# ---- design 1 ----
==> design_1/m1.png <==
(6 px per um) Supply wires on this layer in grey.
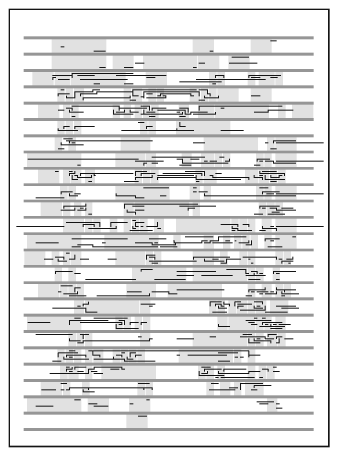

**src/rtl/serializer.sv**
```systemverilog
// MSB-first parallel-to-serial shifter with a programmable word length.
// Every output comes straight from a flop, so no input reaches an output combinationally.
//
// state | meaning
// IDLE  | waiting for a request; all outputs are low
// SHIFT | emitting the captured word one bit per cycle, MSB first
module serializer #(
    parameter int DATA_W = 16,
    parameter int MOD_W  = $clog2(DATA_W)
) (
    input  logic              clk_i,
    input  logic              arst_n_i,
    input  logic [DATA_W-1:0] data_i,
    input  logic [MOD_W-1:0]  data_mod_i,
    input  logic              data_val_i,
    output logic              ser_data_o,
    output logic              ser_data_val_o,
    output logic              busy_o
);

    typedef enum logic {
        IDLE  = 1'b0,
        SHIFT = 1'b1
    } state_t;

    localparam logic [MOD_W:0] CNT_ONE  = (MOD_W+1)'(1);
    localparam logic [MOD_W:0] LEN_MIN  = (MOD_W+1)'(3);
    localparam logic [MOD_W:0] LEN_FULL = (MOD_W+1)'(DATA_W);

    state_t             state_q, state_d;
    logic [DATA_W-1:0]  shift_q, shift_d;
    logic [MOD_W:0]     cnt_q, cnt_d;
    logic               ser_d, val_d, busy_d;
    logic [MOD_W:0]     len;
    logic               accept;

    // A length field of zero stands for a full word; the counter has one
    // extra bit so that a full word never aliases to zero.
    assign len    = (data_mod_i == '0) ? LEN_FULL : {1'b0, data_mod_i};
    assign accept = data_val_i && !busy_o && (state_q == IDLE) && (len >= LEN_MIN);

    always_ff @(posedge clk_i or negedge arst_n_i) begin
        if (!arst_n_i) begin
            state_q        <= IDLE;
            shift_q        <= '0;
            cnt_q          <= '0;
            ser_data_o     <= 1'b0;
            ser_data_val_o <= 1'b0;
            busy_o         <= 1'b0;
        end else begin
            state_q        <= state_d;
            shift_q        <= shift_d;
            cnt_q          <= cnt_d;
            ser_data_o     <= ser_d;
            ser_data_val_o <= val_d;
            busy_o         <= busy_d;
        end
    end

    // The first bit is launched on the same edge that captures the word.
    // From then on, cnt_q counts the bits that are still waiting to be sent.
    always_comb begin
        state_d = state_q;
        shift_d = shift_q;
        cnt_d   = cnt_q;
        ser_d   = 1'b0;
        val_d   = 1'b0;
        busy_d  = 1'b0;
        case (state_q)
            IDLE: begin
                if (accept) begin
                    state_d = SHIFT;
                    ser_d   = data_i[DATA_W-1];
                    val_d   = 1'b1;
                    busy_d  = 1'b1;
                    shift_d = {data_i[DATA_W-2:0], 1'b0};
                    cnt_d   = len - CNT_ONE;
                end
            end
            SHIFT: begin
                if (cnt_q != '0) begin
                    ser_d   = shift_q[DATA_W-1];
                    val_d   = 1'b1;
                    busy_d  = 1'b1;
                    shift_d = {shift_q[DATA_W-2:0], 1'b0};
                    cnt_d   = cnt_q - CNT_ONE;
                end else begin
                    state_d = IDLE;
                    shift_d = '0;
                end
            end
            default: begin
                state_d = IDLE;
                shift_d = '0;
                cnt_d   = '0;
            end
        endcase
    end

endmodule

```
**config.mk**
```make
export PLATFORM = sky130hd
export DESIGN_NAME = serializer
export DESIGN_NICKNAME = d
export VERILOG_FILES = /design/src/rtl/serializer.sv
export SDC_FILE = /design/constraint.sdc
export NUM_CORES = 1
export LEC_CHECK = 0
export ABC_AREA = 1
export CELL_PAD_IN_SITES_DETAIL_PLACEMENT = 0
export CELL_PAD_IN_SITES_GLOBAL_PLACEMENT = 1
export CORE_ASPECT_RATIO = 1.4
export CORE_MARGIN = 2
export CORE_UTILIZATION = 38
export DETAILED_ROUTE_END_ITERATION = 12
export GPL_TIMING_DRIVEN = 1
export PLACE_DENSITY_LB_ADDON = 0.1
export SYNTH_ARGS = -nofsm -noshare
export SYNTH_HDL_FRONTEND = slang
export SYNTH_SLANG_ARGS = --single-unit
```
**constraint.sdc**
```tcl
create_clock -name clk_i -period 2.6 [get_ports clk_i]
set_input_delay 0.65 -clock clk_i [delete_from_list [all_inputs] [get_ports clk_i]]
set_output_delay 0.65 -clock clk_i [all_outputs]
set_load 0.01 [all_outputs]
```
# ---- design 2 ----
<file path="config.mk">
export PLATFORM = sky130hd
export DESIGN_NAME = cdma_frame_ctrl
export DESIGN_NICKNAME = d
export VERILOG_FILES = /design/src/rtl/cdma_frame_ctrl.sv
export SDC_FILE = /design/constraint.sdc
export NUM_CORES = 1
export LEC_CHECK = 0
export CORE_MARGIN = 3
export CORE_UTILIZATION = 43
export DETAILED_ROUTE_END_ITERATION = 6
export PLACE_DENSITY = 0.68
export SLEW_MARGIN = 0
export SYNTH_ARGS = -nofsm -noshare
export SYNTH_HDL_FRONTEND = slang
export SYNTH_SLANG_ARGS = --single-unit
</file>
<file path="constraint.sdc">
create_clock -name clk_i -period 2.7 [get_ports clk_i]
set_input_delay 0.81 -clock clk_i [delete_from_list [all_inputs] [get_ports clk_i]]
set_output_delay 0.81 -clock clk_i [all_outputs]
set_load 0.01 [all_outputs]
</file>
<file path="src/rtl/cdma_frame_ctrl.sv">
// CDMA frame controller: round-robin grants one of four users a frame of data
// bits, each bit spread over CHIPS_PER_BIT chips of a per-user-seeded Gold code.
module cdma_frame_ctrl #(
    parameter int CHIPS_PER_BIT  = 31,
    parameter int BITS_PER_FRAME = 8
) (
    input  logic       clk_i,
    input  logic       rst_i,
    input  logic [3:0] req_i,
    input  logic [3:0] data_i,
    input  logic       cfg_we_i,
    input  logic [1:0] cfg_addr_i,
    input  logic [3:0] cfg_seed_i,
    output logic [3:0] grant_o,
    output logic [3:0] ack_o,
    output logic       chip_o,
    output logic       chip_valid_o,
    output logic       gold_o,
    output logic       busy_o,
    output logic       frame_done_o
);

    typedef enum logic [1:0] {IDLE, LOAD, SPREAD, DONE} state_e;

    localparam logic [4:0] LAST_CHIP  = 5'(CHIPS_PER_BIT - 1);
    localparam logic [3:0] FRAME_BITS = 4'(BITS_PER_FRAME);

    state_e     state_q, state_d;
    logic [3:0] seedTab_q [4];
    logic [3:0] activeSeed_q, activeSeed_d;
    logic [4:0] lfsrA_q, lfsrA_d;
    logic [4:0] lfsrB_q, lfsrB_d;
    logic [4:0] chipCnt_q, chipCnt_d;
    logic [3:0] bitCnt_q, bitCnt_d;
    logic [1:0] ptr_q, ptr_d;
    logic [1:0] winner_q, winner_d;
    logic       dataBit_q, dataBit_d;

    logic [3:0] eligible;
    logic       hit;
    logic [1:0] pick;
    logic [3:0] loadSeed;
    logic       lastChip;
    logic       moreBits;
    logic [3:0] winnerOneHot;

    function automatic logic [4:0] stepA(input logic [4:0] v);
        return {v[3:0], v[4] ^ v[3] ^ v[2] ^ v[1]};
    endfunction

    function automatic logic [4:0] stepB(input logic [4:0] v);
        return {v[3:0], v[4] ^ v[1]};
    endfunction

    function automatic logic [4:0] seedWord(input logic [3:0] s);
        return {s, s[0]};
    endfunction

    // Seed table is registered, so a write in the same cycle as arbitration
    // or LOAD is seen only from the following cycle.
    always_ff @(posedge clk_i or posedge rst_i) begin
        if (rst_i) begin
            seedTab_q[0] <= 4'd1;
            seedTab_q[1] <= 4'd2;
            seedTab_q[2] <= 4'd3;
            seedTab_q[3] <= 4'd4;
        end else if (cfg_we_i) begin
            seedTab_q[cfg_addr_i] <= cfg_seed_i;
        end
    end

    always_comb begin
        for (int u = 0; u < 4; u++) begin
            eligible[u] = req_i[u] && (seedTab_q[u] != 4'd0);
        end
    end

    always_comb begin
        hit  = 1'b0;
        pick = ptr_q;
        for (int k = 0; k < 4; k++) begin
            if (!hit && eligible[ptr_q + 2'(k)]) begin
                hit  = 1'b1;
                pick = ptr_q + 2'(k);
            end
        end
    end

    assign loadSeed     = seedTab_q[winner_q];
    assign lastChip     = (chipCnt_q == LAST_CHIP);
    assign moreBits     = ((bitCnt_q + 4'd1) < FRAME_BITS) && req_i[winner_q];
    assign winnerOneHot = 4'b0001 << winner_q;

    always_ff @(posedge clk_i or posedge rst_i) begin
        if (rst_i) begin
            state_q      <= IDLE;
            activeSeed_q <= 4'd0;
            lfsrA_q      <= 5'd0;
            lfsrB_q      <= 5'd0;
            chipCnt_q    <= 5'd0;
            bitCnt_q     <= 4'd0;
            ptr_q        <= 2'd0;
            winner_q     <= 2'd0;
            dataBit_q    <= 1'b0;
        end else begin
            state_q      <= state_d;
            activeSeed_q <= activeSeed_d;
            lfsrA_q      <= lfsrA_d;
            lfsrB_q      <= lfsrB_d;
            chipCnt_q    <= chipCnt_d;
            bitCnt_q     <= bitCnt_d;
            ptr_q        <= ptr_d;
            winner_q     <= winner_d;
            dataBit_q    <= dataBit_d;
        end
    end

    always_comb begin
        state_d      = state_q;
        activeSeed_d = activeSeed_q;
        lfsrA_d      = lfsrA_q;
        lfsrB_d      = lfsrB_q;
        chipCnt_d    = chipCnt_q;
        bitCnt_d     = bitCnt_q;
        ptr_d        = ptr_q;
        winner_d     = winner_q;
        dataBit_d    = dataBit_q;
        case (state_q)
            IDLE: begin
                if (hit) begin
                    winner_d = pick;
                    state_d  = LOAD;
                end
            end
            LOAD: begin
                activeSeed_d = loadSeed;
                lfsrA_d      = seedWord(loadSeed);
                lfsrB_d      = seedWord(loadSeed);
                dataBit_d    = data_i[winner_q];
                chipCnt_d    = 5'd0;
                bitCnt_d     = 4'd0;
                state_d      = SPREAD;
            end
            SPREAD: begin
                // Reloading from the active seed at each bit boundary gives
                // every bit of the frame the same chip sequence.
                if (lastChip) begin
                    chipCnt_d = 5'd0;
                    bitCnt_d  = bitCnt_q + 4'd1;
                    lfsrA_d   = seedWord(activeSeed_q);
                    lfsrB_d   = seedWord(activeSeed_q);
                    if (moreBits) begin
                        dataBit_d = data_i[winner_q];
                    end else begin
                        state_d = DONE;
                    end
                end else begin
                    chipCnt_d = chipCnt_q + 5'd1;
                    lfsrA_d   = stepA(lfsrA_q);
                    lfsrB_d   = stepB(lfsrB_q);
                end
            end
            DONE: begin
                ptr_d   = winner_q + 2'd1;
                state_d = IDLE;
            end
            default: state_d = IDLE;
        endcase
    end

    assign gold_o = lfsrA_q[4] ^ lfsrB_q[4];

    always_comb begin
        grant_o      = 4'd0;
        ack_o        = 4'd0;
        chip_o       = 1'b0;
        chip_valid_o = 1'b0;
        busy_o       = (state_q != IDLE);
        frame_done_o = (state_q == DONE);
        if (state_q == LOAD) begin
            grant_o = winnerOneHot;
        end
        if (state_q == SPREAD) begin
            grant_o      = winnerOneHot;
            chip_valid_o = 1'b1;
            chip_o       = dataBit_q ^ gold_o;
            if (lastChip) begin
                ack_o = winnerOneHot;
            end
        end
    end

endmodule

</file>
# ---- design 3 ----
===== src/rtl/alu_req_sequencer.sv =====
// alu_req_sequencer
// Two-requester round-robin front end for the shared 12-bit combinational ALU.
// A granted request's operands are latched onto the ALU inputs and held for a
// programmable settle time. The result and flags are then captured and
// returned with the requester ID over a valid/ready response channel.
// Only one operation is in flight at a time.
module alu_req_sequencer #(
    parameter int HOLD_CYCLES = 1,
    parameter int CNT_W       = 16
) (
    input  logic             clk,
    input  logic             rst_n,

    input  logic             req0_valid,
    output logic             req0_ready,
    input  logic [11:0]      req0_a,
    input  logic [11:0]      req0_b,
    input  logic [3:0]       req0_sel,

    input  logic             req1_valid,
    output logic             req1_ready,
    input  logic [11:0]      req1_a,
    input  logic [11:0]      req1_b,
    input  logic [3:0]       req1_sel,

    output logic [11:0]      alu_a,
    output logic [11:0]      alu_b,
    output logic [3:0]       alu_sel,
    input  logic [11:0]      alu_result,
    input  logic             alu_agrtb,
    input  logic             alu_altb,
    input  logic             alu_aeqb,

    output logic             rsp_valid,
    input  logic             rsp_ready,
    output logic             rsp_id,
    output logic [11:0]      rsp_result,
    output logic             rsp_agrtb,
    output logic             rsp_altb,
    output logic             rsp_aeqb,

    output logic             busy,
    output logic [CNT_W-1:0] ops_done
);

    localparam int DATA_W = 12;
    localparam int SEL_W  = 4;

    // A settle time below one cycle is treated as one cycle.
    localparam int          HOLD_EFF  = (HOLD_CYCLES < 1) ? 1 : HOLD_CYCLES;
    localparam logic [15:0] HOLD_LOAD = 16'(HOLD_EFF - 1);

    typedef enum logic [1:0] {
        IDLE   = 2'd0,
        SETTLE = 2'd1,
        RESP   = 2'd2
    } state_t;

    state_t state_q;
    state_t state_d;

    logic                     last_grant;
    logic                     grant;
    logic                     grant_vld;
    logic                     accept;
    logic [15:0]              hold_cnt;
    logic                     hold_done;

    logic signed [DATA_W-1:0] mux_a;
    logic signed [DATA_W-1:0] mux_b;
    logic        [SEL_W-1:0]  mux_sel;

    // Round-robin grant: a lone requester wins; on contention the one that
    // was not granted last time wins.
    always_comb begin
        grant     = 1'b0;
        grant_vld = 1'b0;
        if (req0_valid && req1_valid) begin
            grant     = ~last_grant;
            grant_vld = 1'b1;
        end else if (req0_valid) begin
            grant     = 1'b0;
            grant_vld = 1'b1;
        end else if (req1_valid) begin
            grant     = 1'b1;
            grant_vld = 1'b1;
        end
    end

    // Ready only in IDLE and only toward the granted requester, so at most
    // one ready is ever high and an accept happens exactly when it is.
    always_comb begin
        req0_ready = (state_q == IDLE) && grant_vld && !grant;
        req1_ready = (state_q == IDLE) && grant_vld &&  grant;
        accept     = (req0_ready && req0_valid) || (req1_ready && req1_valid);
    end

    // Operand selection for the granted requester.
    always_comb begin
        mux_a   = grant ? req1_a   : req0_a;
        mux_b   = grant ? req1_b   : req0_b;
        mux_sel = grant ? req1_sel : req0_sel;
    end

    assign hold_done = (hold_cnt == 16'd0);
    assign busy      = (state_q != IDLE);

    // State register.
    always_ff @(posedge clk) begin
        if (!rst_n) begin
            state_q <= IDLE;
        end else begin
            state_q <= state_d;
        end
    end

    // Next-state logic: accept -> settle -> respond -> idle, no bypass.
    always_comb begin
        state_d = state_q;
        case (state_q)
            IDLE: begin
                if (accept) begin
                    state_d = SETTLE;
                end
            end
            SETTLE: begin
                if (hold_done) begin
                    state_d = RESP;
                end
            end
            RESP: begin
                if (rsp_ready) begin
                    state_d = IDLE;
                end
            end
            default: begin
                state_d = IDLE;
            end
        endcase
    end

    // Issue stage: latch operands onto the ALU on accept; they stay put until
    // the next accept so the ALU sees stable inputs throughout the settle time.
    always_ff @(posedge clk) begin
        if (!rst_n) begin
            alu_a      <= '0;
            alu_b      <= '0;
            alu_sel    <= '0;
            rsp_id     <= 1'b0;
            last_grant <= 1'b1;
            hold_cnt   <= 16'd0;
        end else begin
            if (state_q == IDLE && accept) begin
                alu_a      <= mux_a;
                alu_b      <= mux_b;
                alu_sel    <= mux_sel;
                rsp_id     <= grant;
                last_grant <= grant;
                hold_cnt   <= HOLD_LOAD;
            end else if (state_q == SETTLE && !hold_done) begin
                hold_cnt   <= hold_cnt - 16'd1;
            end
        end
    end

    // Capture stage: sample the ALU once the settle time has elapsed and hold
    // the response until the consumer takes it. The captured result and flags
    // persist after the handshake completes.
    always_ff @(posedge clk) begin
        if (!rst_n) begin
            rsp_valid  <= 1'b0;
            rsp_result <= '0;
            rsp_agrtb  <= 1'b0;
            rsp_altb   <= 1'b0;
            rsp_aeqb   <= 1'b0;
        end else begin
            if (state_q == SETTLE && hold_done) begin
                rsp_valid  <= 1'b1;
                rsp_result <= alu_result;
                rsp_agrtb  <= alu_agrtb;
                rsp_altb   <= alu_altb;
                rsp_aeqb   <= alu_aeqb;
            end else if (state_q == RESP && rsp_ready) begin
                rsp_valid  <= 1'b0;
            end
        end
    end

    // Completed-response counter, wraps at 2^CNT_W.
    always_ff @(posedge clk) begin
        if (!rst_n) begin
            ops_done <= '0;
        end else if (state_q == RESP && rsp_ready) begin
            ops_done <= ops_done + CNT_W'(1);
        end
    end

endmodule


===== config.mk =====
export PLATFORM = sky130hd
export DESIGN_NAME = alu_req_sequencer
export DESIGN_NICKNAME = d
export VERILOG_FILES = /design/src/rtl/alu_req_sequencer.sv
export SDC_FILE = /design/constraint.sdc
export NUM_CORES = 1
export LEC_CHECK = 0
export ABC_CLOCK_PERIOD_IN_PS = 2900
export CORE_AREA = 10 10 126 71
export CTS_BUF_LIST = sky130_fd_sc_hd__clkbuf_16
export CTS_CLUSTER_SIZE = 8
export DETAILED_ROUTE_END_ITERATION = 6
export DIE_AREA = 0 0 136 81
export DONT_BUFFER_PORTS = 1
export PLACE_DENSITY = 0.72
export SLEW_MARGIN = 0
export SYNTH_ARGS = -nofsm -noshare
export SYNTH_HDL_FRONTEND = slang
export SYNTH_SLANG_ARGS = --single-unit

===== constraint.sdc =====
create_clock -name clk -period 2.9 [get_ports clk]
set_input_delay 0.29 -clock clk [delete_from_list [all_inputs] [get_ports clk]]
set_output_delay 0.29 -clock clk [all_outputs]
set_load 0.05 [all_outputs]

==> design_1/class_map.png <==
(4 px per um)
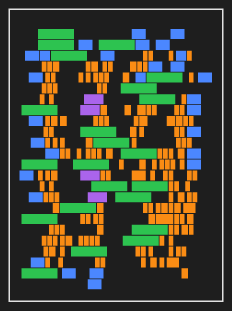
[orange] remaining logic cells | cells: 160
[green] registers | cells: 22
[purple] clock drivers and dummy loads | cells: 4
[blue] remaining buffers and delay cells | cells: 28
placement row count: 24
Final Cell Area: 1595 um2

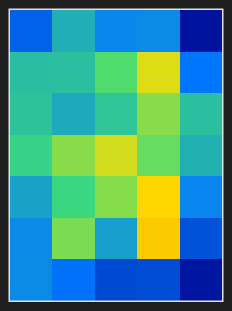
(design_1/util_map.png)
(4 px per um) 5 x 7 tiles, from dark blue (low) to red (high), 0 to 100% covered.
tiles over 75% full: 5.7%
densest ninth of the die: centre
fullest tile: 77%
mean over tiles: 40%
core area: 3153 um2
fp_density: 0.4056
Layout Utilization: 0.5060

Notes on design_1/m1.png above:
share of all routed wire: 40%
main direction: horizontal
wire length on this layer: 1,170 um
WL final: 2881 um
met1 GRT Util: 0.1915

==> Slide: Implementation Results, design 1 <==
Flow Results at a Glance

Final layout
  • Layout cell share with drive strength beyond 1: 0.06542
  • Nets: 239
  • Number of non-filler instances in the completed layout: 253

Pwr
  • Clock power frac: 0.136
  • Final Power: 1.762 mW

Global routing
  • Largest net degree at the start of global routing: 23
  • Vias in the first global route: 1,193
  • First-pass GRT wire length: 5050 um
  • Gr usage total: 0.1754

Timing
  • Relative slew slack: 0.7765
  • Worst Max-Slew Pin Slew: 0.3341 ns
  • Unrepaired setup endpoints after global routing: false

Status
  • Outcome: completed

Placement
  • Setup WS pre-CTS: 0.4133 ns
  • Port bufs: 25

CTS
  • Root buf cell: clkbuf_8
  • CTS Buffer Depth: 2

Setup path
  • Path type of the worst setup path: primary input to flop
  • Cell Chain, Critical Path: clkdlybuf4s50_1, inv_1, nand2_1, nand3_1, nand2_2, nand2_2, inv_2, nand2_1, nand2_1

Synth
  • Synth mux share: 0

Drt
  • Vias per cell: 4.779
  • Metal2 WL: 1581 um
  • DRC: 0

Floorplan
  • Die height: 72.64 um
  • IO Pins: 26
## design 1: Yosys cell counts, drive strengths merged
cell type,count,area share
inv,15,0.044
dfrtp,22,0.43
xor2,1,0.0069
nand3,21,0.086
nand2,106,0.32
ha,1,0.0098
nor2,7,0.021
o21ai,9,0.038
buf,8,0.047
## design 1: final cells by class
class / count / area [um2] / area share
Inverter: 15 / 56.30 / 0.03529
Tap cell: 39 / 48.80 / 0.03059
Timing Repair Buffer: 28 / 272.8 / 0.1710
Sequential cell: 22 / 550.5 / 0.3451
Clock buffer: 4 / 55.05 / 0.03451
Multi-Input combinational cell: 145 / 611.8 / 0.3835
## design 1: how the worst max path moves through the flow
stage / end / slack (ns) / depth (start not counted) / from
6_report: shift_q[5] / 0.69 / 9 / data_mod_i[1]
3_5_place_dp: shift_q[5] / 0.41 / 9 / data_mod_i[1]
2_1_floorplan: cnt_q[4] / 1.13 / 9 / data_mod_i[0]
3_3_place_gp: shift_q[5] / 0.44 / 9 / data_mod_i[1]
4_1_cts: shift_q[10] / 0.67 / 9 / data_mod_i[1]
5_1_grt: shift_q[14] / 0.54 / 9 / data_mod_i[1]
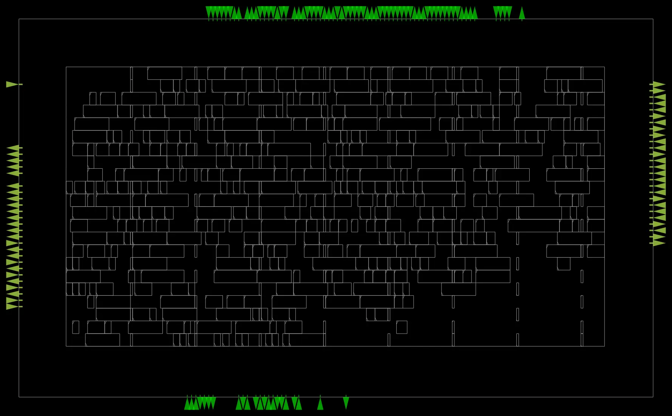
(design_3/placed.png)
fraction of area in registers: 0.3923
Layout Utilization: 0.5909
n_taps: 96
number of non-filler instances in the completed layout: 504

==> Slide: Implementation Results, design 3 <==
Flow Results at a Glance

Status
  • Outcome: completed

Timing
  • Unrepaired setup endpoints after global routing: false
  • Setup tns final: 0 ns
  • Final hold violation count: 0
  • Clk_skew: 0.006095 ns

Floorplan
  • Fp_density: 0.5244
  • Placement row count: 22
  • Die extent in x: 136 um

Synth
  • Flip-flops with a built-in enable: 0
  • Post-synthesis cell type count: 47
  • Top FF cell, synth: dfxtp_1
  • Top cells by count: 80 x dfxtp_1, 47 x mux2i_1, 47 x nor2_1
  • Most numerous cell in the Yosys netlist: dfxtp_1
  • Synth area leader: dfxtp_1
  • Synth Register Bits: 80
  • Cells after Synth: 402

Min path
  • Worst Hold Launch: rst_n

Global routing
  • GR Overflow Total: 0
  • Vias in the first global route: 2,773
  • Initial antenna violation count: 0

Final layout
  • Layout cell share with drive strength beyond 1: 0.1054
  • Most numerous logic cells after layout: 80 x dfxtp_1, 47 x mux2i_1, 46 x nor2_1, 41 x nand2_1, 29 x a211oi_1
  • # fillers: 597
  • Antenna diode count: 0
  • Biggest Area Class: multi-input combinational cells
  • Final Cell Area: 4083 um2

Pwr
  • Final Power: 2.937 mW
  • Flop+latch power: 1.49 mW

Drt
  • WL/cell: 17.94 um
  • DR iter-0 viols: 149
  • Routed Antenna Nets: 0
  • Pre-antenna DRT Iters: 4
  • DRC: 0
  • Metal-1 WL: 3744 um
  • Vias per cell: 5.778

Placement
  • Placed insts: 490

Setup path
  • Start of the worst register-to-register path: hold_cnt[11]
  • CP Launch Type: flop

CTS
  • Post-CTS Setup Inserts: 0
  • Worst-path clk slew: 0.06 ns
-- design 3: how the worst max path moves through the flow --
stage | from | endpoint | slack [ns] | cells after the start
2_1_floorplan | ops_done[0] | ops_done[12] | 0.71 | 6
4_1_cts | hold_cnt[11] | rsp_result[0] | 0.62 | 5
3_5_place_dp | hold_cnt[11] | rsp_agrtb | 0.62 | 5
6_report | hold_cnt[11] | rsp_result[0] | 0.61 | 5
3_3_place_gp | hold_cnt[11] | rsp_result[5] | 0.72 | 5
5_1_grt | hold_cnt[11] | rsp_result[0] | 0.48 | 5
-- design 3: kinds of logic (layout without fill, tap and decap cells) --
logic type | Yosys count | count (layout) | synth area share
XOR/XNOR | 10 | 10 | 0.02417
buffers and inverters | 33 | 39 | 0.03798
flip-flops | 80 | 80 | 0.4420
multiplexers | 47 | 47 | 0.1298
AND/OR/NAND/NOR | 158 | 158 | 0.2262
adder cells (fa/ha/maj) | 2 | 2 | 0.006905
AND-OR/OR-AND | 72 | 72 | 0.1329
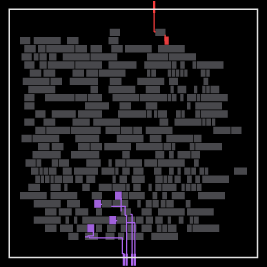
(design_2/port_trees.png)
(3 px per um)
[red] rst_i | bits: 1 | direction: input | end cells: 1 | buffers: 1 | wire: 9.50 um
[purple] grant_o | bits: 4 | direction: output | end cells: 4 | buffers: 4 | wire: 78.2 um
IO Pins: 30
port bufs: 29

==> Slide: Implementation Results, design 2 <==
Flow Results at a Glance

Final layout
  • Biggest register: seedTab_q
  • # fillers: 504
  • Layout cell share with drive strength beyond 1: 0.2759
  • Register Area: 1157 um2

Timing
  • Worst hold margin: 0.5049 ns
  • Final min period: 2.596 ns
  • Setup tns final: 0 ns
  • # setup viols final: 0
  • Clk_skew: 0.01206 ns
  • Final hold violation count: 0

Synth
  • Synth mux share: 0.1676
  • Floorplan Nets: 243
  • Post-synthesis async set-or-reset flop share: 1.000
  • Yosys cell count: 215
  • Synthesis Warnings: 0
  • Top FF cell, synth: dfrtp_1
  • AND-OR/OR-AND share of the synthesized area: 0.1461
  • Synth area leader: dfrtp_1
  • Top cells by count: 41 x dfrtp_1, 23 x mux2_2, 17 x nand2_1

CTS
  • CTS tree: yes
  • Clk sink count: 46

Drt
  • DR iter-0 viols: 85
  • Vias per cell: 5.327

Status
  • Outcome: completed

Min path
  • Hold Path Depth: 1

Setup path
  • Crit path from: state_q[0]

Floorplan
  • Placement row count: 27
  • Die area: 6768 um2

Placement
  • Setup WS pre-CTS: 0.1846 ns
  • Routability cong.: 0.8158

Pwr
  • Worst VDD drop: 0.5032 mV
## design 2: cell type report
class / instances / area share
Tap cell: 72 / 0.02927
Clock inverter: 3 / 0.007724
Sequential cell: 46 / 0.3760
Timing Repair Buffer: 44 / 0.1350
Multi-Input combinational cell: 154 / 0.4187
Clock buffer: 5 / 0.02236
Inverter: 9 / 0.01098
## design 2: worst max-delay path, stage by stage (launching register included)
cell and delay, ns:
dfrtp_1 0.41, inv_1 0.11, ha_2 0.24, nor2_2 0.08, nor2b_1 0.11, clkdlybuf4s50_1 0.54
## design 2: power by group
part	internal, mW	leakage, nW	switching (mW)	total [mW]
Combinational	0.829	0.731	0.843	1.67
Sequential	0.938	0.553	0.218	1.16
Clock	0.186	0.0408	0.263	0.449
Total	1.95	1.32	1.32	3.28
## design 2: metal layers
layer / GRT usage / up-vias / wire, um
li1: - / 866 / -
met4: 0.04983 / 0 / 36
met2: 0.2989 / 32 / 2574
met1: 0.2317 / 870 / 2469
met5: 0 / - / 0
met3: 0.02711 / 6 / 148
## design 2: repair_timing
action                     4_1_cts  5_1_grt
pin swaps                        1        1
gates resized                    6        3
setup buffers                    2        2
setup endpoints to repair        8        5

# ---- design 4 ----
==> design_4/class_map.png <==
(4 px per um)
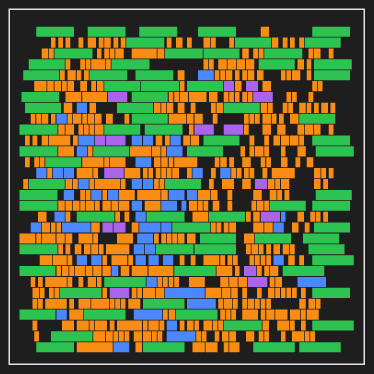

$ cat config.mk
export PLATFORM = sky130hd
export DESIGN_NAME = sobel_shift_sequencer_flat
export DESIGN_NICKNAME = d
export VERILOG_FILES = /design/src/rtl/sobel_pkg.sv /design/src/rtl/sobel_shift_sequencer_if.sv /design/src/rtl/sobel_beat_timer.sv /design/src/rtl/sobel_shift_sequencer.sv /design/src/flat_wrapper.sv
export SDC_FILE = /design/constraint.sdc
export NUM_CORES = 1
export LEC_CHECK = 0
export ABC_AREA = 1
export CORE_MARGIN = 2
export CORE_UTILIZATION = 60
export CTS_CLUSTER_DIAMETER = 50
export DETAILED_ROUTE_END_ITERATION = 16
export DONT_BUFFER_PORTS = 1
export GPL_TIMING_DRIVEN = 0
export PLACE_DENSITY = 0.76
export SETUP_SLACK_MARGIN = 0.5
export SLEW_MARGIN = 20
export SYNTH_ARGS = -nofsm -noshare
export SYNTH_HDL_FRONTEND = slang
export SYNTH_HIERARCHICAL = 1
export SYNTH_SLANG_ARGS = --single-unit
$ cat constraint.sdc
create_clock -name clk -period 2.18 [get_ports clk]
set_input_delay 0.436 -clock clk [delete_from_list [all_inputs] [get_ports clk]]
set_output_delay 0.436 -clock clk [all_outputs]
set_load 0.1 [all_outputs]
$ cat src/rtl/sobel_pkg.sv
// rtl/sobel_pkg.sv - shared constants and state encoding for the Sobel window sequencer
package sobel_pkg;

  localparam int PIXEL_BITS   = 16;
  localparam int PIX_PER_WORD = 4;
  localparam int COORD_BITS   = 16;

  typedef logic [2:0] seqStateT;

  localparam seqStateT ST_IDLE     = 3'd0;
  localparam seqStateT ST_FETCH    = 3'd1;
  localparam seqStateT ST_LOAD     = 3'd2;
  localparam seqStateT ST_SHIFT    = 3'd3;
  localparam seqStateT ST_LINE_END = 3'd4;
  localparam seqStateT ST_DONE     = 3'd5;

  function automatic int wordsPerRow(input int imgWidth);
    return imgWidth / PIX_PER_WORD;
  endfunction

endpackage

$ cat src/rtl/sobel_shift_sequencer_if.sv
// rtl/sobel_shift_sequencer_if.sv - line-buffer read and window-shifter control bus
interface sobel_shift_sequencer_if import sobel_pkg::*; #(
  parameter int ADDRW = 9
);
  logic                  out_ready;
  logic                  rd_en;
  logic [ADDRW-1:0]      rd_addr;
  logic                  load;
  logic                  shift;
  logic                  win_valid;
  logic [COORD_BITS-1:0] row;
  logic [COORD_BITS-1:0] col;

  modport master (
    input  out_ready,
    output rd_en, rd_addr, load, shift, win_valid, row, col
  );

  modport slave (
    output out_ready,
    input  rd_en, rd_addr, load, shift, win_valid, row, col
  );
endinterface

$ cat src/rtl/sobel_beat_timer.sv
// rtl/sobel_beat_timer.sv - shared counter for shift beats within a word and the row-end pause
module sobel_beat_timer #(
  parameter int BEATS = 3,
  parameter int PAUSE = 1,
  parameter int CNTW  = 2
) (
  input  logic clk,
  input  logic reset,
  input  logic clr,
  input  logic inc,
  output logic beatLast,
  output logic pauseLast
);
  logic [CNTW-1:0] count;

  always_ff @(posedge clk or negedge reset) begin
    if (!reset) begin
      count <= '0;
    end else if (clr) begin
      count <= '0;
    end else if (inc) begin
      count <= count + 1'b1;
    end
  end

  // Beats and pause never overlap, so one counter serves both phases.
  assign beatLast  = (count == CNTW'(BEATS - 1));
  assign pauseLast = (count == CNTW'(PAUSE - 1));
endmodule

$ cat src/rtl/sobel_shift_sequencer.sv
// rtl/sobel_shift_sequencer.sv - walks a frame word by word, driving line-buffer reads and shifter load/shift
module sobel_shift_sequencer import sobel_pkg::*; #(
  parameter int IMG_WIDTH  = 2048,
  parameter int IMG_HEIGHT = 2048,
  parameter int BEATS      = 3,
  parameter int PAUSE      = 1,
  parameter int ADDRW      = 9
) (
  input  logic clk,
  input  logic reset,
  input  logic start,
  input  logic abort,
  output logic busy,
  output logic frame_done,
  sobel_shift_sequencer_if.master bus
);
  localparam int WORDS = wordsPerRow(IMG_WIDTH);
  localparam int CNTW  = $clog2(((BEATS > PAUSE) ? BEATS : PAUSE) + 1);

  seqStateT              state;
  logic                  rdEn;
  logic [ADDRW-1:0]      rdAddr;
  logic [ADDRW-1:0]      wordCnt;
  logic                  loadR;
  logic                  shiftR;
  logic                  winValid;
  logic                  busyR;
  logic                  frameDone;
  logic [COORD_BITS-1:0] rowR;
  logic [COORD_BITS-1:0] colR;
  logic [COORD_BITS-1:0] pixCnt;
  logic                  timerClr;
  logic                  timerInc;
  logic                  beatLast;
  logic                  pauseLast;
  logic                  outReady;

  assign outReady = bus.out_ready;

  sobel_beat_timer #(
    .BEATS(BEATS),
    .PAUSE(PAUSE),
    .CNTW (CNTW)
  ) u_timer (
    .clk      (clk),
    .reset    (reset),
    .clr      (timerClr),
    .inc      (timerInc),
    .beatLast (beatLast),
    .pauseLast(pauseLast)
  );

  always_comb begin
    timerClr = 1'b1;
    timerInc = 1'b0;
    if (!abort) begin
      case (state)
        ST_SHIFT: begin
          timerClr = outReady && beatLast;
          timerInc = outReady && !beatLast;
        end
        ST_LINE_END: begin
          timerClr = pauseLast;
          timerInc = !pauseLast;
        end
        default: ;
      endcase
    end
  end

  // Strobes are registered: each one describes the action the datapath takes on the following edge.
  always_ff @(posedge clk or negedge reset) begin
    if (!reset) begin
      state     <= ST_IDLE;
      rdEn      <= 1'b0;
      rdAddr    <= '0;
      wordCnt   <= '0;
      loadR     <= 1'b0;
      shiftR    <= 1'b0;
      winValid  <= 1'b0;
      busyR     <= 1'b0;
      frameDone <= 1'b0;
      rowR      <= '0;
      colR      <= '0;
      pixCnt    <= '0;
    end else begin
      rdEn      <= 1'b0;
      loadR     <= 1'b0;
      shiftR    <= 1'b0;
      winValid  <= 1'b0;
      frameDone <= 1'b0;
      if (abort) begin
        state <= ST_IDLE;
        busyR <= 1'b0;
      end else begin
        case (state)
          ST_IDLE: begin
            if (start) begin
              state   <= ST_FETCH;
              busyR   <= 1'b1;
              rowR    <= '0;
              colR    <= '0;
              pixCnt  <= '0;
              wordCnt <= '0;
              rdEn    <= 1'b1;
              rdAddr  <= '0;
            end
          end
          ST_FETCH: state <= ST_LOAD;
          ST_LOAD: begin
            if (outReady) begin
              loadR    <= 1'b1;
              colR     <= pixCnt;
              pixCnt   <= pixCnt + 1'b1;
              winValid <= (rowR >= COORD_BITS'(2)) && (pixCnt >= COORD_BITS'(2));
              state    <= ST_SHIFT;
            end
          end
          ST_SHIFT: begin
            if (outReady) begin
              shiftR   <= 1'b1;
              colR     <= pixCnt;
              pixCnt   <= pixCnt + 1'b1;
              winValid <= (rowR >= COORD_BITS'(2)) && (pixCnt >= COORD_BITS'(2));
              if (beatLast) begin
                if (wordCnt != ADDRW'(WORDS - 1)) begin
                  wordCnt <= wordCnt + 1'b1;
                  rdEn    <= 1'b1;
                  rdAddr  <= wordCnt + 1'b1;
                  state   <= ST_LOAD;
                end else begin
                  wordCnt <= '0;
                  state   <= ST_LINE_END;
                end
              end
            end
          end
          ST_LINE_END: begin
            if (pauseLast) begin
              colR   <= '0;
              pixCnt <= '0;
              if (rowR == COORD_BITS'(IMG_HEIGHT - 1)) begin
                state     <= ST_DONE;
                frameDone <= 1'b1;
                busyR     <= 1'b0;
              end else begin
                rowR   <= rowR + 1'b1;
                state  <= ST_FETCH;
                rdEn   <= 1'b1;
                rdAddr <= '0;
              end
            end
          end
          ST_DONE: state <= ST_IDLE;
          default: state <= ST_IDLE;
        endcase
      end
    end
  end

  assign bus.rd_en     = rdEn;
  assign bus.rd_addr   = rdAddr;
  assign bus.load      = loadR;
  assign bus.shift     = shiftR;
  assign bus.win_valid = winValid;
  assign bus.row       = rowR;
  assign bus.col       = colR;
  assign busy          = busyR;
  assign frame_done    = frameDone;
endmodule

$ cat src/flat_wrapper.sv
// flat-port wrapper written by rule: the top's interface ports become plain ports
module sobel_shift_sequencer_flat import sobel_pkg::*;
#(
  parameter int IMG_WIDTH  = 2048,
  parameter int IMG_HEIGHT = 2048,
  parameter int BEATS      = 3,
  parameter int PAUSE      = 1,
  parameter int ADDRW      = 9
)
  (clk, reset, start, abort, busy, frame_done, bus_out_ready, bus_rd_en, bus_rd_addr, bus_load, bus_shift, bus_win_valid, bus_row, bus_col);
  sobel_shift_sequencer_if #(.ADDRW(ADDRW)) bus_i ();
  input  logic clk;
  input  logic reset;
  input  logic start;
  input  logic abort;
  output logic busy;
  output logic frame_done;
  input wire logic [$bits(bus_i.out_ready)-1:0] bus_out_ready;
  output wire logic [$bits(bus_i.rd_en)-1:0] bus_rd_en;
  output wire logic [$bits(bus_i.rd_addr)-1:0] bus_rd_addr;
  output wire logic [$bits(bus_i.load)-1:0] bus_load;
  output wire logic [$bits(bus_i.shift)-1:0] bus_shift;
  output wire logic [$bits(bus_i.win_valid)-1:0] bus_win_valid;
  output wire logic [$bits(bus_i.row)-1:0] bus_row;
  output wire logic [$bits(bus_i.col)-1:0] bus_col;
  assign bus_i.out_ready = bus_out_ready;
  assign bus_rd_en = bus_i.rd_en;
  assign bus_rd_addr = bus_i.rd_addr;
  assign bus_load = bus_i.load;
  assign bus_shift = bus_i.shift;
  assign bus_win_valid = bus_i.win_valid;
  assign bus_row = bus_i.row;
  assign bus_col = bus_i.col;
  sobel_shift_sequencer #(.IMG_WIDTH(IMG_WIDTH), .IMG_HEIGHT(IMG_HEIGHT), .BEATS(BEATS), .PAUSE(PAUSE), .ADDRW(ADDRW)) u_core (.clk(clk), .reset(reset), .start(start), .abort(abort), .busy(busy), .frame_done(frame_done), .bus(bus_i));
endmodule
# ---- design 5 ----
**src/rtl/crc_code_encoder.sv**
```systemverilog
// crc_code_encoder: serial MSB-first CRC encoder producing {data, crc} codewords over valid/ready
module crc_code_encoder #(
    parameter int                       DATA_WIDTH = 8,
    parameter int                       CRC_WIDTH  = 4,
    parameter logic [CRC_WIDTH-1:0]     POLY       = 'h3
) (
    input  logic                             clk,
    input  logic                             rst,
    input  logic                             clear,
    input  logic [DATA_WIDTH-1:0]            in_data,
    input  logic                             in_valid,
    output logic                             in_ready,
    output logic [DATA_WIDTH+CRC_WIDTH-1:0]  out_data,
    output logic                             out_valid,
    input  logic                             out_ready,
    output logic                             busy
);
    localparam int CW = $clog2(DATA_WIDTH);

    typedef enum logic [1:0] {IDLE, SHIFT, DONE} state_t;

    state_t                            state_q, state_d;
    logic [CRC_WIDTH-1:0]              lfsr_q, lfsr_d, lfsr_step;
    logic [DATA_WIDTH-1:0]             shift_q, shift_d;
    logic [DATA_WIDTH-1:0]             data_q, data_d;
    logic [CW-1:0]                     cnt_q, cnt_d;
    logic [DATA_WIDTH+CRC_WIDTH-1:0]   out_q, out_d;
    logic                              fb;

    assign fb        = lfsr_q[CRC_WIDTH-1] ^ shift_q[DATA_WIDTH-1];
    assign lfsr_step = {lfsr_q[CRC_WIDTH-2:0], 1'b0} ^ (fb ? POLY : '0);

    assign in_ready  = (state_q == IDLE);
    assign out_valid = (state_q == DONE);
    assign busy      = (state_q != IDLE);
    assign out_data  = out_q;

    // State and datapath registers; reset drops everything to idle immediately
    always_ff @(posedge clk or negedge rst) begin
        if (!rst) begin
            state_q <= IDLE;
            lfsr_q  <= '0;
            shift_q <= '0;
            data_q  <= '0;
            cnt_q   <= '0;
            out_q   <= '0;
        end else begin
            state_q <= state_d;
            lfsr_q  <= lfsr_d;
            shift_q <= shift_d;
            data_q  <= data_d;
            cnt_q   <= cnt_d;
            out_q   <= out_d;
        end
    end

    // Next state: clear wins over both handshakes; codeword latched only on entry to DONE
    always_comb begin
        state_d = state_q;
        lfsr_d  = lfsr_q;
        shift_d = shift_q;
        data_d  = data_q;
        cnt_d   = cnt_q;
        out_d   = out_q;
        if (clear) begin
            state_d = IDLE;
            lfsr_d  = '0;
            cnt_d   = '0;
        end else begin
            case (state_q)
                IDLE: if (in_valid) begin
                    data_d  = in_data;
                    shift_d = in_data;
                    lfsr_d  = '0;
                    cnt_d   = '0;
                    state_d = SHIFT;
                end
                SHIFT: begin
                    lfsr_d  = lfsr_step;
                    shift_d = shift_q << 1;
                    cnt_d   = cnt_q + CW'(1);
                    if (cnt_q == CW'(DATA_WIDTH - 1)) begin
                        state_d = DONE;
                        out_d   = {data_q, lfsr_step};
                    end
                end
                DONE: if (out_ready) state_d = IDLE;
                default: state_d = IDLE;
            endcase
        end
    end
endmodule

```
**config.mk**
```make
export PLATFORM = sky130hd
export DESIGN_NAME = crc_code_encoder
export DESIGN_NICKNAME = d
export VERILOG_FILES = /design/src/rtl/crc_code_encoder.sv
export SDC_FILE = /design/constraint.sdc
export NUM_CORES = 1
export LEC_CHECK = 0
export ABC_AREA = 1
export CAP_MARGIN = 20
export CORE_MARGIN = 3
export CORE_UTILIZATION = 35
export DETAILED_ROUTE_END_ITERATION = 10
export SYNTH_ARGS = -nofsm -noshare
export SYNTH_HDL_FRONTEND = slang
export SYNTH_SLANG_ARGS = --single-unit
```
**constraint.sdc**
```tcl
create_clock -name clk -period 2 [get_ports clk]
set_input_delay 0.3 -clock clk [delete_from_list [all_inputs] [get_ports clk]]
set_output_delay 0.3 -clock clk [all_outputs]
set_load 0.005 [all_outputs]
```
# ---- design 6 ----
$ cat src/rtl/z80_bus_ctrl.sv
// Z80 bus controller: CPU clock-enable divider, memory/I/O wait-state insertion,
// and registered data paths between the T80 core and the system bus.
module z80_bus_ctrl #(
    parameter int             DW        = 8,
    parameter int             DIV_W     = 3,
    parameter int             WS_W      = 4,
    parameter logic [DW-1:0]  FLOAT_VAL = 8'hFF
) (
    input  logic             clk,
    input  logic             reset_n,
    input  logic [DIV_W-1:0] cen_div,
    input  logic [WS_W-1:0]  mem_waits,
    input  logic [WS_W-1:0]  io_waits,
    input  logic             cpu_m1_n,
    input  logic             cpu_mreq_n,
    input  logic             cpu_iorq_n,
    input  logic             cpu_rd_n,
    input  logic             cpu_wr_n,
    input  logic             cpu_busak_n,
    input  logic [DW-1:0]    cpu_dout,
    input  logic             ext_wait_n,
    input  logic [DW-1:0]    di,
    input  logic [DW-1:0]    int_vector,
    output logic             cpu_cen,
    output logic             cpu_wait_n,
    output logic [DW-1:0]    cpu_di,
    output logic [DW-1:0]    dout,
    output logic             dout_oe,
    output logic             busy
);

    localparam logic [1:0] ST_IDLE = 2'd0;
    localparam logic [1:0] ST_WAIT = 2'd1;
    localparam logic [1:0] ST_HOLD = 2'd2;

    logic [DIV_W-1:0] cnt;
    logic [1:0]       state;
    logic [WS_W-1:0]  wcnt;
    logic [WS_W-1:0]  wload;
    logic             rd_act;
    logic             wr_act;
    logic             inta;
    logic             strobe;

    assign rd_act = (!cpu_mreq_n || !cpu_iorq_n) && !cpu_rd_n;
    assign wr_act = (!cpu_mreq_n || !cpu_iorq_n) && !cpu_wr_n;
    assign inta   = !cpu_m1_n && !cpu_iorq_n;
    assign strobe = rd_act || wr_act || inta;
    assign wload  = !cpu_iorq_n ? io_waits : mem_waits;

    // The >= compare lets a shrinking divisor take effect without wrapping the counter.
    always_ff @(posedge clk or negedge reset_n) begin
        if (!reset_n) begin
            cnt     <= '0;
            cpu_cen <= 1'b0;
        end else if (cnt >= cen_div) begin
            cnt     <= '0;
            cpu_cen <= 1'b1;
        end else begin
            cnt     <= cnt + 1'b1;
            cpu_cen <= 1'b0;
        end
    end

    // Bus grant to another master aborts any cycle in progress, on any clock.
    always_ff @(posedge clk or negedge reset_n) begin
        if (!reset_n) begin
            state <= ST_IDLE;
            wcnt  <= '0;
        end else if (!cpu_busak_n) begin
            state <= ST_IDLE;
        end else if (cpu_cen) begin
            case (state)
                ST_IDLE: begin
                    if (strobe) begin
                        wcnt  <= wload;
                        state <= (wload != '0) ? ST_WAIT : ST_HOLD;
                    end
                end
                ST_WAIT: begin
                    wcnt <= wcnt - 1'b1;
                    if (wcnt <= WS_W'(1))
                        state <= ST_HOLD;
                end
                ST_HOLD: begin
                    if (!strobe)
                        state <= ST_IDLE;
                end
                default: state <= ST_IDLE;
            endcase
        end
    end

    assign cpu_wait_n = ext_wait_n && (state != ST_WAIT);
    assign busy       = (state != ST_IDLE);

    always_ff @(posedge clk or negedge reset_n) begin
        if (!reset_n) begin
            cpu_di <= FLOAT_VAL;
        end else if (inta) begin
            cpu_di <= int_vector;
        end else if (rd_act) begin
            cpu_di <= di;
        end else if (!(wr_act || !cpu_busak_n)) begin
            cpu_di <= FLOAT_VAL;
        end
    end

    always_ff @(posedge clk or negedge reset_n) begin
        if (!reset_n) begin
            dout    <= '0;
            dout_oe <= 1'b0;
        end else begin
            dout_oe <= wr_act && cpu_busak_n;
            if (wr_act)
                dout <= cpu_dout;
        end
    end

endmodule

$ cat config.mk
export PLATFORM = sky130hd
export DESIGN_NAME = z80_bus_ctrl
export DESIGN_NICKNAME = d
export VERILOG_FILES = /design/src/rtl/z80_bus_ctrl.sv
export SDC_FILE = /design/constraint.sdc
export NUM_CORES = 1
export LEC_CHECK = 0
export CAP_MARGIN = 0
export CORE_UTILIZATION = 35
export DETAILED_ROUTE_END_ITERATION = 10
export GPL_ROUTABILITY_DRIVEN = 0
export GPL_TIMING_DRIVEN = 0
export PLACE_DENSITY = 0.67
export SYNTH_ARGS = -nofsm -noshare
export SYNTH_HDL_FRONTEND = slang
export SYNTH_SLANG_ARGS = --single-unit
$ cat constraint.sdc
create_clock -name clk -period 2.29 [get_ports clk]
set_clock_uncertainty 0.05 [all_clocks]
set_input_delay 0.229 -clock clk [delete_from_list [all_inputs] [get_ports clk]]
set_output_delay 0.229 -clock clk [all_outputs]
set_load 0.05 [all_outputs]
==> design_4/m1.png <==
(6 px per um) Supply wires on this layer in grey.
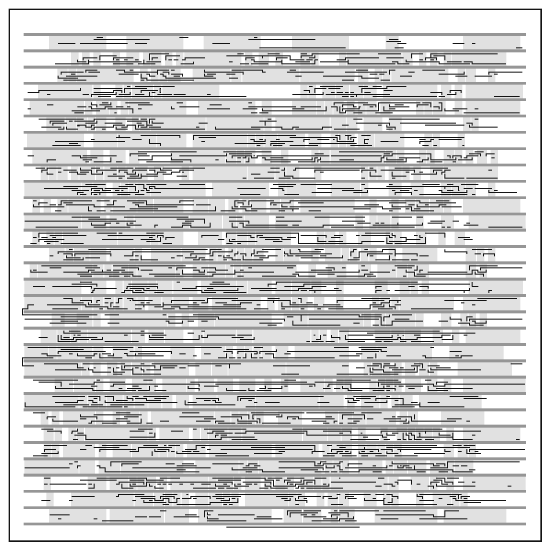
main direction: horizontal
longest straight run: 31.7 um
wire length on this layer: 4,940 um
nets with wire on the layer: 593
share of all routed wire: 41%
Vias: 4,198
WL final: 12,150 um
met1 GRT Util: 0.4026

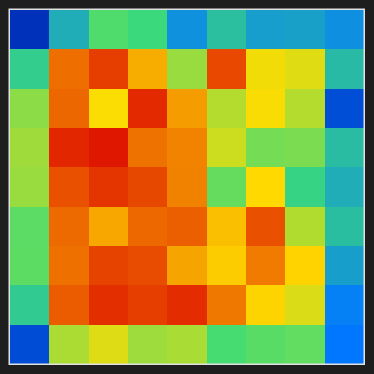
(design_4/util_map.png)
(4 px per um) 9 x 9 tiles, from dark blue (low) to red (high), 0 to 100% covered.
emptiest ninth of the die: north-east
mean over tiles: 66%
tiles over 75% full: 43%
fullest tile: 97%
core area: 6832 um2
Layout Utilization: 0.7775
fp_density: 0.6255

## Picture notes: design_4/class_map.png
[orange] remaining logic cells | cells: 463
[green] registers | cells: 77
[blue] remaining buffers and delay cells | cells: 53
[purple] clock drivers and dummy loads | cells: 16
Final Cell Area: 5311 um2
placement row count: 30
fraction of area in registers: 0.3800

==> Slide: Implementation Results, design 4 <==
Flow Results at a Glance

Status
  • Outcome: complete, but fails checks
  • Violations in the final reports: hold timing

Floorplan
  • Die area: 7813 um2
  • IO Pins: 52

Pwr
  • NetSw: 1.922 mW
  • Top power group: registers
  • Combinational power share: 0.308
  • Switching share of power: 0.4315

Setup path
  • CP Launch Type: flop
  • Path type of the worst setup path: flop to flop
  • CP peak stage delay: 0.67 ns
  • Highest net fanout along the worst path: 7

Drt
  • DRC: 0
  • Metal2 WL: 6032 um
  • WL/cell: 17.23 um

Synth
  • Synthesis Warnings: 6
  • Synth Register Bits: 77
  • Top cells by area: dfrtp_1 45%, nand2_1 14%, nor2_1 5.2%, nand3_1 5.0%, inv_1 4.5%
  • Post-synth area from yosys stat: 4273 um2

Final layout
  • Multi-input comb cells: 408
  • Flops: 77
  • Biggest Area Class: multi-input combinational cells
  • Non-clock inverter count in the final layout: 55
  • # fillers: 476

Placement
  • Routability cong.: 0.9439
  • Placed cell area: 4453 um2

Timing
  • Max Fclk: 0.5391 GHz
  • Worst hold margin: -0.2345 ns
  • Final hold violation count: 77

CTS
  • H-tree Lvls: 3
  • Root buf cell: clkbuf_8

Global routing
  • Largest net degree at the start of global routing: 78
==> design 4: kinds of logic after synthesis <==
family                     Yosys count  synth area share
and+or+nand+nor                    333            0.3590
adders and majority gates            8           0.02343
buffers and inverters               67           0.07145
xor gates and xnor gates             6           0.01230
DFF                                 77            0.4510
AOI/OAI and AO/OA                   60           0.08287
==> design 4: synth_stat cells (all sizes together), types with 2 or more instances <==
master  number
a21oi        5
and2         2
buf         10
clkbuf       2
dfrtp       77
ha           8
inv         55
nand2      168
nand3       50
nand4       29
nor2        63
nor3         9
nor4         4
o21ai       47
o21bai       5
or2          6
xor2         6
==> design 4: metal layers <==
layer | global-route usage | vias up
met5 | 0 | -
met4 | 0.1047 | 0
met3 | 0.06250 | 38
met2 | 0.4696 | 214
met1 | 0.4026 | 2018
li1 | - | 1928
==> design 4: sequential cells by signal (all words and copies together), names as in the netlist <==
name and cells:
u_core/wordCnt 9, u_core/bus.col 16, u_core/pixCnt 16, u_core/frame_done 1, u_core/bus.load 1, u_core/bus.rd_addr 9
u_core/u_timer/count 2, u_core/bus.shift 1, u_core/bus.win_valid 1, u_core/state 3, u_core/bus.rd_en 1, u_core/bus.row 16
u_core/busy 1
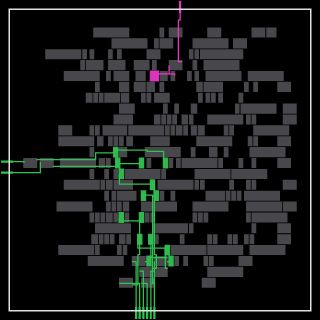
(design_5/port_trees.png)
(4 px per um)
[magenta] out_valid | bits: 1 | direction: output | end cells: 1 | buffers: 1 | wire: 20.6 um
[green] in_data | bits: 8 | direction: input | end cells: 15 | buffers: 8 | wire: 246 um
IO Pins: 28
port bufs: 27

==> Slide: Implementation Results, design 5 <==
Flow Results at a Glance

Status
  • Outcome: completed

Global routing
  • GR Overflow Total: 0
  • Met1 GRT Util: 0.1823
  • Met2 GRT Util: 0.2060
  • Vias in the first global route: 1,219
  • GR Util met3: 0.02537
  • Initial antenna violation count: 0

Synth
  • Top FF cell, synth: dfrtp_1
  • Most numerous cell in the Yosys netlist: nand2_1
  • Synth Register Bits: 37
  • Cells after Synth: 199
  • Post-synthesis async set-or-reset flop share: 1.000
  • Post-synthesis cell type count: 19
  • Avg Inst Size Synth: 8.369 um2

CTS
  • H-tree Lvls: 2
  • CTS Buffer Depth: 2
  • CTS buffer count: 5
  • Worst-path clk slew: 0.07 ns
  • Post-cts resize count: 0

Final layout
  • Antenna diode count: 0
  • Layout cell share with drive strength beyond 1: 0.1082

Setup path
  • Capture point of the worst reg-to-reg path: out_data[11]
  • Worst R2R Path Depth: 5
  • Crit path from: state_q[0]
  • WP data arrival: 1.60 ns
  • Highest net fanout along the worst path: 11
  • Start of the worst register-to-register path: state_q[0]

Timing
  • Max-slew violations: 0
  • Fin crit share: 0.9481
  • Worst hold margin: 0.4243 ns
  • Final min period: 1.896 ns
  • Setup tns final: 0 ns
  • # setup viols final: 0
  • Max Fclk: 0.5274 GHz
  • Unrepaired setup endpoints after global routing: false

Drt
  • WL/cell: 11.55 um
  • Max Used Layer: met4
  • Vias per cell: 4.505
  • Pre-antenna DRT Iters: 4
  • Metal-1 WL: 1599 um

Pwr
  • P_leak: 1.105 nW
  • Switching share of power: 0.2485
  • Sequential share of power: 0.496
  • Pwr dens: 831.8 nW/um2

Placement
  • Setup WS pre-CTS: 0.2885 ns
  • Placed insts: 275

Floorplan
  • Die extent in x: 74.98 um
  • Placement row count: 24

Run
  • Max-cap violations: 0
[design 5: cells by family after synthesis]
logic type,synth area share
AOI/OAI and AO/OA,0.02479
adders and majority gates,0.01502
buffers and inverters,0.05184
DFF,0.5560
and+or+nand+nor,0.3524
[design 5: cell type report]
cell class	instances	area, um2	share of cell area
Timing Repair Buffer	28	277.8	0.1326
Tap cell	52	65.06	0.03106
Sequential cell	37	925.9	0.4421
Multi-Input combinational cell	146	653.1	0.3118
Clock buffer	6	82.58	0.03943
Clock inverter	2	37.54	0.01792
Inverter	12	52.55	0.02509
[design 5: power by group through the flow]
stage          combinational (mW)  sequential [mW]  clock [mW]
2_1_floorplan               0.140            0.861           0
3_3_place_gp                0.209            0.876           0
3_5_place_dp                0.210            0.878           0
4_1_cts                     0.212            0.863       0.690
5_1_grt                     0.243            0.873       0.724
6_report                    0.209            0.863       0.670
[design 5: critical path, cell delays in order (launching register included)]
cell and delay [ns]:
dfrtp_1 0.65, nor2_1 0.10, inv_1 0.07, clkdlybuf4s50_1 0.49
[design 5: sequential cells by signal, indices dropped and copies added (netlist names)]
register	count
out_data	12
data_q	8
shift_q	8
lfsr_q	4
cnt_q	3
state_q	2
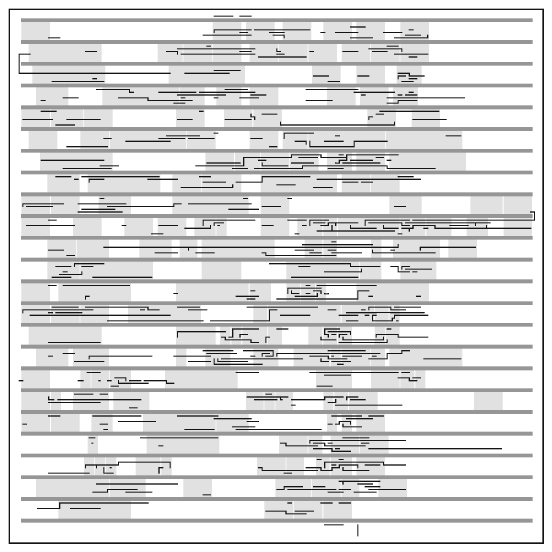
(design_6/m1.png)
(8 px per um) Supply wires on this layer in grey.
nets with wire on the layer: 213
longest straight run: 36.8 um
wire length on this layer: 1,440 um
main direction: horizontal
share of all routed wire: 41%
WL final: 3532 um
Vias: 1,228

==> Slide: Implementation Results, design 6 <==
Flow Results at a Glance

Final layout
  • Non-clk buf share: 0.2943
  • Multi-input combinational cell area: 721.9 um2
  • Flops: 27
  • Antenna diode count: 0

Synth
  • Top FF cell, synth: dfrtp_1
  • Synthesis Warnings: 0
  • Top cells by area: dfrtp_1 33%, dfstp_2 14%, mux2i_1 8.9%, mux2_2 6.9%, ha_1 5.1%
  • AND-OR/OR-AND share of the synthesized area: 0.1818
  • Synthesized area: 1459 um2

CTS
  • CTS tree: yes
  • Post-CTS Setup Inserts: 0

Status
  • Outcome: completed

Setup path
  • CP Launch Type: flop
  • Start of the worst register-to-register path: wcnt[0]
  • Path type of the worst setup path: flop to output pin
  • Worst Setup EP: busy
  • WP data arrival: 1.77 ns

Floorplan
  • Die extent in x: 66.56 um
  • Fp_density: 0.3647
  • Die height: 66.56 um

Drt
  • Max Used Layer: met4

Timing
  • Relative slew slack: 0.1983

Pwr
  • Pwr dens: 812.4 nW/um2

Min path
  • Worst Hold Launch: cpu_iorq_n
[design 6: worst max-delay path, cell delays in order (launching register included)]
cell             delay, ns
dfrtp_1               0.33
buf_2                 0.22
or2_1                 0.16
clkdlybuf4s50_1       0.80
[design 6: power by group]
part	leakage, nW	internal (mW)	switching, mW
Combinational	0.590	0.358	0.468
Sequential	0.320	0.598	0.0922
Clock	0.0228	0.124	0.139
Total	0.932	1.08	0.699
[design 6: cell usage after synthesis (2+ instances only)]
master,instances
nand2b_1,2
a21oi_1,4
dfrtp_1,19
mux2_2,9
nand2_1,5
buf_2,2
inv_1,8
ha_1,6
nand3_1,4
nor2_1,7
o221ai_1,2
mux2i_1,13
a2bb2oi_1,8
and2_1,2
dfstp_2,8
o21ai_0,4
a21o_1,4
[design 6: through the flow]
step | setup slack, ns | area, um2 | power (mW) | std cells
floorplan | 0.7666 | 1459 | 1.232 | 126
global placement | 0.3873 | 2142 | 1.492 | 238
detailed placement | 0.3858 | 2142 | 1.527 | 238
CTS | 0.07869 | 2187 | 1.798 | 242
global route | 0.1813 | 2190 | 1.897 | 242
finish | 0.2364 | 2190 | 1.779 | 242

# ---- design 7 ----
==> design_7/placed.png <==
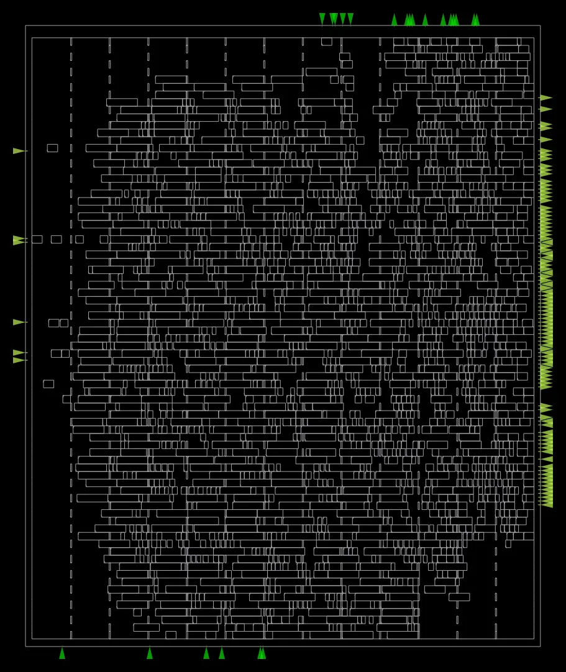

## src/rtl/nw_pkg.sv

```systemverilog
// Shared types and constants for the alignment grid and its traceback formatter.
package nw_pkg;

  typedef enum logic [1:0] {
    OP_MATCH    = 2'd0,
    OP_MISMATCH = 2'd1,
    OP_GAP      = 2'd2,
    OP_BAD      = 2'd3
  } op_t;

  localparam logic [1:0] TOP_DIR    = 2'b00;
  localparam logic [1:0] LEFT_DIR   = 2'b01;
  localparam logic [1:0] CORNER_DIR = 2'b10;

  typedef enum logic [1:0] {
    ST_IDLE,
    ST_COLLECT,
    ST_EMIT,
    ST_DONE
  } state_t;

  localparam int DEFAULT_MATCH    = 1;
  localparam int DEFAULT_MISMATCH = -1;
  localparam int DEFAULT_INDEL    = -1;

endpackage

```

## src/rtl/traceback_formatter_if.sv

```systemverilog
// Aligned-column output handshake: one column pair per valid/ready transfer.
interface traceback_formatter_if
  import nw_pkg::*;
#(
  parameter int unsigned CWIDTH = 2
);
  logic              out_valid;
  logic              out_ready;
  logic [CWIDTH-1:0] out_c1;
  logic [CWIDTH-1:0] out_c2;
  logic              out_gap1;
  logic              out_gap2;
  op_t               out_op;
  logic              out_last;

  modport master (
    output out_valid, out_c1, out_c2, out_gap1, out_gap2, out_op, out_last,
    input  out_ready
  );

  modport slave (
    input  out_valid, out_c1, out_c2, out_gap1, out_gap2, out_op, out_last,
    output out_ready
  );
endinterface

```

## src/rtl/coord_stack.sv

```systemverilog
// LIFO of traceback coordinates; top of stack is presented combinationally.
module coord_stack #(
  parameter int unsigned WIDTH = 16,
  parameter int unsigned DEPTH = 19
) (
  input  logic                         clk,
  input  logic                         reset,
  input  logic                         clear,
  input  logic                         push,
  input  logic                         pop,
  input  logic [WIDTH-1:0]             din,
  output logic [WIDTH-1:0]             top,
  output logic                         full,
  output logic                         empty,
  output logic [$clog2(DEPTH+1)-1:0]   count
);
  localparam int unsigned CNTW = $clog2(DEPTH + 1);
  localparam int unsigned AW   = (DEPTH > 1) ? $clog2(DEPTH) : 1;

  logic [WIDTH-1:0] mem [DEPTH];
  logic [CNTW-1:0]  cnt;

  assign full  = (cnt == CNTW'(DEPTH));
  assign empty = (cnt == '0);
  assign count = cnt;
  assign top   = empty ? '0 : mem[AW'(cnt - CNTW'(1))];

  always_ff @(posedge clk) begin
    if (push && !full) mem[AW'(cnt)] <= din;
  end

  always_ff @(posedge clk) begin
    if (reset || clear) begin
      cnt <= '0;
    end else if (push && !full) begin
      cnt <= cnt + CNTW'(1);
    end else if (pop && !empty) begin
      cnt <= cnt - CNTW'(1);
    end
  end
endmodule

```

## src/rtl/traceback_formatter.sv

```systemverilog
// Buffers the reverse traceback stream and replays it forward as aligned columns,
// tallying matches, mismatches and indels into a recomputed score.
module traceback_formatter
  import nw_pkg::*;
#(
  parameter int unsigned LENGTH      = 10,
  parameter int unsigned CWIDTH      = 2,
  parameter int unsigned SWIDTH      = 16,
  parameter int unsigned CORD_LENGTH = 8,
  parameter int unsigned DEPTH       = 2 * LENGTH - 1,
  parameter int          MATCH       = DEFAULT_MATCH,
  parameter int          MISMATCH    = DEFAULT_MISMATCH,
  parameter int          INDEL       = DEFAULT_INDEL
) (
  input  logic                          clk,
  input  logic                          reset,
  input  logic                          clear,
  input  logic [LENGTH*CWIDTH-1:0]      s1,
  input  logic [LENGTH*CWIDTH-1:0]      s2,
  input  logic                          tb_valid,
  input  logic [2*CORD_LENGTH-1:0]      tb_coord,
  traceback_formatter_if.master         col,
  output logic                          done,
  output logic                          err,
  output logic [CORD_LENGTH:0]          n_match,
  output logic [CORD_LENGTH:0]          n_mismatch,
  output logic [CORD_LENGTH:0]          n_indel,
  output logic signed [SWIDTH-1:0]      score
);
  localparam int unsigned TW   = CORD_LENGTH + 1;
  localparam int unsigned CNTW = $clog2(DEPTH + 1);
  localparam logic [2*CORD_LENGTH-1:0] START_COORD =
    {CORD_LENGTH'(LENGTH - 1), CORD_LENGTH'(LENGTH - 1)};

  function automatic logic [CWIDTH-1:0] char_at(input logic [LENGTH*CWIDTH-1:0] s,
                                                input logic [CORD_LENGTH-1:0] idx);
    logic [CWIDTH-1:0] ch;
    ch = '0;
    for (int unsigned i = 0; i < LENGTH; i++) begin
      if (idx == CORD_LENGTH'(i)) ch = s[(LENGTH-1-i)*CWIDTH +: CWIDTH];
    end
    return ch;
  endfunction

  function automatic logic [TW-1:0] sat_inc(input logic [TW-1:0] t);
    return (t >= TW'(2 * LENGTH)) ? t : t + TW'(1);
  endfunction

  state_t                   state;
  logic                     first_pop;
  logic [CORD_LENGTH-1:0]   prev_x, prev_y;
  logic                     push, pop, full, empty;
  logic [2*CORD_LENGTH-1:0] stack_top;
  logic [CNTW-1:0]          count;

  logic                     out_valid_q, out_gap1_q, out_gap2_q, out_last_q;
  logic [CWIDTH-1:0]        out_c1_q, out_c2_q;
  op_t                      out_op_q;

  logic                     load, last_xfer;
  logic [CORD_LENGTH-1:0]   cx, cy;
  logic [CWIDTH-1:0]        ch1, ch2, c1_n, c2_n;
  logic                     g1_n, g2_n, dx1, dy1, dxe, dye;
  op_t                      op_n;
  logic signed [SWIDTH-1:0] w_m, w_x, w_i, t_m, t_x, t_i, score_n;

  assign col.out_valid = out_valid_q;
  assign col.out_c1    = out_c1_q;
  assign col.out_c2    = out_c2_q;
  assign col.out_gap1  = out_gap1_q;
  assign col.out_gap2  = out_gap2_q;
  assign col.out_op    = out_op_q;
  assign col.out_last  = out_last_q;

  assign load      = !out_valid_q || col.out_ready;
  assign last_xfer = out_valid_q && col.out_ready && out_last_q;

  coord_stack #(.WIDTH(2 * CORD_LENGTH), .DEPTH(DEPTH)) u_stack (
    .clk   (clk),
    .reset (reset),
    .clear (clear),
    .push  (push),
    .pop   (pop),
    .din   (tb_coord),
    .top   (stack_top),
    .full  (full),
    .empty (empty),
    .count (count)
  );

  // Stack control; clear outranks any incoming word
  always_comb begin
    push = 1'b0;
    pop  = 1'b0;
    if (!clear) begin
      case (state)
        ST_IDLE:    push = tb_valid;
        ST_COLLECT: push = tb_valid && !full;
        ST_EMIT:    pop  = load && !empty;
        default:    ;
      endcase
    end
  end

  // Classify the step from the popped entry back to the previously popped one
  always_comb begin
    cx   = stack_top[2*CORD_LENGTH-1:CORD_LENGTH];
    cy   = stack_top[CORD_LENGTH-1:0];
    ch1  = char_at(s1, cy);
    ch2  = char_at(s2, cx);
    dx1  = (TW'(cx) == TW'(prev_x) + TW'(1));
    dy1  = (TW'(cy) == TW'(prev_y) + TW'(1));
    dxe  = (cx == prev_x);
    dye  = (cy == prev_y);
    op_n = OP_BAD;
    c1_n = '0;
    c2_n = '0;
    g1_n = 1'b1;
    g2_n = 1'b1;
    if (first_pop || (dx1 && dy1)) begin
      op_n = (ch1 == ch2) ? OP_MATCH : OP_MISMATCH;
      c1_n = ch1;
      c2_n = ch2;
      g1_n = 1'b0;
      g2_n = 1'b0;
    end else if (dxe && dy1) begin
      op_n = OP_GAP;
      c1_n = ch1;
      g1_n = 1'b0;
    end else if (dx1 && dye) begin
      op_n = OP_GAP;
      c2_n = ch2;
      g2_n = 1'b0;
    end
  end

  always_comb begin
    w_m     = SWIDTH'(MATCH);
    w_x     = SWIDTH'(MISMATCH);
    w_i     = SWIDTH'(INDEL);
    t_m     = $signed(SWIDTH'(n_match));
    t_x     = $signed(SWIDTH'(n_mismatch));
    t_i     = $signed(SWIDTH'(n_indel));
    score_n = w_m * t_m + w_x * t_x + w_i * t_i;
  end

  always_ff @(posedge clk) begin
    if (reset || clear) begin
      state       <= ST_IDLE;
      first_pop   <= 1'b1;
      prev_x      <= '0;
      prev_y      <= '0;
      out_valid_q <= 1'b0;
      out_c1_q    <= '0;
      out_c2_q    <= '0;
      out_gap1_q  <= 1'b0;
      out_gap2_q  <= 1'b0;
      out_op_q    <= OP_MATCH;
      out_last_q  <= 1'b0;
      done        <= 1'b0;
      err         <= 1'b0;
      n_match     <= '0;
      n_mismatch  <= '0;
      n_indel     <= '0;
      score       <= '0;
    end else begin
      score <= score_n;
      case (state)
        ST_IDLE: begin
          if (tb_valid) begin
            if (tb_coord != START_COORD) err <= 1'b1;
            state <= (tb_coord == '0) ? ST_EMIT : ST_COLLECT;
          end
        end
        ST_COLLECT: begin
          if (tb_valid) begin
            if (tb_coord == '0) begin
              state <= ST_EMIT;
            end else if (full) begin
              err   <= 1'b1;
              done  <= 1'b1;
              state <= ST_DONE;
            end
          end
        end
        ST_EMIT: begin
          if (last_xfer) begin
            out_valid_q <= 1'b0;
            done        <= 1'b1;
            state       <= ST_DONE;
          end else if (pop) begin
            out_valid_q <= 1'b1;
            out_c1_q    <= c1_n;
            out_c2_q    <= c2_n;
            out_gap1_q  <= g1_n;
            out_gap2_q  <= g2_n;
            out_op_q    <= op_n;
            out_last_q  <= (count == CNTW'(1));
            prev_x      <= cx;
            prev_y      <= cy;
            first_pop   <= 1'b0;
            case (op_n)
              OP_MATCH:    n_match    <= sat_inc(n_match);
              OP_MISMATCH: n_mismatch <= sat_inc(n_mismatch);
              OP_GAP:      n_indel    <= sat_inc(n_indel);
              default:     err        <= 1'b1;
            endcase
          end else if (load) begin
            out_valid_q <= 1'b0;
          end
        end
        ST_DONE: ;
        default: state <= ST_IDLE;
      endcase
    end
  end
endmodule

```

## src/flat_wrapper.sv

```systemverilog
// flat-port wrapper written by rule: the top's interface ports become plain ports
module traceback_formatter_flat import nw_pkg::*;
#(
  parameter int unsigned LENGTH      = 10,
  parameter int unsigned CWIDTH      = 2,
  parameter int unsigned SWIDTH      = 16,
  parameter int unsigned CORD_LENGTH = 8,
  parameter int unsigned DEPTH       = 2 * LENGTH - 1,
  parameter int          MATCH       = DEFAULT_MATCH,
  parameter int          MISMATCH    = DEFAULT_MISMATCH,
  parameter int          INDEL       = DEFAULT_INDEL
)
  (clk, reset, clear, s1, s2, tb_valid, tb_coord, done, err, n_match, n_mismatch, n_indel, score, col_out_valid, col_out_c1, col_out_c2, col_out_gap1, col_out_gap2, col_out_op, col_out_last, col_out_ready);
  traceback_formatter_if #(.CWIDTH(CWIDTH)) col_i ();
  input  logic clk;
  input  logic reset;
  input  logic clear;
  input  logic [LENGTH*CWIDTH-1:0] s1;
  input  logic [LENGTH*CWIDTH-1:0] s2;
  input  logic tb_valid;
  input  logic [2*CORD_LENGTH-1:0] tb_coord;
  output logic done;
  output logic err;
  output logic [CORD_LENGTH:0] n_match;
  output logic [CORD_LENGTH:0] n_mismatch;
  output logic [CORD_LENGTH:0] n_indel;
  output logic signed [SWIDTH-1:0] score;
  output wire logic [$bits(col_i.out_valid)-1:0] col_out_valid;
  output wire logic [$bits(col_i.out_c1)-1:0] col_out_c1;
  output wire logic [$bits(col_i.out_c2)-1:0] col_out_c2;
  output wire logic [$bits(col_i.out_gap1)-1:0] col_out_gap1;
  output wire logic [$bits(col_i.out_gap2)-1:0] col_out_gap2;
  output wire logic [$bits(col_i.out_op)-1:0] col_out_op;
  output wire logic [$bits(col_i.out_last)-1:0] col_out_last;
  input wire logic [$bits(col_i.out_ready)-1:0] col_out_ready;
  assign col_out_valid = col_i.out_valid;
  assign col_out_c1 = col_i.out_c1;
  assign col_out_c2 = col_i.out_c2;
  assign col_out_gap1 = col_i.out_gap1;
  assign col_out_gap2 = col_i.out_gap2;
  assign col_out_op = col_i.out_op;
  assign col_out_last = col_i.out_last;
  assign col_i.out_ready = col_out_ready;
  traceback_formatter #(.LENGTH(LENGTH), .CWIDTH(CWIDTH), .SWIDTH(SWIDTH), .CORD_LENGTH(CORD_LENGTH), .DEPTH(DEPTH), .MATCH(MATCH), .MISMATCH(MISMATCH), .INDEL(INDEL)) u_core (.clk(clk), .reset(reset), .clear(clear), .s1(s1), .s2(s2), .tb_valid(tb_valid), .tb_coord(tb_coord), .col(col_i), .done(done), .err(err), .n_match(n_match), .n_mismatch(n_mismatch), .n_indel(n_indel), .score(score));
endmodule
```

## config.mk

```make
export PLATFORM = sky130hd
export DESIGN_NAME = traceback_formatter_flat
export DESIGN_NICKNAME = d
export VERILOG_FILES = /design/src/rtl/nw_pkg.sv /design/src/rtl/traceback_formatter_if.sv /design/src/rtl/coord_stack.sv /design/src/rtl/traceback_formatter.sv /design/src/flat_wrapper.sv
export SDC_FILE = /design/constraint.sdc
export NUM_CORES = 1
export LEC_CHECK = 0
export ABC_AREA = 1
export CORE_AREA = 2 2 182 220
export DETAILED_ROUTE_END_ITERATION = 8
export DIE_AREA = 0 0 184 222
export GPL_ROUTABILITY_DRIVEN = 1
export HOLD_SLACK_MARGIN = 0.06
export PLACE_DENSITY = 0.64
export SLEW_MARGIN = 10
export SYNTH_ARGS = -nofsm -noshare
export SYNTH_HDL_FRONTEND = slang
export SYNTH_SLANG_ARGS = --single-unit
```

## constraint.sdc

```tcl
create_clock -name clk -period 4.5 [get_ports clk]
set_clock_uncertainty 0.2 [all_clocks]
set_input_delay 0.9 -clock clk [delete_from_list [all_inputs] [get_ports clk]]
set_output_delay 0.9 -clock clk [all_outputs]
set_load 0.05 [all_outputs]
```

# ---- design 8 ----
[config.mk]
export PLATFORM = sky130hd
export DESIGN_NAME = matmul_result_drain_flat
export DESIGN_NICKNAME = d
export VERILOG_FILES = /design/src/rtl/matmul_result_drain_if.sv /design/src/rtl/matmul_result_drain.sv /design/src/flat_wrapper.sv
export SDC_FILE = /design/constraint.sdc
export NUM_CORES = 1
export LEC_CHECK = 0
export CORE_MARGIN = 5
export CORE_UTILIZATION = 56
export DETAILED_ROUTE_END_ITERATION = 8
export PLACE_DENSITY = 0.89
export SLEW_MARGIN = 10
export SYNTH_ARGS = -nofsm -noshare
export SYNTH_HDL_FRONTEND = slang
export SYNTH_SLANG_ARGS = --single-unit
[constraint.sdc]
create_clock -name clk -period 3.2 [get_ports clk]
set_clock_uncertainty 0.2 [all_clocks]
set_input_delay 0.32 -clock clk [delete_from_list [all_inputs] [get_ports clk]]
set_output_delay 0.32 -clock clk [all_outputs]
set_load 0.005 [all_outputs]
[src/rtl/matmul_result_drain_if.sv]
// Bundle of the drain block's control, result-memory read port and output stream.
// The DUT uses the master modport; the environment (host + memory) uses slave.
interface matmul_result_drain_if #(
    parameter int unsigned N  = 32,
    parameter int unsigned DW = 32
);
    localparam int unsigned AW = $clog2(N * N);

    logic          start;
    logic          transpose;
    logic          abort;
    logic          busy;
    logic          done;
    logic          rd_en;
    logic [AW-1:0] rd_addr;
    logic [DW-1:0] rd_data;
    logic          m_valid;
    logic          m_ready;
    logic [DW-1:0] m_data;
    logic          m_last;

    modport master (
        input  start, transpose, abort, rd_data, m_ready,
        output busy, done, rd_en, rd_addr, m_valid, m_data, m_last
    );

    modport slave (
        output start, transpose, abort, rd_data, m_ready,
        input  busy, done, rd_en, rd_addr, m_valid, m_data, m_last
    );
endinterface

[src/rtl/matmul_result_drain.sv]
// Walks the N*N result memory (row- or column-major) and streams each word out through a
// small FIFO that absorbs the one-cycle read latency and host back-pressure.
module matmul_result_drain #(
    parameter int unsigned N          = 32,
    parameter int unsigned DW         = 32,
    parameter int unsigned FIFO_DEPTH = 4
) (
    input  logic                    clk,
    input  logic                    reset_n,
    matmul_result_drain_if.master   bus
);
    localparam int unsigned AW = $clog2(N * N);
    localparam int unsigned PW = $clog2(FIFO_DEPTH);
    localparam int unsigned CW = $clog2(FIFO_DEPTH + 1);
    localparam logic [AW-1:0] LastIdx = AW'(N * N - 1);

    typedef enum logic [1:0] {StIdle, StRead, StDrain} state_e;

    state_e          state_q, state_d;
    logic [AW-1:0]   iss_q, iss_d;
    logic [AW-1:0]   snt_q, snt_d;
    logic            trans_q, trans_d;
    logic            pend_q, pend_d;
    logic            done_q, done_d;
    logic [CW-1:0]   cnt_q, cnt_d;
    logic [PW-1:0]   wr_ptr_q, wr_ptr_d;
    logic [PW-1:0]   rd_ptr_q, rd_ptr_d;
    logic [DW-1:0]   fifo_q [FIFO_DEPTH];
    logic [DW-1:0]   fifo_d [FIFO_DEPTH];

    logic            accept, cancel, rd_en, m_valid, m_last, pop;
    logic [CW:0]     occ;
    logic [AW-1:0]   rd_addr;

    assign accept = (state_q == StIdle) && bus.start;
    assign cancel = (state_q != StIdle) && bus.abort;
    assign pop    = m_valid && bus.m_ready;

    // State register
    always_ff @(posedge clk or negedge reset_n) begin
        if (!reset_n) state_q <= StIdle;
        else          state_q <= state_d;
    end

    // Next-state logic
    always_comb begin
        state_d = state_q;
        unique case (state_q)
            StIdle:  if (bus.start) state_d = StRead;
            StRead: begin
                if (bus.abort)                        state_d = StIdle;
                else if (rd_en && (iss_q == LastIdx)) state_d = StDrain;
            end
            StDrain: begin
                if (bus.abort)          state_d = StIdle;
                else if (pop && m_last) state_d = StIdle;
            end
            default: state_d = StIdle;
        endcase
    end

    // Outputs; the in-flight read reserves a slot so the FIFO can never overflow
    always_comb begin
        occ     = {1'b0, cnt_q} + {{CW{1'b0}}, pend_q};
        rd_en   = (state_q == StRead) && !bus.abort && (occ < (CW + 1)'(FIFO_DEPTH));
        m_valid = (cnt_q != '0);
        m_last  = m_valid && (snt_q == LastIdx);
        if (trans_q) rd_addr = AW'((32'(iss_q) % N) * N + 32'(iss_q) / N);
        else         rd_addr = iss_q;
    end

    assign bus.rd_en   = rd_en;
    assign bus.rd_addr = rd_addr;
    assign bus.busy    = (state_q != StIdle);
    assign bus.done    = done_q;
    assign bus.m_valid = m_valid;
    assign bus.m_data  = fifo_q[rd_ptr_q];
    assign bus.m_last  = m_last;

    // Datapath next state: counters, FIFO and the single in-flight read
    always_comb begin
        iss_d    = iss_q;
        snt_d    = snt_q;
        trans_d  = trans_q;
        pend_d   = 1'b0;
        cnt_d    = cnt_q;
        wr_ptr_d = wr_ptr_q;
        rd_ptr_d = rd_ptr_q;
        fifo_d   = fifo_q;
        done_d   = 1'b0;
        if (accept || cancel) begin
            if (accept) trans_d = bus.transpose;
            iss_d    = '0;
            snt_d    = '0;
            cnt_d    = '0;
            wr_ptr_d = '0;
            rd_ptr_d = '0;
        end else begin
            if (rd_en) begin
                iss_d  = iss_q + AW'(1);
                pend_d = 1'b1;
            end
            if (pend_q) begin
                fifo_d[wr_ptr_q] = bus.rd_data;
                wr_ptr_d         = wr_ptr_q + PW'(1);
            end
            if (pop) begin
                rd_ptr_d = rd_ptr_q + PW'(1);
                snt_d    = snt_q + AW'(1);
            end
            cnt_d  = cnt_q + CW'(pend_q) - CW'(pop);
            done_d = (state_q == StDrain) && pop && m_last;
        end
    end

    always_ff @(posedge clk or negedge reset_n) begin
        if (!reset_n) begin
            iss_q    <= '0;
            snt_q    <= '0;
            trans_q  <= 1'b0;
            pend_q   <= 1'b0;
            done_q   <= 1'b0;
            cnt_q    <= '0;
            wr_ptr_q <= '0;
            rd_ptr_q <= '0;
            fifo_q   <= '{default: '0};
        end else begin
            iss_q    <= iss_d;
            snt_q    <= snt_d;
            trans_q  <= trans_d;
            pend_q   <= pend_d;
            done_q   <= done_d;
            cnt_q    <= cnt_d;
            wr_ptr_q <= wr_ptr_d;
            rd_ptr_q <= rd_ptr_d;
            fifo_q   <= fifo_d;
        end
    end
endmodule

[src/flat_wrapper.sv]
// flat-port wrapper written by rule: the top's interface ports become plain ports
module matmul_result_drain_flat 
#(
    parameter int unsigned N          = 32,
    parameter int unsigned DW         = 32,
    parameter int unsigned FIFO_DEPTH = 4
)
  (clk, reset_n, bus_start, bus_transpose, bus_abort, bus_rd_data, bus_m_ready, bus_busy, bus_done, bus_rd_en, bus_rd_addr, bus_m_valid, bus_m_data, bus_m_last);
  matmul_result_drain_if #(.N(N), .DW(DW)) bus_i ();
  input  logic clk;
  input  logic reset_n;
  input wire logic [$bits(bus_i.start)-1:0] bus_start;
  input wire logic [$bits(bus_i.transpose)-1:0] bus_transpose;
  input wire logic [$bits(bus_i.abort)-1:0] bus_abort;
  input wire logic [$bits(bus_i.rd_data)-1:0] bus_rd_data;
  input wire logic [$bits(bus_i.m_ready)-1:0] bus_m_ready;
  output wire logic [$bits(bus_i.busy)-1:0] bus_busy;
  output wire logic [$bits(bus_i.done)-1:0] bus_done;
  output wire logic [$bits(bus_i.rd_en)-1:0] bus_rd_en;
  output wire logic [$bits(bus_i.rd_addr)-1:0] bus_rd_addr;
  output wire logic [$bits(bus_i.m_valid)-1:0] bus_m_valid;
  output wire logic [$bits(bus_i.m_data)-1:0] bus_m_data;
  output wire logic [$bits(bus_i.m_last)-1:0] bus_m_last;
  assign bus_i.start = bus_start;
  assign bus_i.transpose = bus_transpose;
  assign bus_i.abort = bus_abort;
  assign bus_i.rd_data = bus_rd_data;
  assign bus_i.m_ready = bus_m_ready;
  assign bus_busy = bus_i.busy;
  assign bus_done = bus_i.done;
  assign bus_rd_en = bus_i.rd_en;
  assign bus_rd_addr = bus_i.rd_addr;
  assign bus_m_valid = bus_i.m_valid;
  assign bus_m_data = bus_i.m_data;
  assign bus_m_last = bus_i.m_last;
  matmul_result_drain #(.N(N), .DW(DW), .FIFO_DEPTH(FIFO_DEPTH)) u_core (.clk(clk), .reset_n(reset_n), .bus(bus_i));
endmodule
# ---- design 9 ----
`config.mk`:
```
export PLATFORM = sky130hd
export DESIGN_NAME = spi_txn_arbiter
export DESIGN_NICKNAME = d
export VERILOG_FILES = /design/src/rtl/spi_txn_arbiter.sv
export SDC_FILE = /design/constraint.sdc
export NUM_CORES = 1
export LEC_CHECK = 0
export CELL_PAD_IN_SITES_DETAIL_PLACEMENT = 2
export CELL_PAD_IN_SITES_GLOBAL_PLACEMENT = 2
export CORE_MARGIN = 2
export CORE_UTILIZATION = 25
export CTS_BUF_LIST = sky130_fd_sc_hd__clkbuf_16
export CTS_CLUSTER_SIZE = 40
export DETAILED_ROUTE_END_ITERATION = 12
export PLACE_DENSITY = 0.92
export REMOVE_ABC_BUFFERS = 1
export SLEW_MARGIN = 20
export SYNTH_ARGS = -nofsm -noshare
export SYNTH_HDL_FRONTEND = slang
export SYNTH_SLANG_ARGS = --single-unit
```
`constraint.sdc`:
```
create_clock -name HCLK -period 4.6 [get_ports HCLK]
set_input_delay 0.92 -clock HCLK [delete_from_list [all_inputs] [get_ports HCLK]]
set_output_delay 0.92 -clock HCLK [all_outputs]
set_load 0.05 [all_outputs]
```
`src/rtl/spi_txn_arbiter.sv`:
```
// Round-robin arbiter sharing one SPI byte engine between NUM_REQ requesters.
// Optional SS lock/back-to-back mode is enabled with `define SPI_ARB_LOCK_EN.
module spi_txn_arbiter #(
    parameter int NUM_REQ        = 4,
    parameter int SS_WIDTH       = 32,
    parameter int SETUP_CYCLES   = 2,
    parameter int RELEASE_CYCLES = 2,
    parameter int TIMEOUT_CYCLES = 4096
) (
    input  logic                  HCLK,
    input  logic                  HRESETn,
    input  logic [NUM_REQ-1:0]    req_valid_i,
    output logic [NUM_REQ-1:0]    req_ready_o,
    input  logic [NUM_REQ*32-1:0] req_wdata_i,
    input  logic [NUM_REQ*3-1:0]  req_nbytes_i,
    input  logic [NUM_REQ*5-1:0]  req_ss_idx_i,
`ifdef SPI_ARB_LOCK_EN
    input  logic [NUM_REQ-1:0]    req_lock_i,
`endif
    output logic [NUM_REQ-1:0]    rsp_valid_o,
    output logic [31:0]           rsp_rdata_o,
    output logic                  rsp_error_o,
    output logic                  spi_enable_o,
    output logic                  spi_reset_fill_o,
    output logic [31:0]           spi_wdata_o,
    output logic [2:0]            spi_nbytes_o,
    output logic [SS_WIDTH-1:0]   spi_ss_o,
    input  logic [31:0]           spi_rdata_i,
    input  logic [2:0]            spi_rbytes_i,
    output logic                  busy_o
);

    localparam int PW   = $clog2(NUM_REQ);
    localparam int CMAX = (SETUP_CYCLES > RELEASE_CYCLES) ? SETUP_CYCLES : RELEASE_CYCLES;
    localparam int CW   = $clog2(CMAX + 1);
    localparam int WW   = $clog2(TIMEOUT_CYCLES + 1);

    typedef enum logic [1:0] {IDLE, SETUP, XFER, RELEASE} state_t;

    state_t                state_q, state_d;
    logic [PW-1:0]         ptr_q, ptr_d, gnt_q, gnt_d;
    logic [CW-1:0]         cnt_q, cnt_d;
    logic [WW-1:0]         wdog_q, wdog_d;
    logic [31:0]           wdata_q, wdata_d, rdata_q, rdata_d;
    logic [2:0]            nbytes_q, nbytes_d;
    logic [SS_WIDTH-1:0]   ss_q, ss_d;
    logic [NUM_REQ-1:0]    ready_q, ready_d, rsp_valid_q, rsp_valid_d;
    logic                  en_q, en_d, err_q, err_d, fill_q, fill_d;
    logic                  err_pend_q, err_pend_d, lock_win_q, lock_win_d;

    logic                  found, sel_bad, done;
    logic [PW-1:0]         sel, cand;
    logic [2:0]            sel_nbytes;
    logic [4:0]            sel_ss;
    logic [31:0]           sel_wdata;
    logic [SS_WIDTH-1:0]   sel_ss_n;

    always_comb begin
        state_d     = state_q;
        ptr_d       = ptr_q;
        gnt_d       = gnt_q;
        cnt_d       = cnt_q;
        wdog_d      = wdog_q;
        wdata_d     = wdata_q;
        nbytes_d    = nbytes_q;
        ss_d        = ss_q;
        en_d        = en_q;
        ready_d     = '0;
        rsp_valid_d = '0;
        rdata_d     = '0;
        err_d       = 1'b0;
        fill_d      = 1'b0;
        err_pend_d  = 1'b0;
        lock_win_d  = 1'b0;

        found = 1'b0;
        sel   = '0;
        cand  = '0;
        for (int unsigned i = 0; i < NUM_REQ; i++) begin
            cand = PW'((32'(ptr_q) + i) % NUM_REQ);
            if (!found && req_valid_i[cand]) begin
                found = 1'b1;
                sel   = cand;
            end
        end
        // A locked requester re-requesting in the window bypasses the pointer.
        if (lock_win_q) begin
            found = req_valid_i[gnt_q];
            sel   = gnt_q;
        end

        sel_wdata  = req_wdata_i[32*32'(sel) +: 32];
        sel_nbytes = req_nbytes_i[3*32'(sel) +: 3];
        sel_ss     = req_ss_idx_i[5*32'(sel) +: 5];
        sel_bad    = (sel_nbytes == 3'd0) || (sel_nbytes > 3'd4) || (32'(sel_ss) >= SS_WIDTH);
        for (int unsigned i = 0; i < SS_WIDTH; i++) begin
            sel_ss_n[i] = (i != 32'(sel_ss));
        end
        // Fill is cleared at the edge after the pulse, so a stale count must not complete.
        done = (spi_rbytes_i == nbytes_q) && !fill_q;

        case (state_q)
            IDLE: begin
                if (err_pend_q) begin
                    rsp_valid_d[gnt_q] = 1'b1;
                    err_d              = 1'b1;
                end else if (lock_win_q && !found) begin
                    ss_d    = '1;
                    state_d = RELEASE;
                    cnt_d   = '0;
                end else if (found) begin
                    ready_d[sel] = 1'b1;
                    gnt_d        = sel;
                    wdata_d      = sel_wdata;
                    nbytes_d     = sel_nbytes;
                    ptr_d        = (32'(sel) == NUM_REQ - 1) ? '0 : sel + 1'b1;
                    if (sel_bad) begin
                        err_pend_d = 1'b1;
                        ss_d       = '1;
                    end else begin
                        fill_d = 1'b1;
                        ss_d   = sel_ss_n;
                        if (lock_win_q) begin
                            state_d = XFER;
                            en_d    = 1'b1;
                            wdog_d  = '0;
                        end else begin
                            state_d = SETUP;
                            cnt_d   = '0;
                        end
                    end
                end
            end
            SETUP: begin
                if (cnt_q >= CW'(SETUP_CYCLES)) begin
                    state_d = XFER;
                    en_d    = 1'b1;
                    wdog_d  = '0;
                end else if (cnt_q != '1) begin
                    cnt_d = cnt_q + 1'b1;
                end
            end
            XFER: begin
                if (done) begin
                    rdata_d            = spi_rdata_i;
                    rsp_valid_d[gnt_q] = 1'b1;
                    en_d               = 1'b0;
`ifdef SPI_ARB_LOCK_EN
                    if (req_lock_i[gnt_q]) begin
                        state_d    = IDLE;
                        lock_win_d = 1'b1;
                    end else
`endif
                    begin
                        ss_d    = '1;
                        state_d = RELEASE;
                        cnt_d   = '0;
                    end
                end else if (wdog_q >= WW'(TIMEOUT_CYCLES - 1)) begin
                    rsp_valid_d[gnt_q] = 1'b1;
                    err_d              = 1'b1;
                    en_d               = 1'b0;
                    ss_d               = '1;
                    state_d            = RELEASE;
                    cnt_d              = '0;
                end else if (wdog_q != '1) begin
                    wdog_d = wdog_q + 1'b1;
                end
            end
            RELEASE: begin
                if (cnt_q >= CW'(RELEASE_CYCLES - 1)) begin
                    state_d = IDLE;
                end else if (cnt_q != '1) begin
                    cnt_d = cnt_q + 1'b1;
                end
            end
            default: state_d = IDLE;
        endcase
    end

    always_ff @(posedge HCLK or negedge HRESETn) begin
        if (!HRESETn) begin
            state_q     <= IDLE;
            ptr_q       <= '0;
            gnt_q       <= '0;
            cnt_q       <= '0;
            wdog_q      <= '0;
            wdata_q     <= '0;
            nbytes_q    <= '0;
            ss_q        <= '1;
            en_q        <= 1'b0;
            ready_q     <= '0;
            rsp_valid_q <= '0;
            rdata_q     <= '0;
            err_q       <= 1'b0;
            fill_q      <= 1'b0;
            err_pend_q  <= 1'b0;
            lock_win_q  <= 1'b0;
        end else begin
            state_q     <= state_d;
            ptr_q       <= ptr_d;
            gnt_q       <= gnt_d;
            cnt_q       <= cnt_d;
            wdog_q      <= wdog_d;
            wdata_q     <= wdata_d;
            nbytes_q    <= nbytes_d;
            ss_q        <= ss_d;
            en_q        <= en_d;
            ready_q     <= ready_d;
            rsp_valid_q <= rsp_valid_d;
            rdata_q     <= rdata_d;
            err_q       <= err_d;
            fill_q      <= fill_d;
            err_pend_q  <= err_pend_d;
            lock_win_q  <= lock_win_d;
        end
    end

    assign req_ready_o      = ready_q;
    assign rsp_valid_o      = rsp_valid_q;
    assign rsp_rdata_o      = rdata_q;
    assign rsp_error_o      = err_q;
    assign spi_enable_o     = en_q;
    assign spi_reset_fill_o = fill_q;
    assign spi_wdata_o      = wdata_q;
    assign spi_nbytes_o     = nbytes_q;
    assign spi_ss_o         = ss_q;
    assign busy_o           = (state_q != IDLE);

endmodule

```
==> design_8/placed.png <==
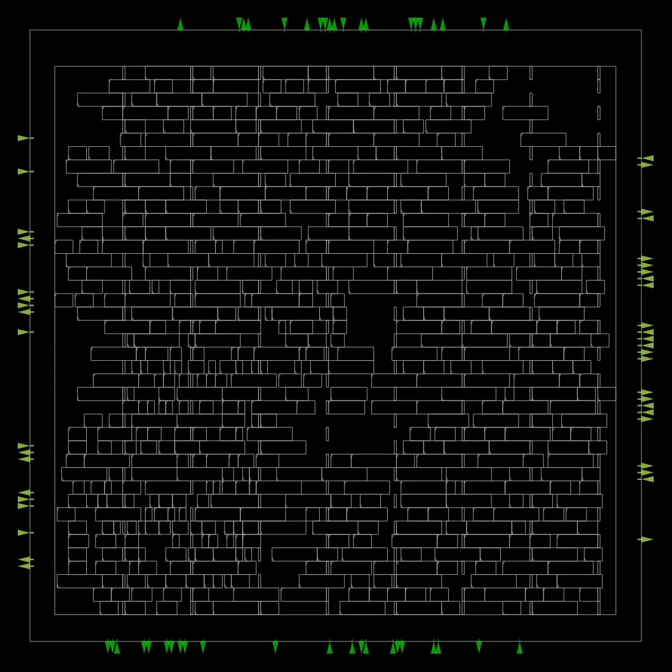
fraction of area in registers: 0.4431
core area: 12,720 um2

==> Slide: Implementation Results, design 8 <==
Flow Results at a Glance

Status
  • Outcome: completed

Drt
  • WL/cell: 19.50 um
  • Routed Antenna Nets: 0
  • Vias per cell: 5.793
  • Vias: 4,449
  • DRC: 0

Floorplan
  • Fp_density: 0.5754

Setup path
  • Worst Setup EP: bus_rd_en
  • Crit path from: u_core.pend_q

Pwr
  • NetSw: 2.030 mW
  • Clock power frac: 0.278
  • Pwr dens: 853.1 nW/um2

Synth
  • Post-synthesis cell type count: 41
  • Top cells by area: dfrtp_1 55%, mux2_2 21%, mux4_2 9.8%, ha_1 1.4%, xnor2_1 1.1%
  • Floorplan Nets: 537
  • AND-OR/OR-AND share of the synthesized area: 0.02427
  • Dominant comb cell: multiplexers

Timing
  • Final hold violation count: 0
  • Worst hold margin: 0.2893 ns

Run
  • OpenROAD warning count: 29

Placement
  • Port bufs: 84
  • Placed cell area: 8399 um2
  • Setup WS pre-CTS: 0.4993 ns

Global routing
  • Initial antenna violation count: 0
  • Largest net degree at the start of global routing: 77
  • Vias in the first global route: 4,984

Final layout
  • Number of non-filler instances in the completed layout: 768

CTS
  • CTS Buffer Depth: 2

Min path
  • Hold Crit Class: flop to flop
[design 8: routing by layer]
metal  track usage  vias up  wire length (um)
met5             0        -                 0
met4       0.04965        0               145
met3       0.05060       12               496
met2        0.3403       84              7864
met1        0.2685     2344              6469
li1              -     2009                 -
[design 8: power by group through the flow]
stage / registers (mW) / clock network, mW / logic [mW]
5_1_grt: 3.09 / 2.28 / 2.77
2_1_floorplan: 2.87 / 0 / 1.54
4_1_cts: 3.01 / 2.18 / 2.61
6_report: 3.02 / 2.15 / 2.55
3_3_place_gp: 2.97 / 0 / 2.50
3_5_place_dp: 3.05 / 0 / 2.59
[design 8: flip-flops by register name, summed over array words and instances (netlist names), 2 cells and up]
signal,count
u_core.state_q,2
u_core.wr_ptr_q,2
u_core.iss_q,10
u_core.fifo_q,128
u_core.cnt_q,3
u_core.rd_ptr_q,2
u_core.snt_q,10
[design 8: worst reg2reg max path, stage by stage, from the launching register on]
cell	delay, ns
dfrtp_1	0.48
o31ai_1	0.83
xnor2_1	0.20
ha_1	0.16
inv_1	0.05
fa_1	0.37
xnor2_1	0.14
nor2_1	0.06
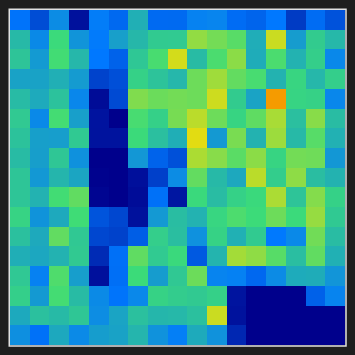
(design_9/util_map.png)
(2 px per um) 17 x 17 tiles, from dark blue (low) to red (high), 0 to 100% covered.
fullest tile: 82%
mean over tiles: 37%
nearly empty tiles: 6.9%
tiles over 75% full: 0.30%
emptiest ninth of the die: south-east
Layout Utilization: 0.4096
fp_density: 0.2560

==> Slide: Implementation Results, design 9 <==
Flow Results at a Glance

Final layout
  • Non-clock inverter count in the final layout: 16
  • Syn-to-layout area delta: 60.01%
  • Register Area: 3343 um2

CTS
  • H-tree Lvls: 4
  • CTS buffer count: 17
  • Worst-path clk slew: 0.07 ns
  • Root buf cell: clkbuf_16

Setup path
  • CP max stage cell: or4b_4

Timing
  • # setup viols final: 0

Status
  • Outcome: completed

Global routing
  • First-pass GRT wire length: 44,060 um

Floorplan
  • Placement row count: 59

Placement
  • HPWL after DPL: 21,480 um

Synth
  • Synth mux share: 0.02768
  • Synthesis Warnings: 0
==> design 9: worst paths after layout <==
check / endpoint / from
setup / recovery: spi_ss_o[9] / req_valid_i[2]
hold / removal: spi_wdata_o[8] / spi_wdata_o[8]
setup reg to reg: spi_ss_o[9] / ptr_q[0]
hold reg to reg: spi_wdata_o[8] / spi_wdata_o[8]
max in group asynchronous: spi_ss_o[31] / HRESETn
min in group asynchronous: rsp_rdata_o[14] / HRESETn
==> design 9: cells in the final DEF (no fill, tap or decap), drive strengths merged, types with 26 or more instances in the layout <==
| master | netlist | final |
|---|---|---|
| o21ai | 44 | 44 |
| clkdlybuf4s50 | 0 | 310 |
| dfrtp | 100 | 100 |
| nand2 | 222 | 222 |
| a31oi | 26 | 26 |
| dfstp | 32 | 32 |
| inv | 16 | 26 |
| nand3 | 80 | 80 |
| nor2 | 54 | 54 |
| and3 | 42 | 42 |
==> design 9: metal layers <==
metal	GRT usage	vias to the layer above	share of wire	wire length (um)
met4	0.05482	2	0.020	575
li1	-	3189	-	-
met2	0.3868	250	0.53	15010
met3	0.07209	37	0.079	2242
met5	0	-	0.00042	12
met1	0.2087	3344	0.37	10660
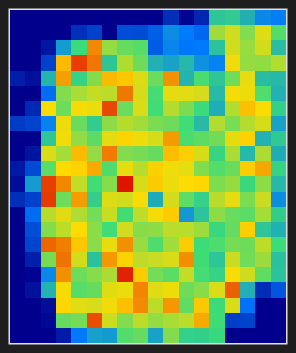
(design_7/util_map.png)
(1.5 px per um) 18 x 22 tiles, from dark blue (low) to red (high), 0 to 100% covered.
emptiest ninth of the die: north-west
fullest tile: 98%
tiles over 75% full: 14%
mean over tiles: 49%
Layout Utilization: 0.5361
core area: 38,550 um2
fp_density: 0.4484

Notes on design_7/placed.png above:
n_taps: 486
fraction of area in registers: 0.5184

==> Slide: Implementation Results, design 7 <==
Flow Results at a Glance

Drt
  • Vias per cell: 5.439
  • WL final: 44,820 um
  • Routed Antenna Nets: 0

Setup path
  • WP data arrival: 4.31 ns
  • CP Launch Type: flop
  • WP buf/inv: 3
  • Crit path from: u_core.u_stack.count[1]

CTS
  • Clock latency (worst-skew pair): 0.54 ns
  • CTS tree: yes
  • Post-cts resize count: 0
  • # hold bufs at CTS: 0
  • H-tree Lvls: 2
  • Worst-path clk slew: 0.06 ns

Synth
  • Top FF cell, synth: edfxtp_1
  • Top-area cell share: 0.5281
  • Synth area leader: edfxtp_1
  • Synthesis Warnings: 0
  • Yosys cell count: 1,722
  • Synthesized area: 17,290 um2
  • Synth Seq Share: 0.6196
  • Top cells by count: 466 x nand2_1, 304 x edfxtp_1, 274 x nand3_1

Pwr
  • Pint: 6.143 mW
  • Flop+latch power: 3.84 mW
  • Switching share of power: 0.2356
  • Comb. pwr: 861 uW

Run
  • Max-cap violations: 0
  • OpenROAD warning count: 42

Placement
  • HPWL after DPL: 28,280 um
  • Setup WS pre-CTS: 0.2373 ns
  • Placed cell area: 19,340 um2

Final layout
  • Register Area: 10,710 um2

Timing
  • Max Fclk: 0.2448 GHz
  • Final min period: 4.085 ns
  • Max-slew violations: 0
  • Worst hold margin: 0.2483 ns
  • Final hold violation count: 0

Status
  • Outcome: completed

Min path
  • Hold Path Depth: 2

Floorplan
  • IO Pins: 116
  • Die area: 40,850 um2
-- design 7: sequential cells by signal (all words and copies together) (netlist names), 5 cells and up --
name,cells
u_core.score,16
u_core.prev_x,8
u_core.n_mismatch,9
u_core.u_stack.count,5
u_core.n_match,9
u_core.n_indel,9
u_core.u_stack.mem,304
u_core.prev_y,8
-- design 7: layout make-up --
type,instances,share of cell area
clock inverters,17,0.01162
well taps,486,0.02942
repair buffers,193,0.08706
flip-flops and latches,383,0.5184
clock buffers,51,0.05195
inverters,105,0.01931
multi-input cells,1158,0.2822
-- design 7: worst max path at each step --
stage / endpoint / slack (ns) / depth (start not counted)
2_1_floorplan: u_core.n_indel[0] / 0.75 / 23
6_report: u_core.n_mismatch[1] / 0.41 / 26
4_1_cts: u_core.n_mismatch[1] / 0.23 / 25
5_1_grt: u_core.n_mismatch[3] / 0.06 / 28
3_3_place_gp: u_core.n_indel[0] / 0.41 / 21
3_5_place_dp: u_core.n_mismatch[1] / 0.24 / 25
-- design 7: metal layers --
metal	track usage	vias to the layer above
met3	0.03072	90
met1	0.2838	6218
li1	-	6257
met5	0	-
met2	0.3797	450
met4	0.07535	0

==> layout pictures side by side <==
The metal 1 layer.
picture 1
(2 px per um) Supply wires on this layer in grey.
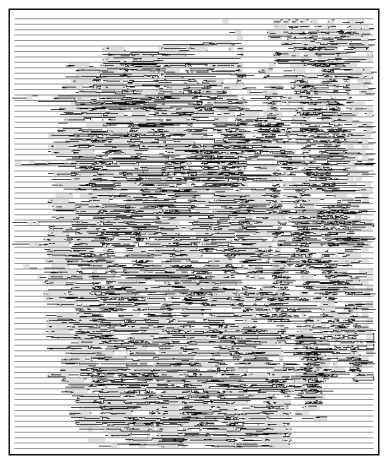
picture 2
(4 px per um) Supply wires on this layer in grey.
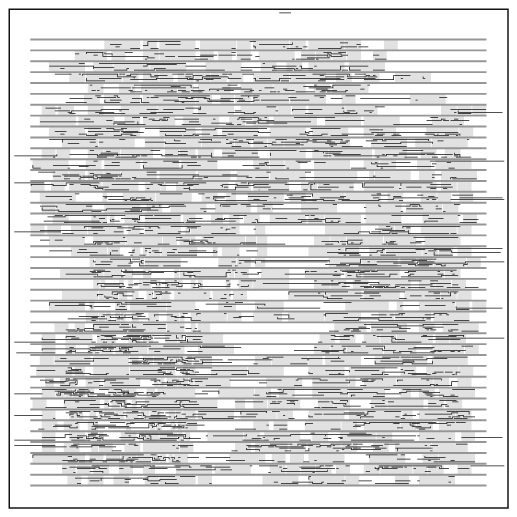
picture 3
(3 px per um) Supply wires on this layer in grey.
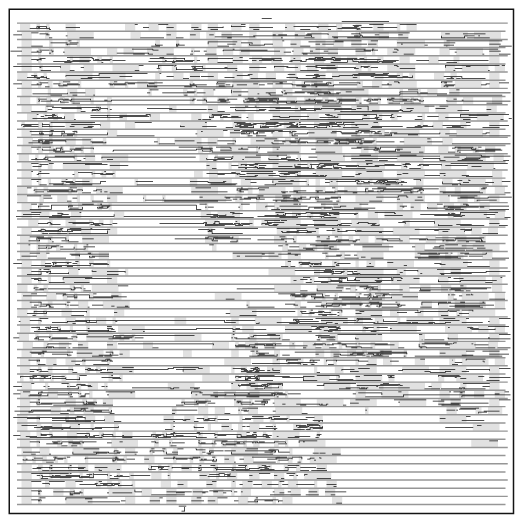
- design 9 = picture 3
- design 8 = picture 2
- design 7 = picture 1

Key to picture 3:
main direction: horizontal
share of all routed wire: 37%
longest straight run: 49.7 um
nets with wire on the layer: 1,109



==> gallery <==
Placement density heat map.
shot_01.png
(3 px per um) 12 x 12 tiles, from dark blue (low) to red (high), 0 to 100% covered.
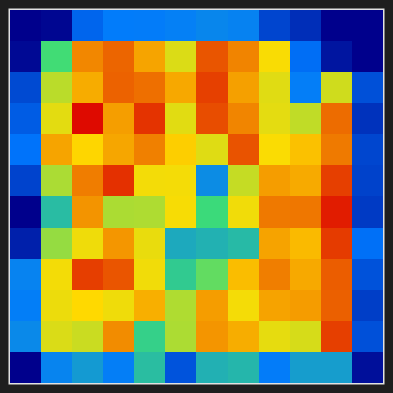
shot_02.png
(6 px per um) 7 x 7 tiles, from dark blue (low) to red (high), 0 to 100% covered.
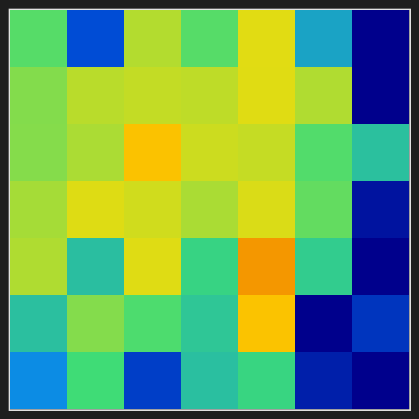
shot_03.png
(4 px per um) 8 x 8 tiles, from dark blue (low) to red (high), 0 to 100% covered.
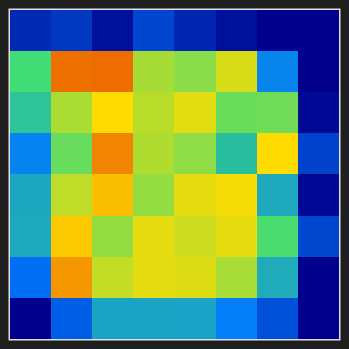
shot_04.png
(4 px per um) 14 x 8 tiles, from dark blue (low) to red (high), 0 to 100% covered.
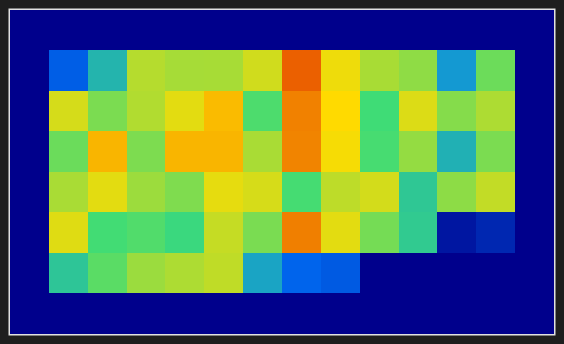
shot_05.png
(4 px per um) 7 x 7 tiles, from dark blue (low) to red (high), 0 to 100% covered.
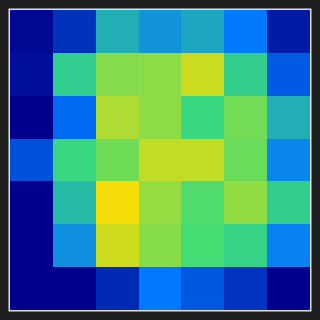
shot_05.png: design 5
shot_04.png: design 3
shot_03.png: design 2
shot_01.png: design 8
shot_02.png: design 6
Of these, highest utilization: shot_01.png
Of these, largest die: shot_01.png


==> gallery <==
Wires at chosen ports, followed through buffers.
panel A
(4 px per um)
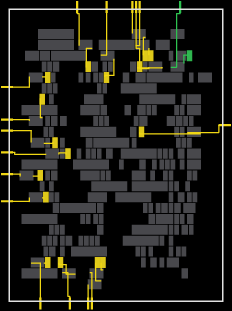
panel B
(3 px per um)
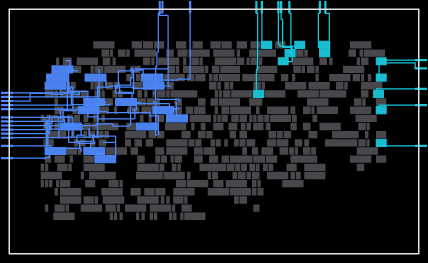
panel C
(1 px per um)
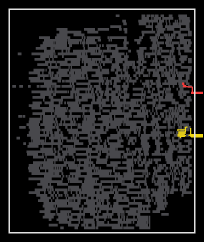
panel D
(4 px per um)
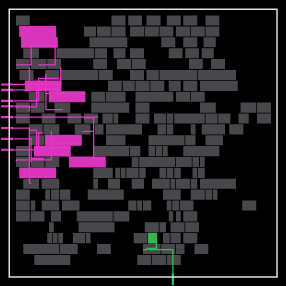
panel E
(1.5 px per um)
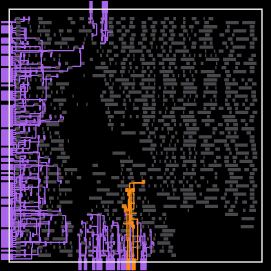
panel F
(2 px per um)
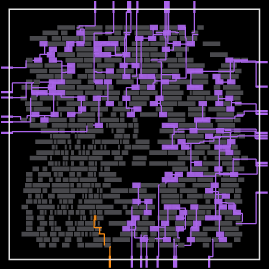
- panel F = design 8
- panel E = design 9
- panel A = design 1
- panel C = design 7
- panel B = design 3
- panel D = design 6
- largest die: panel C
- most cells: panel C

Power and IR drop assume default switching activity.
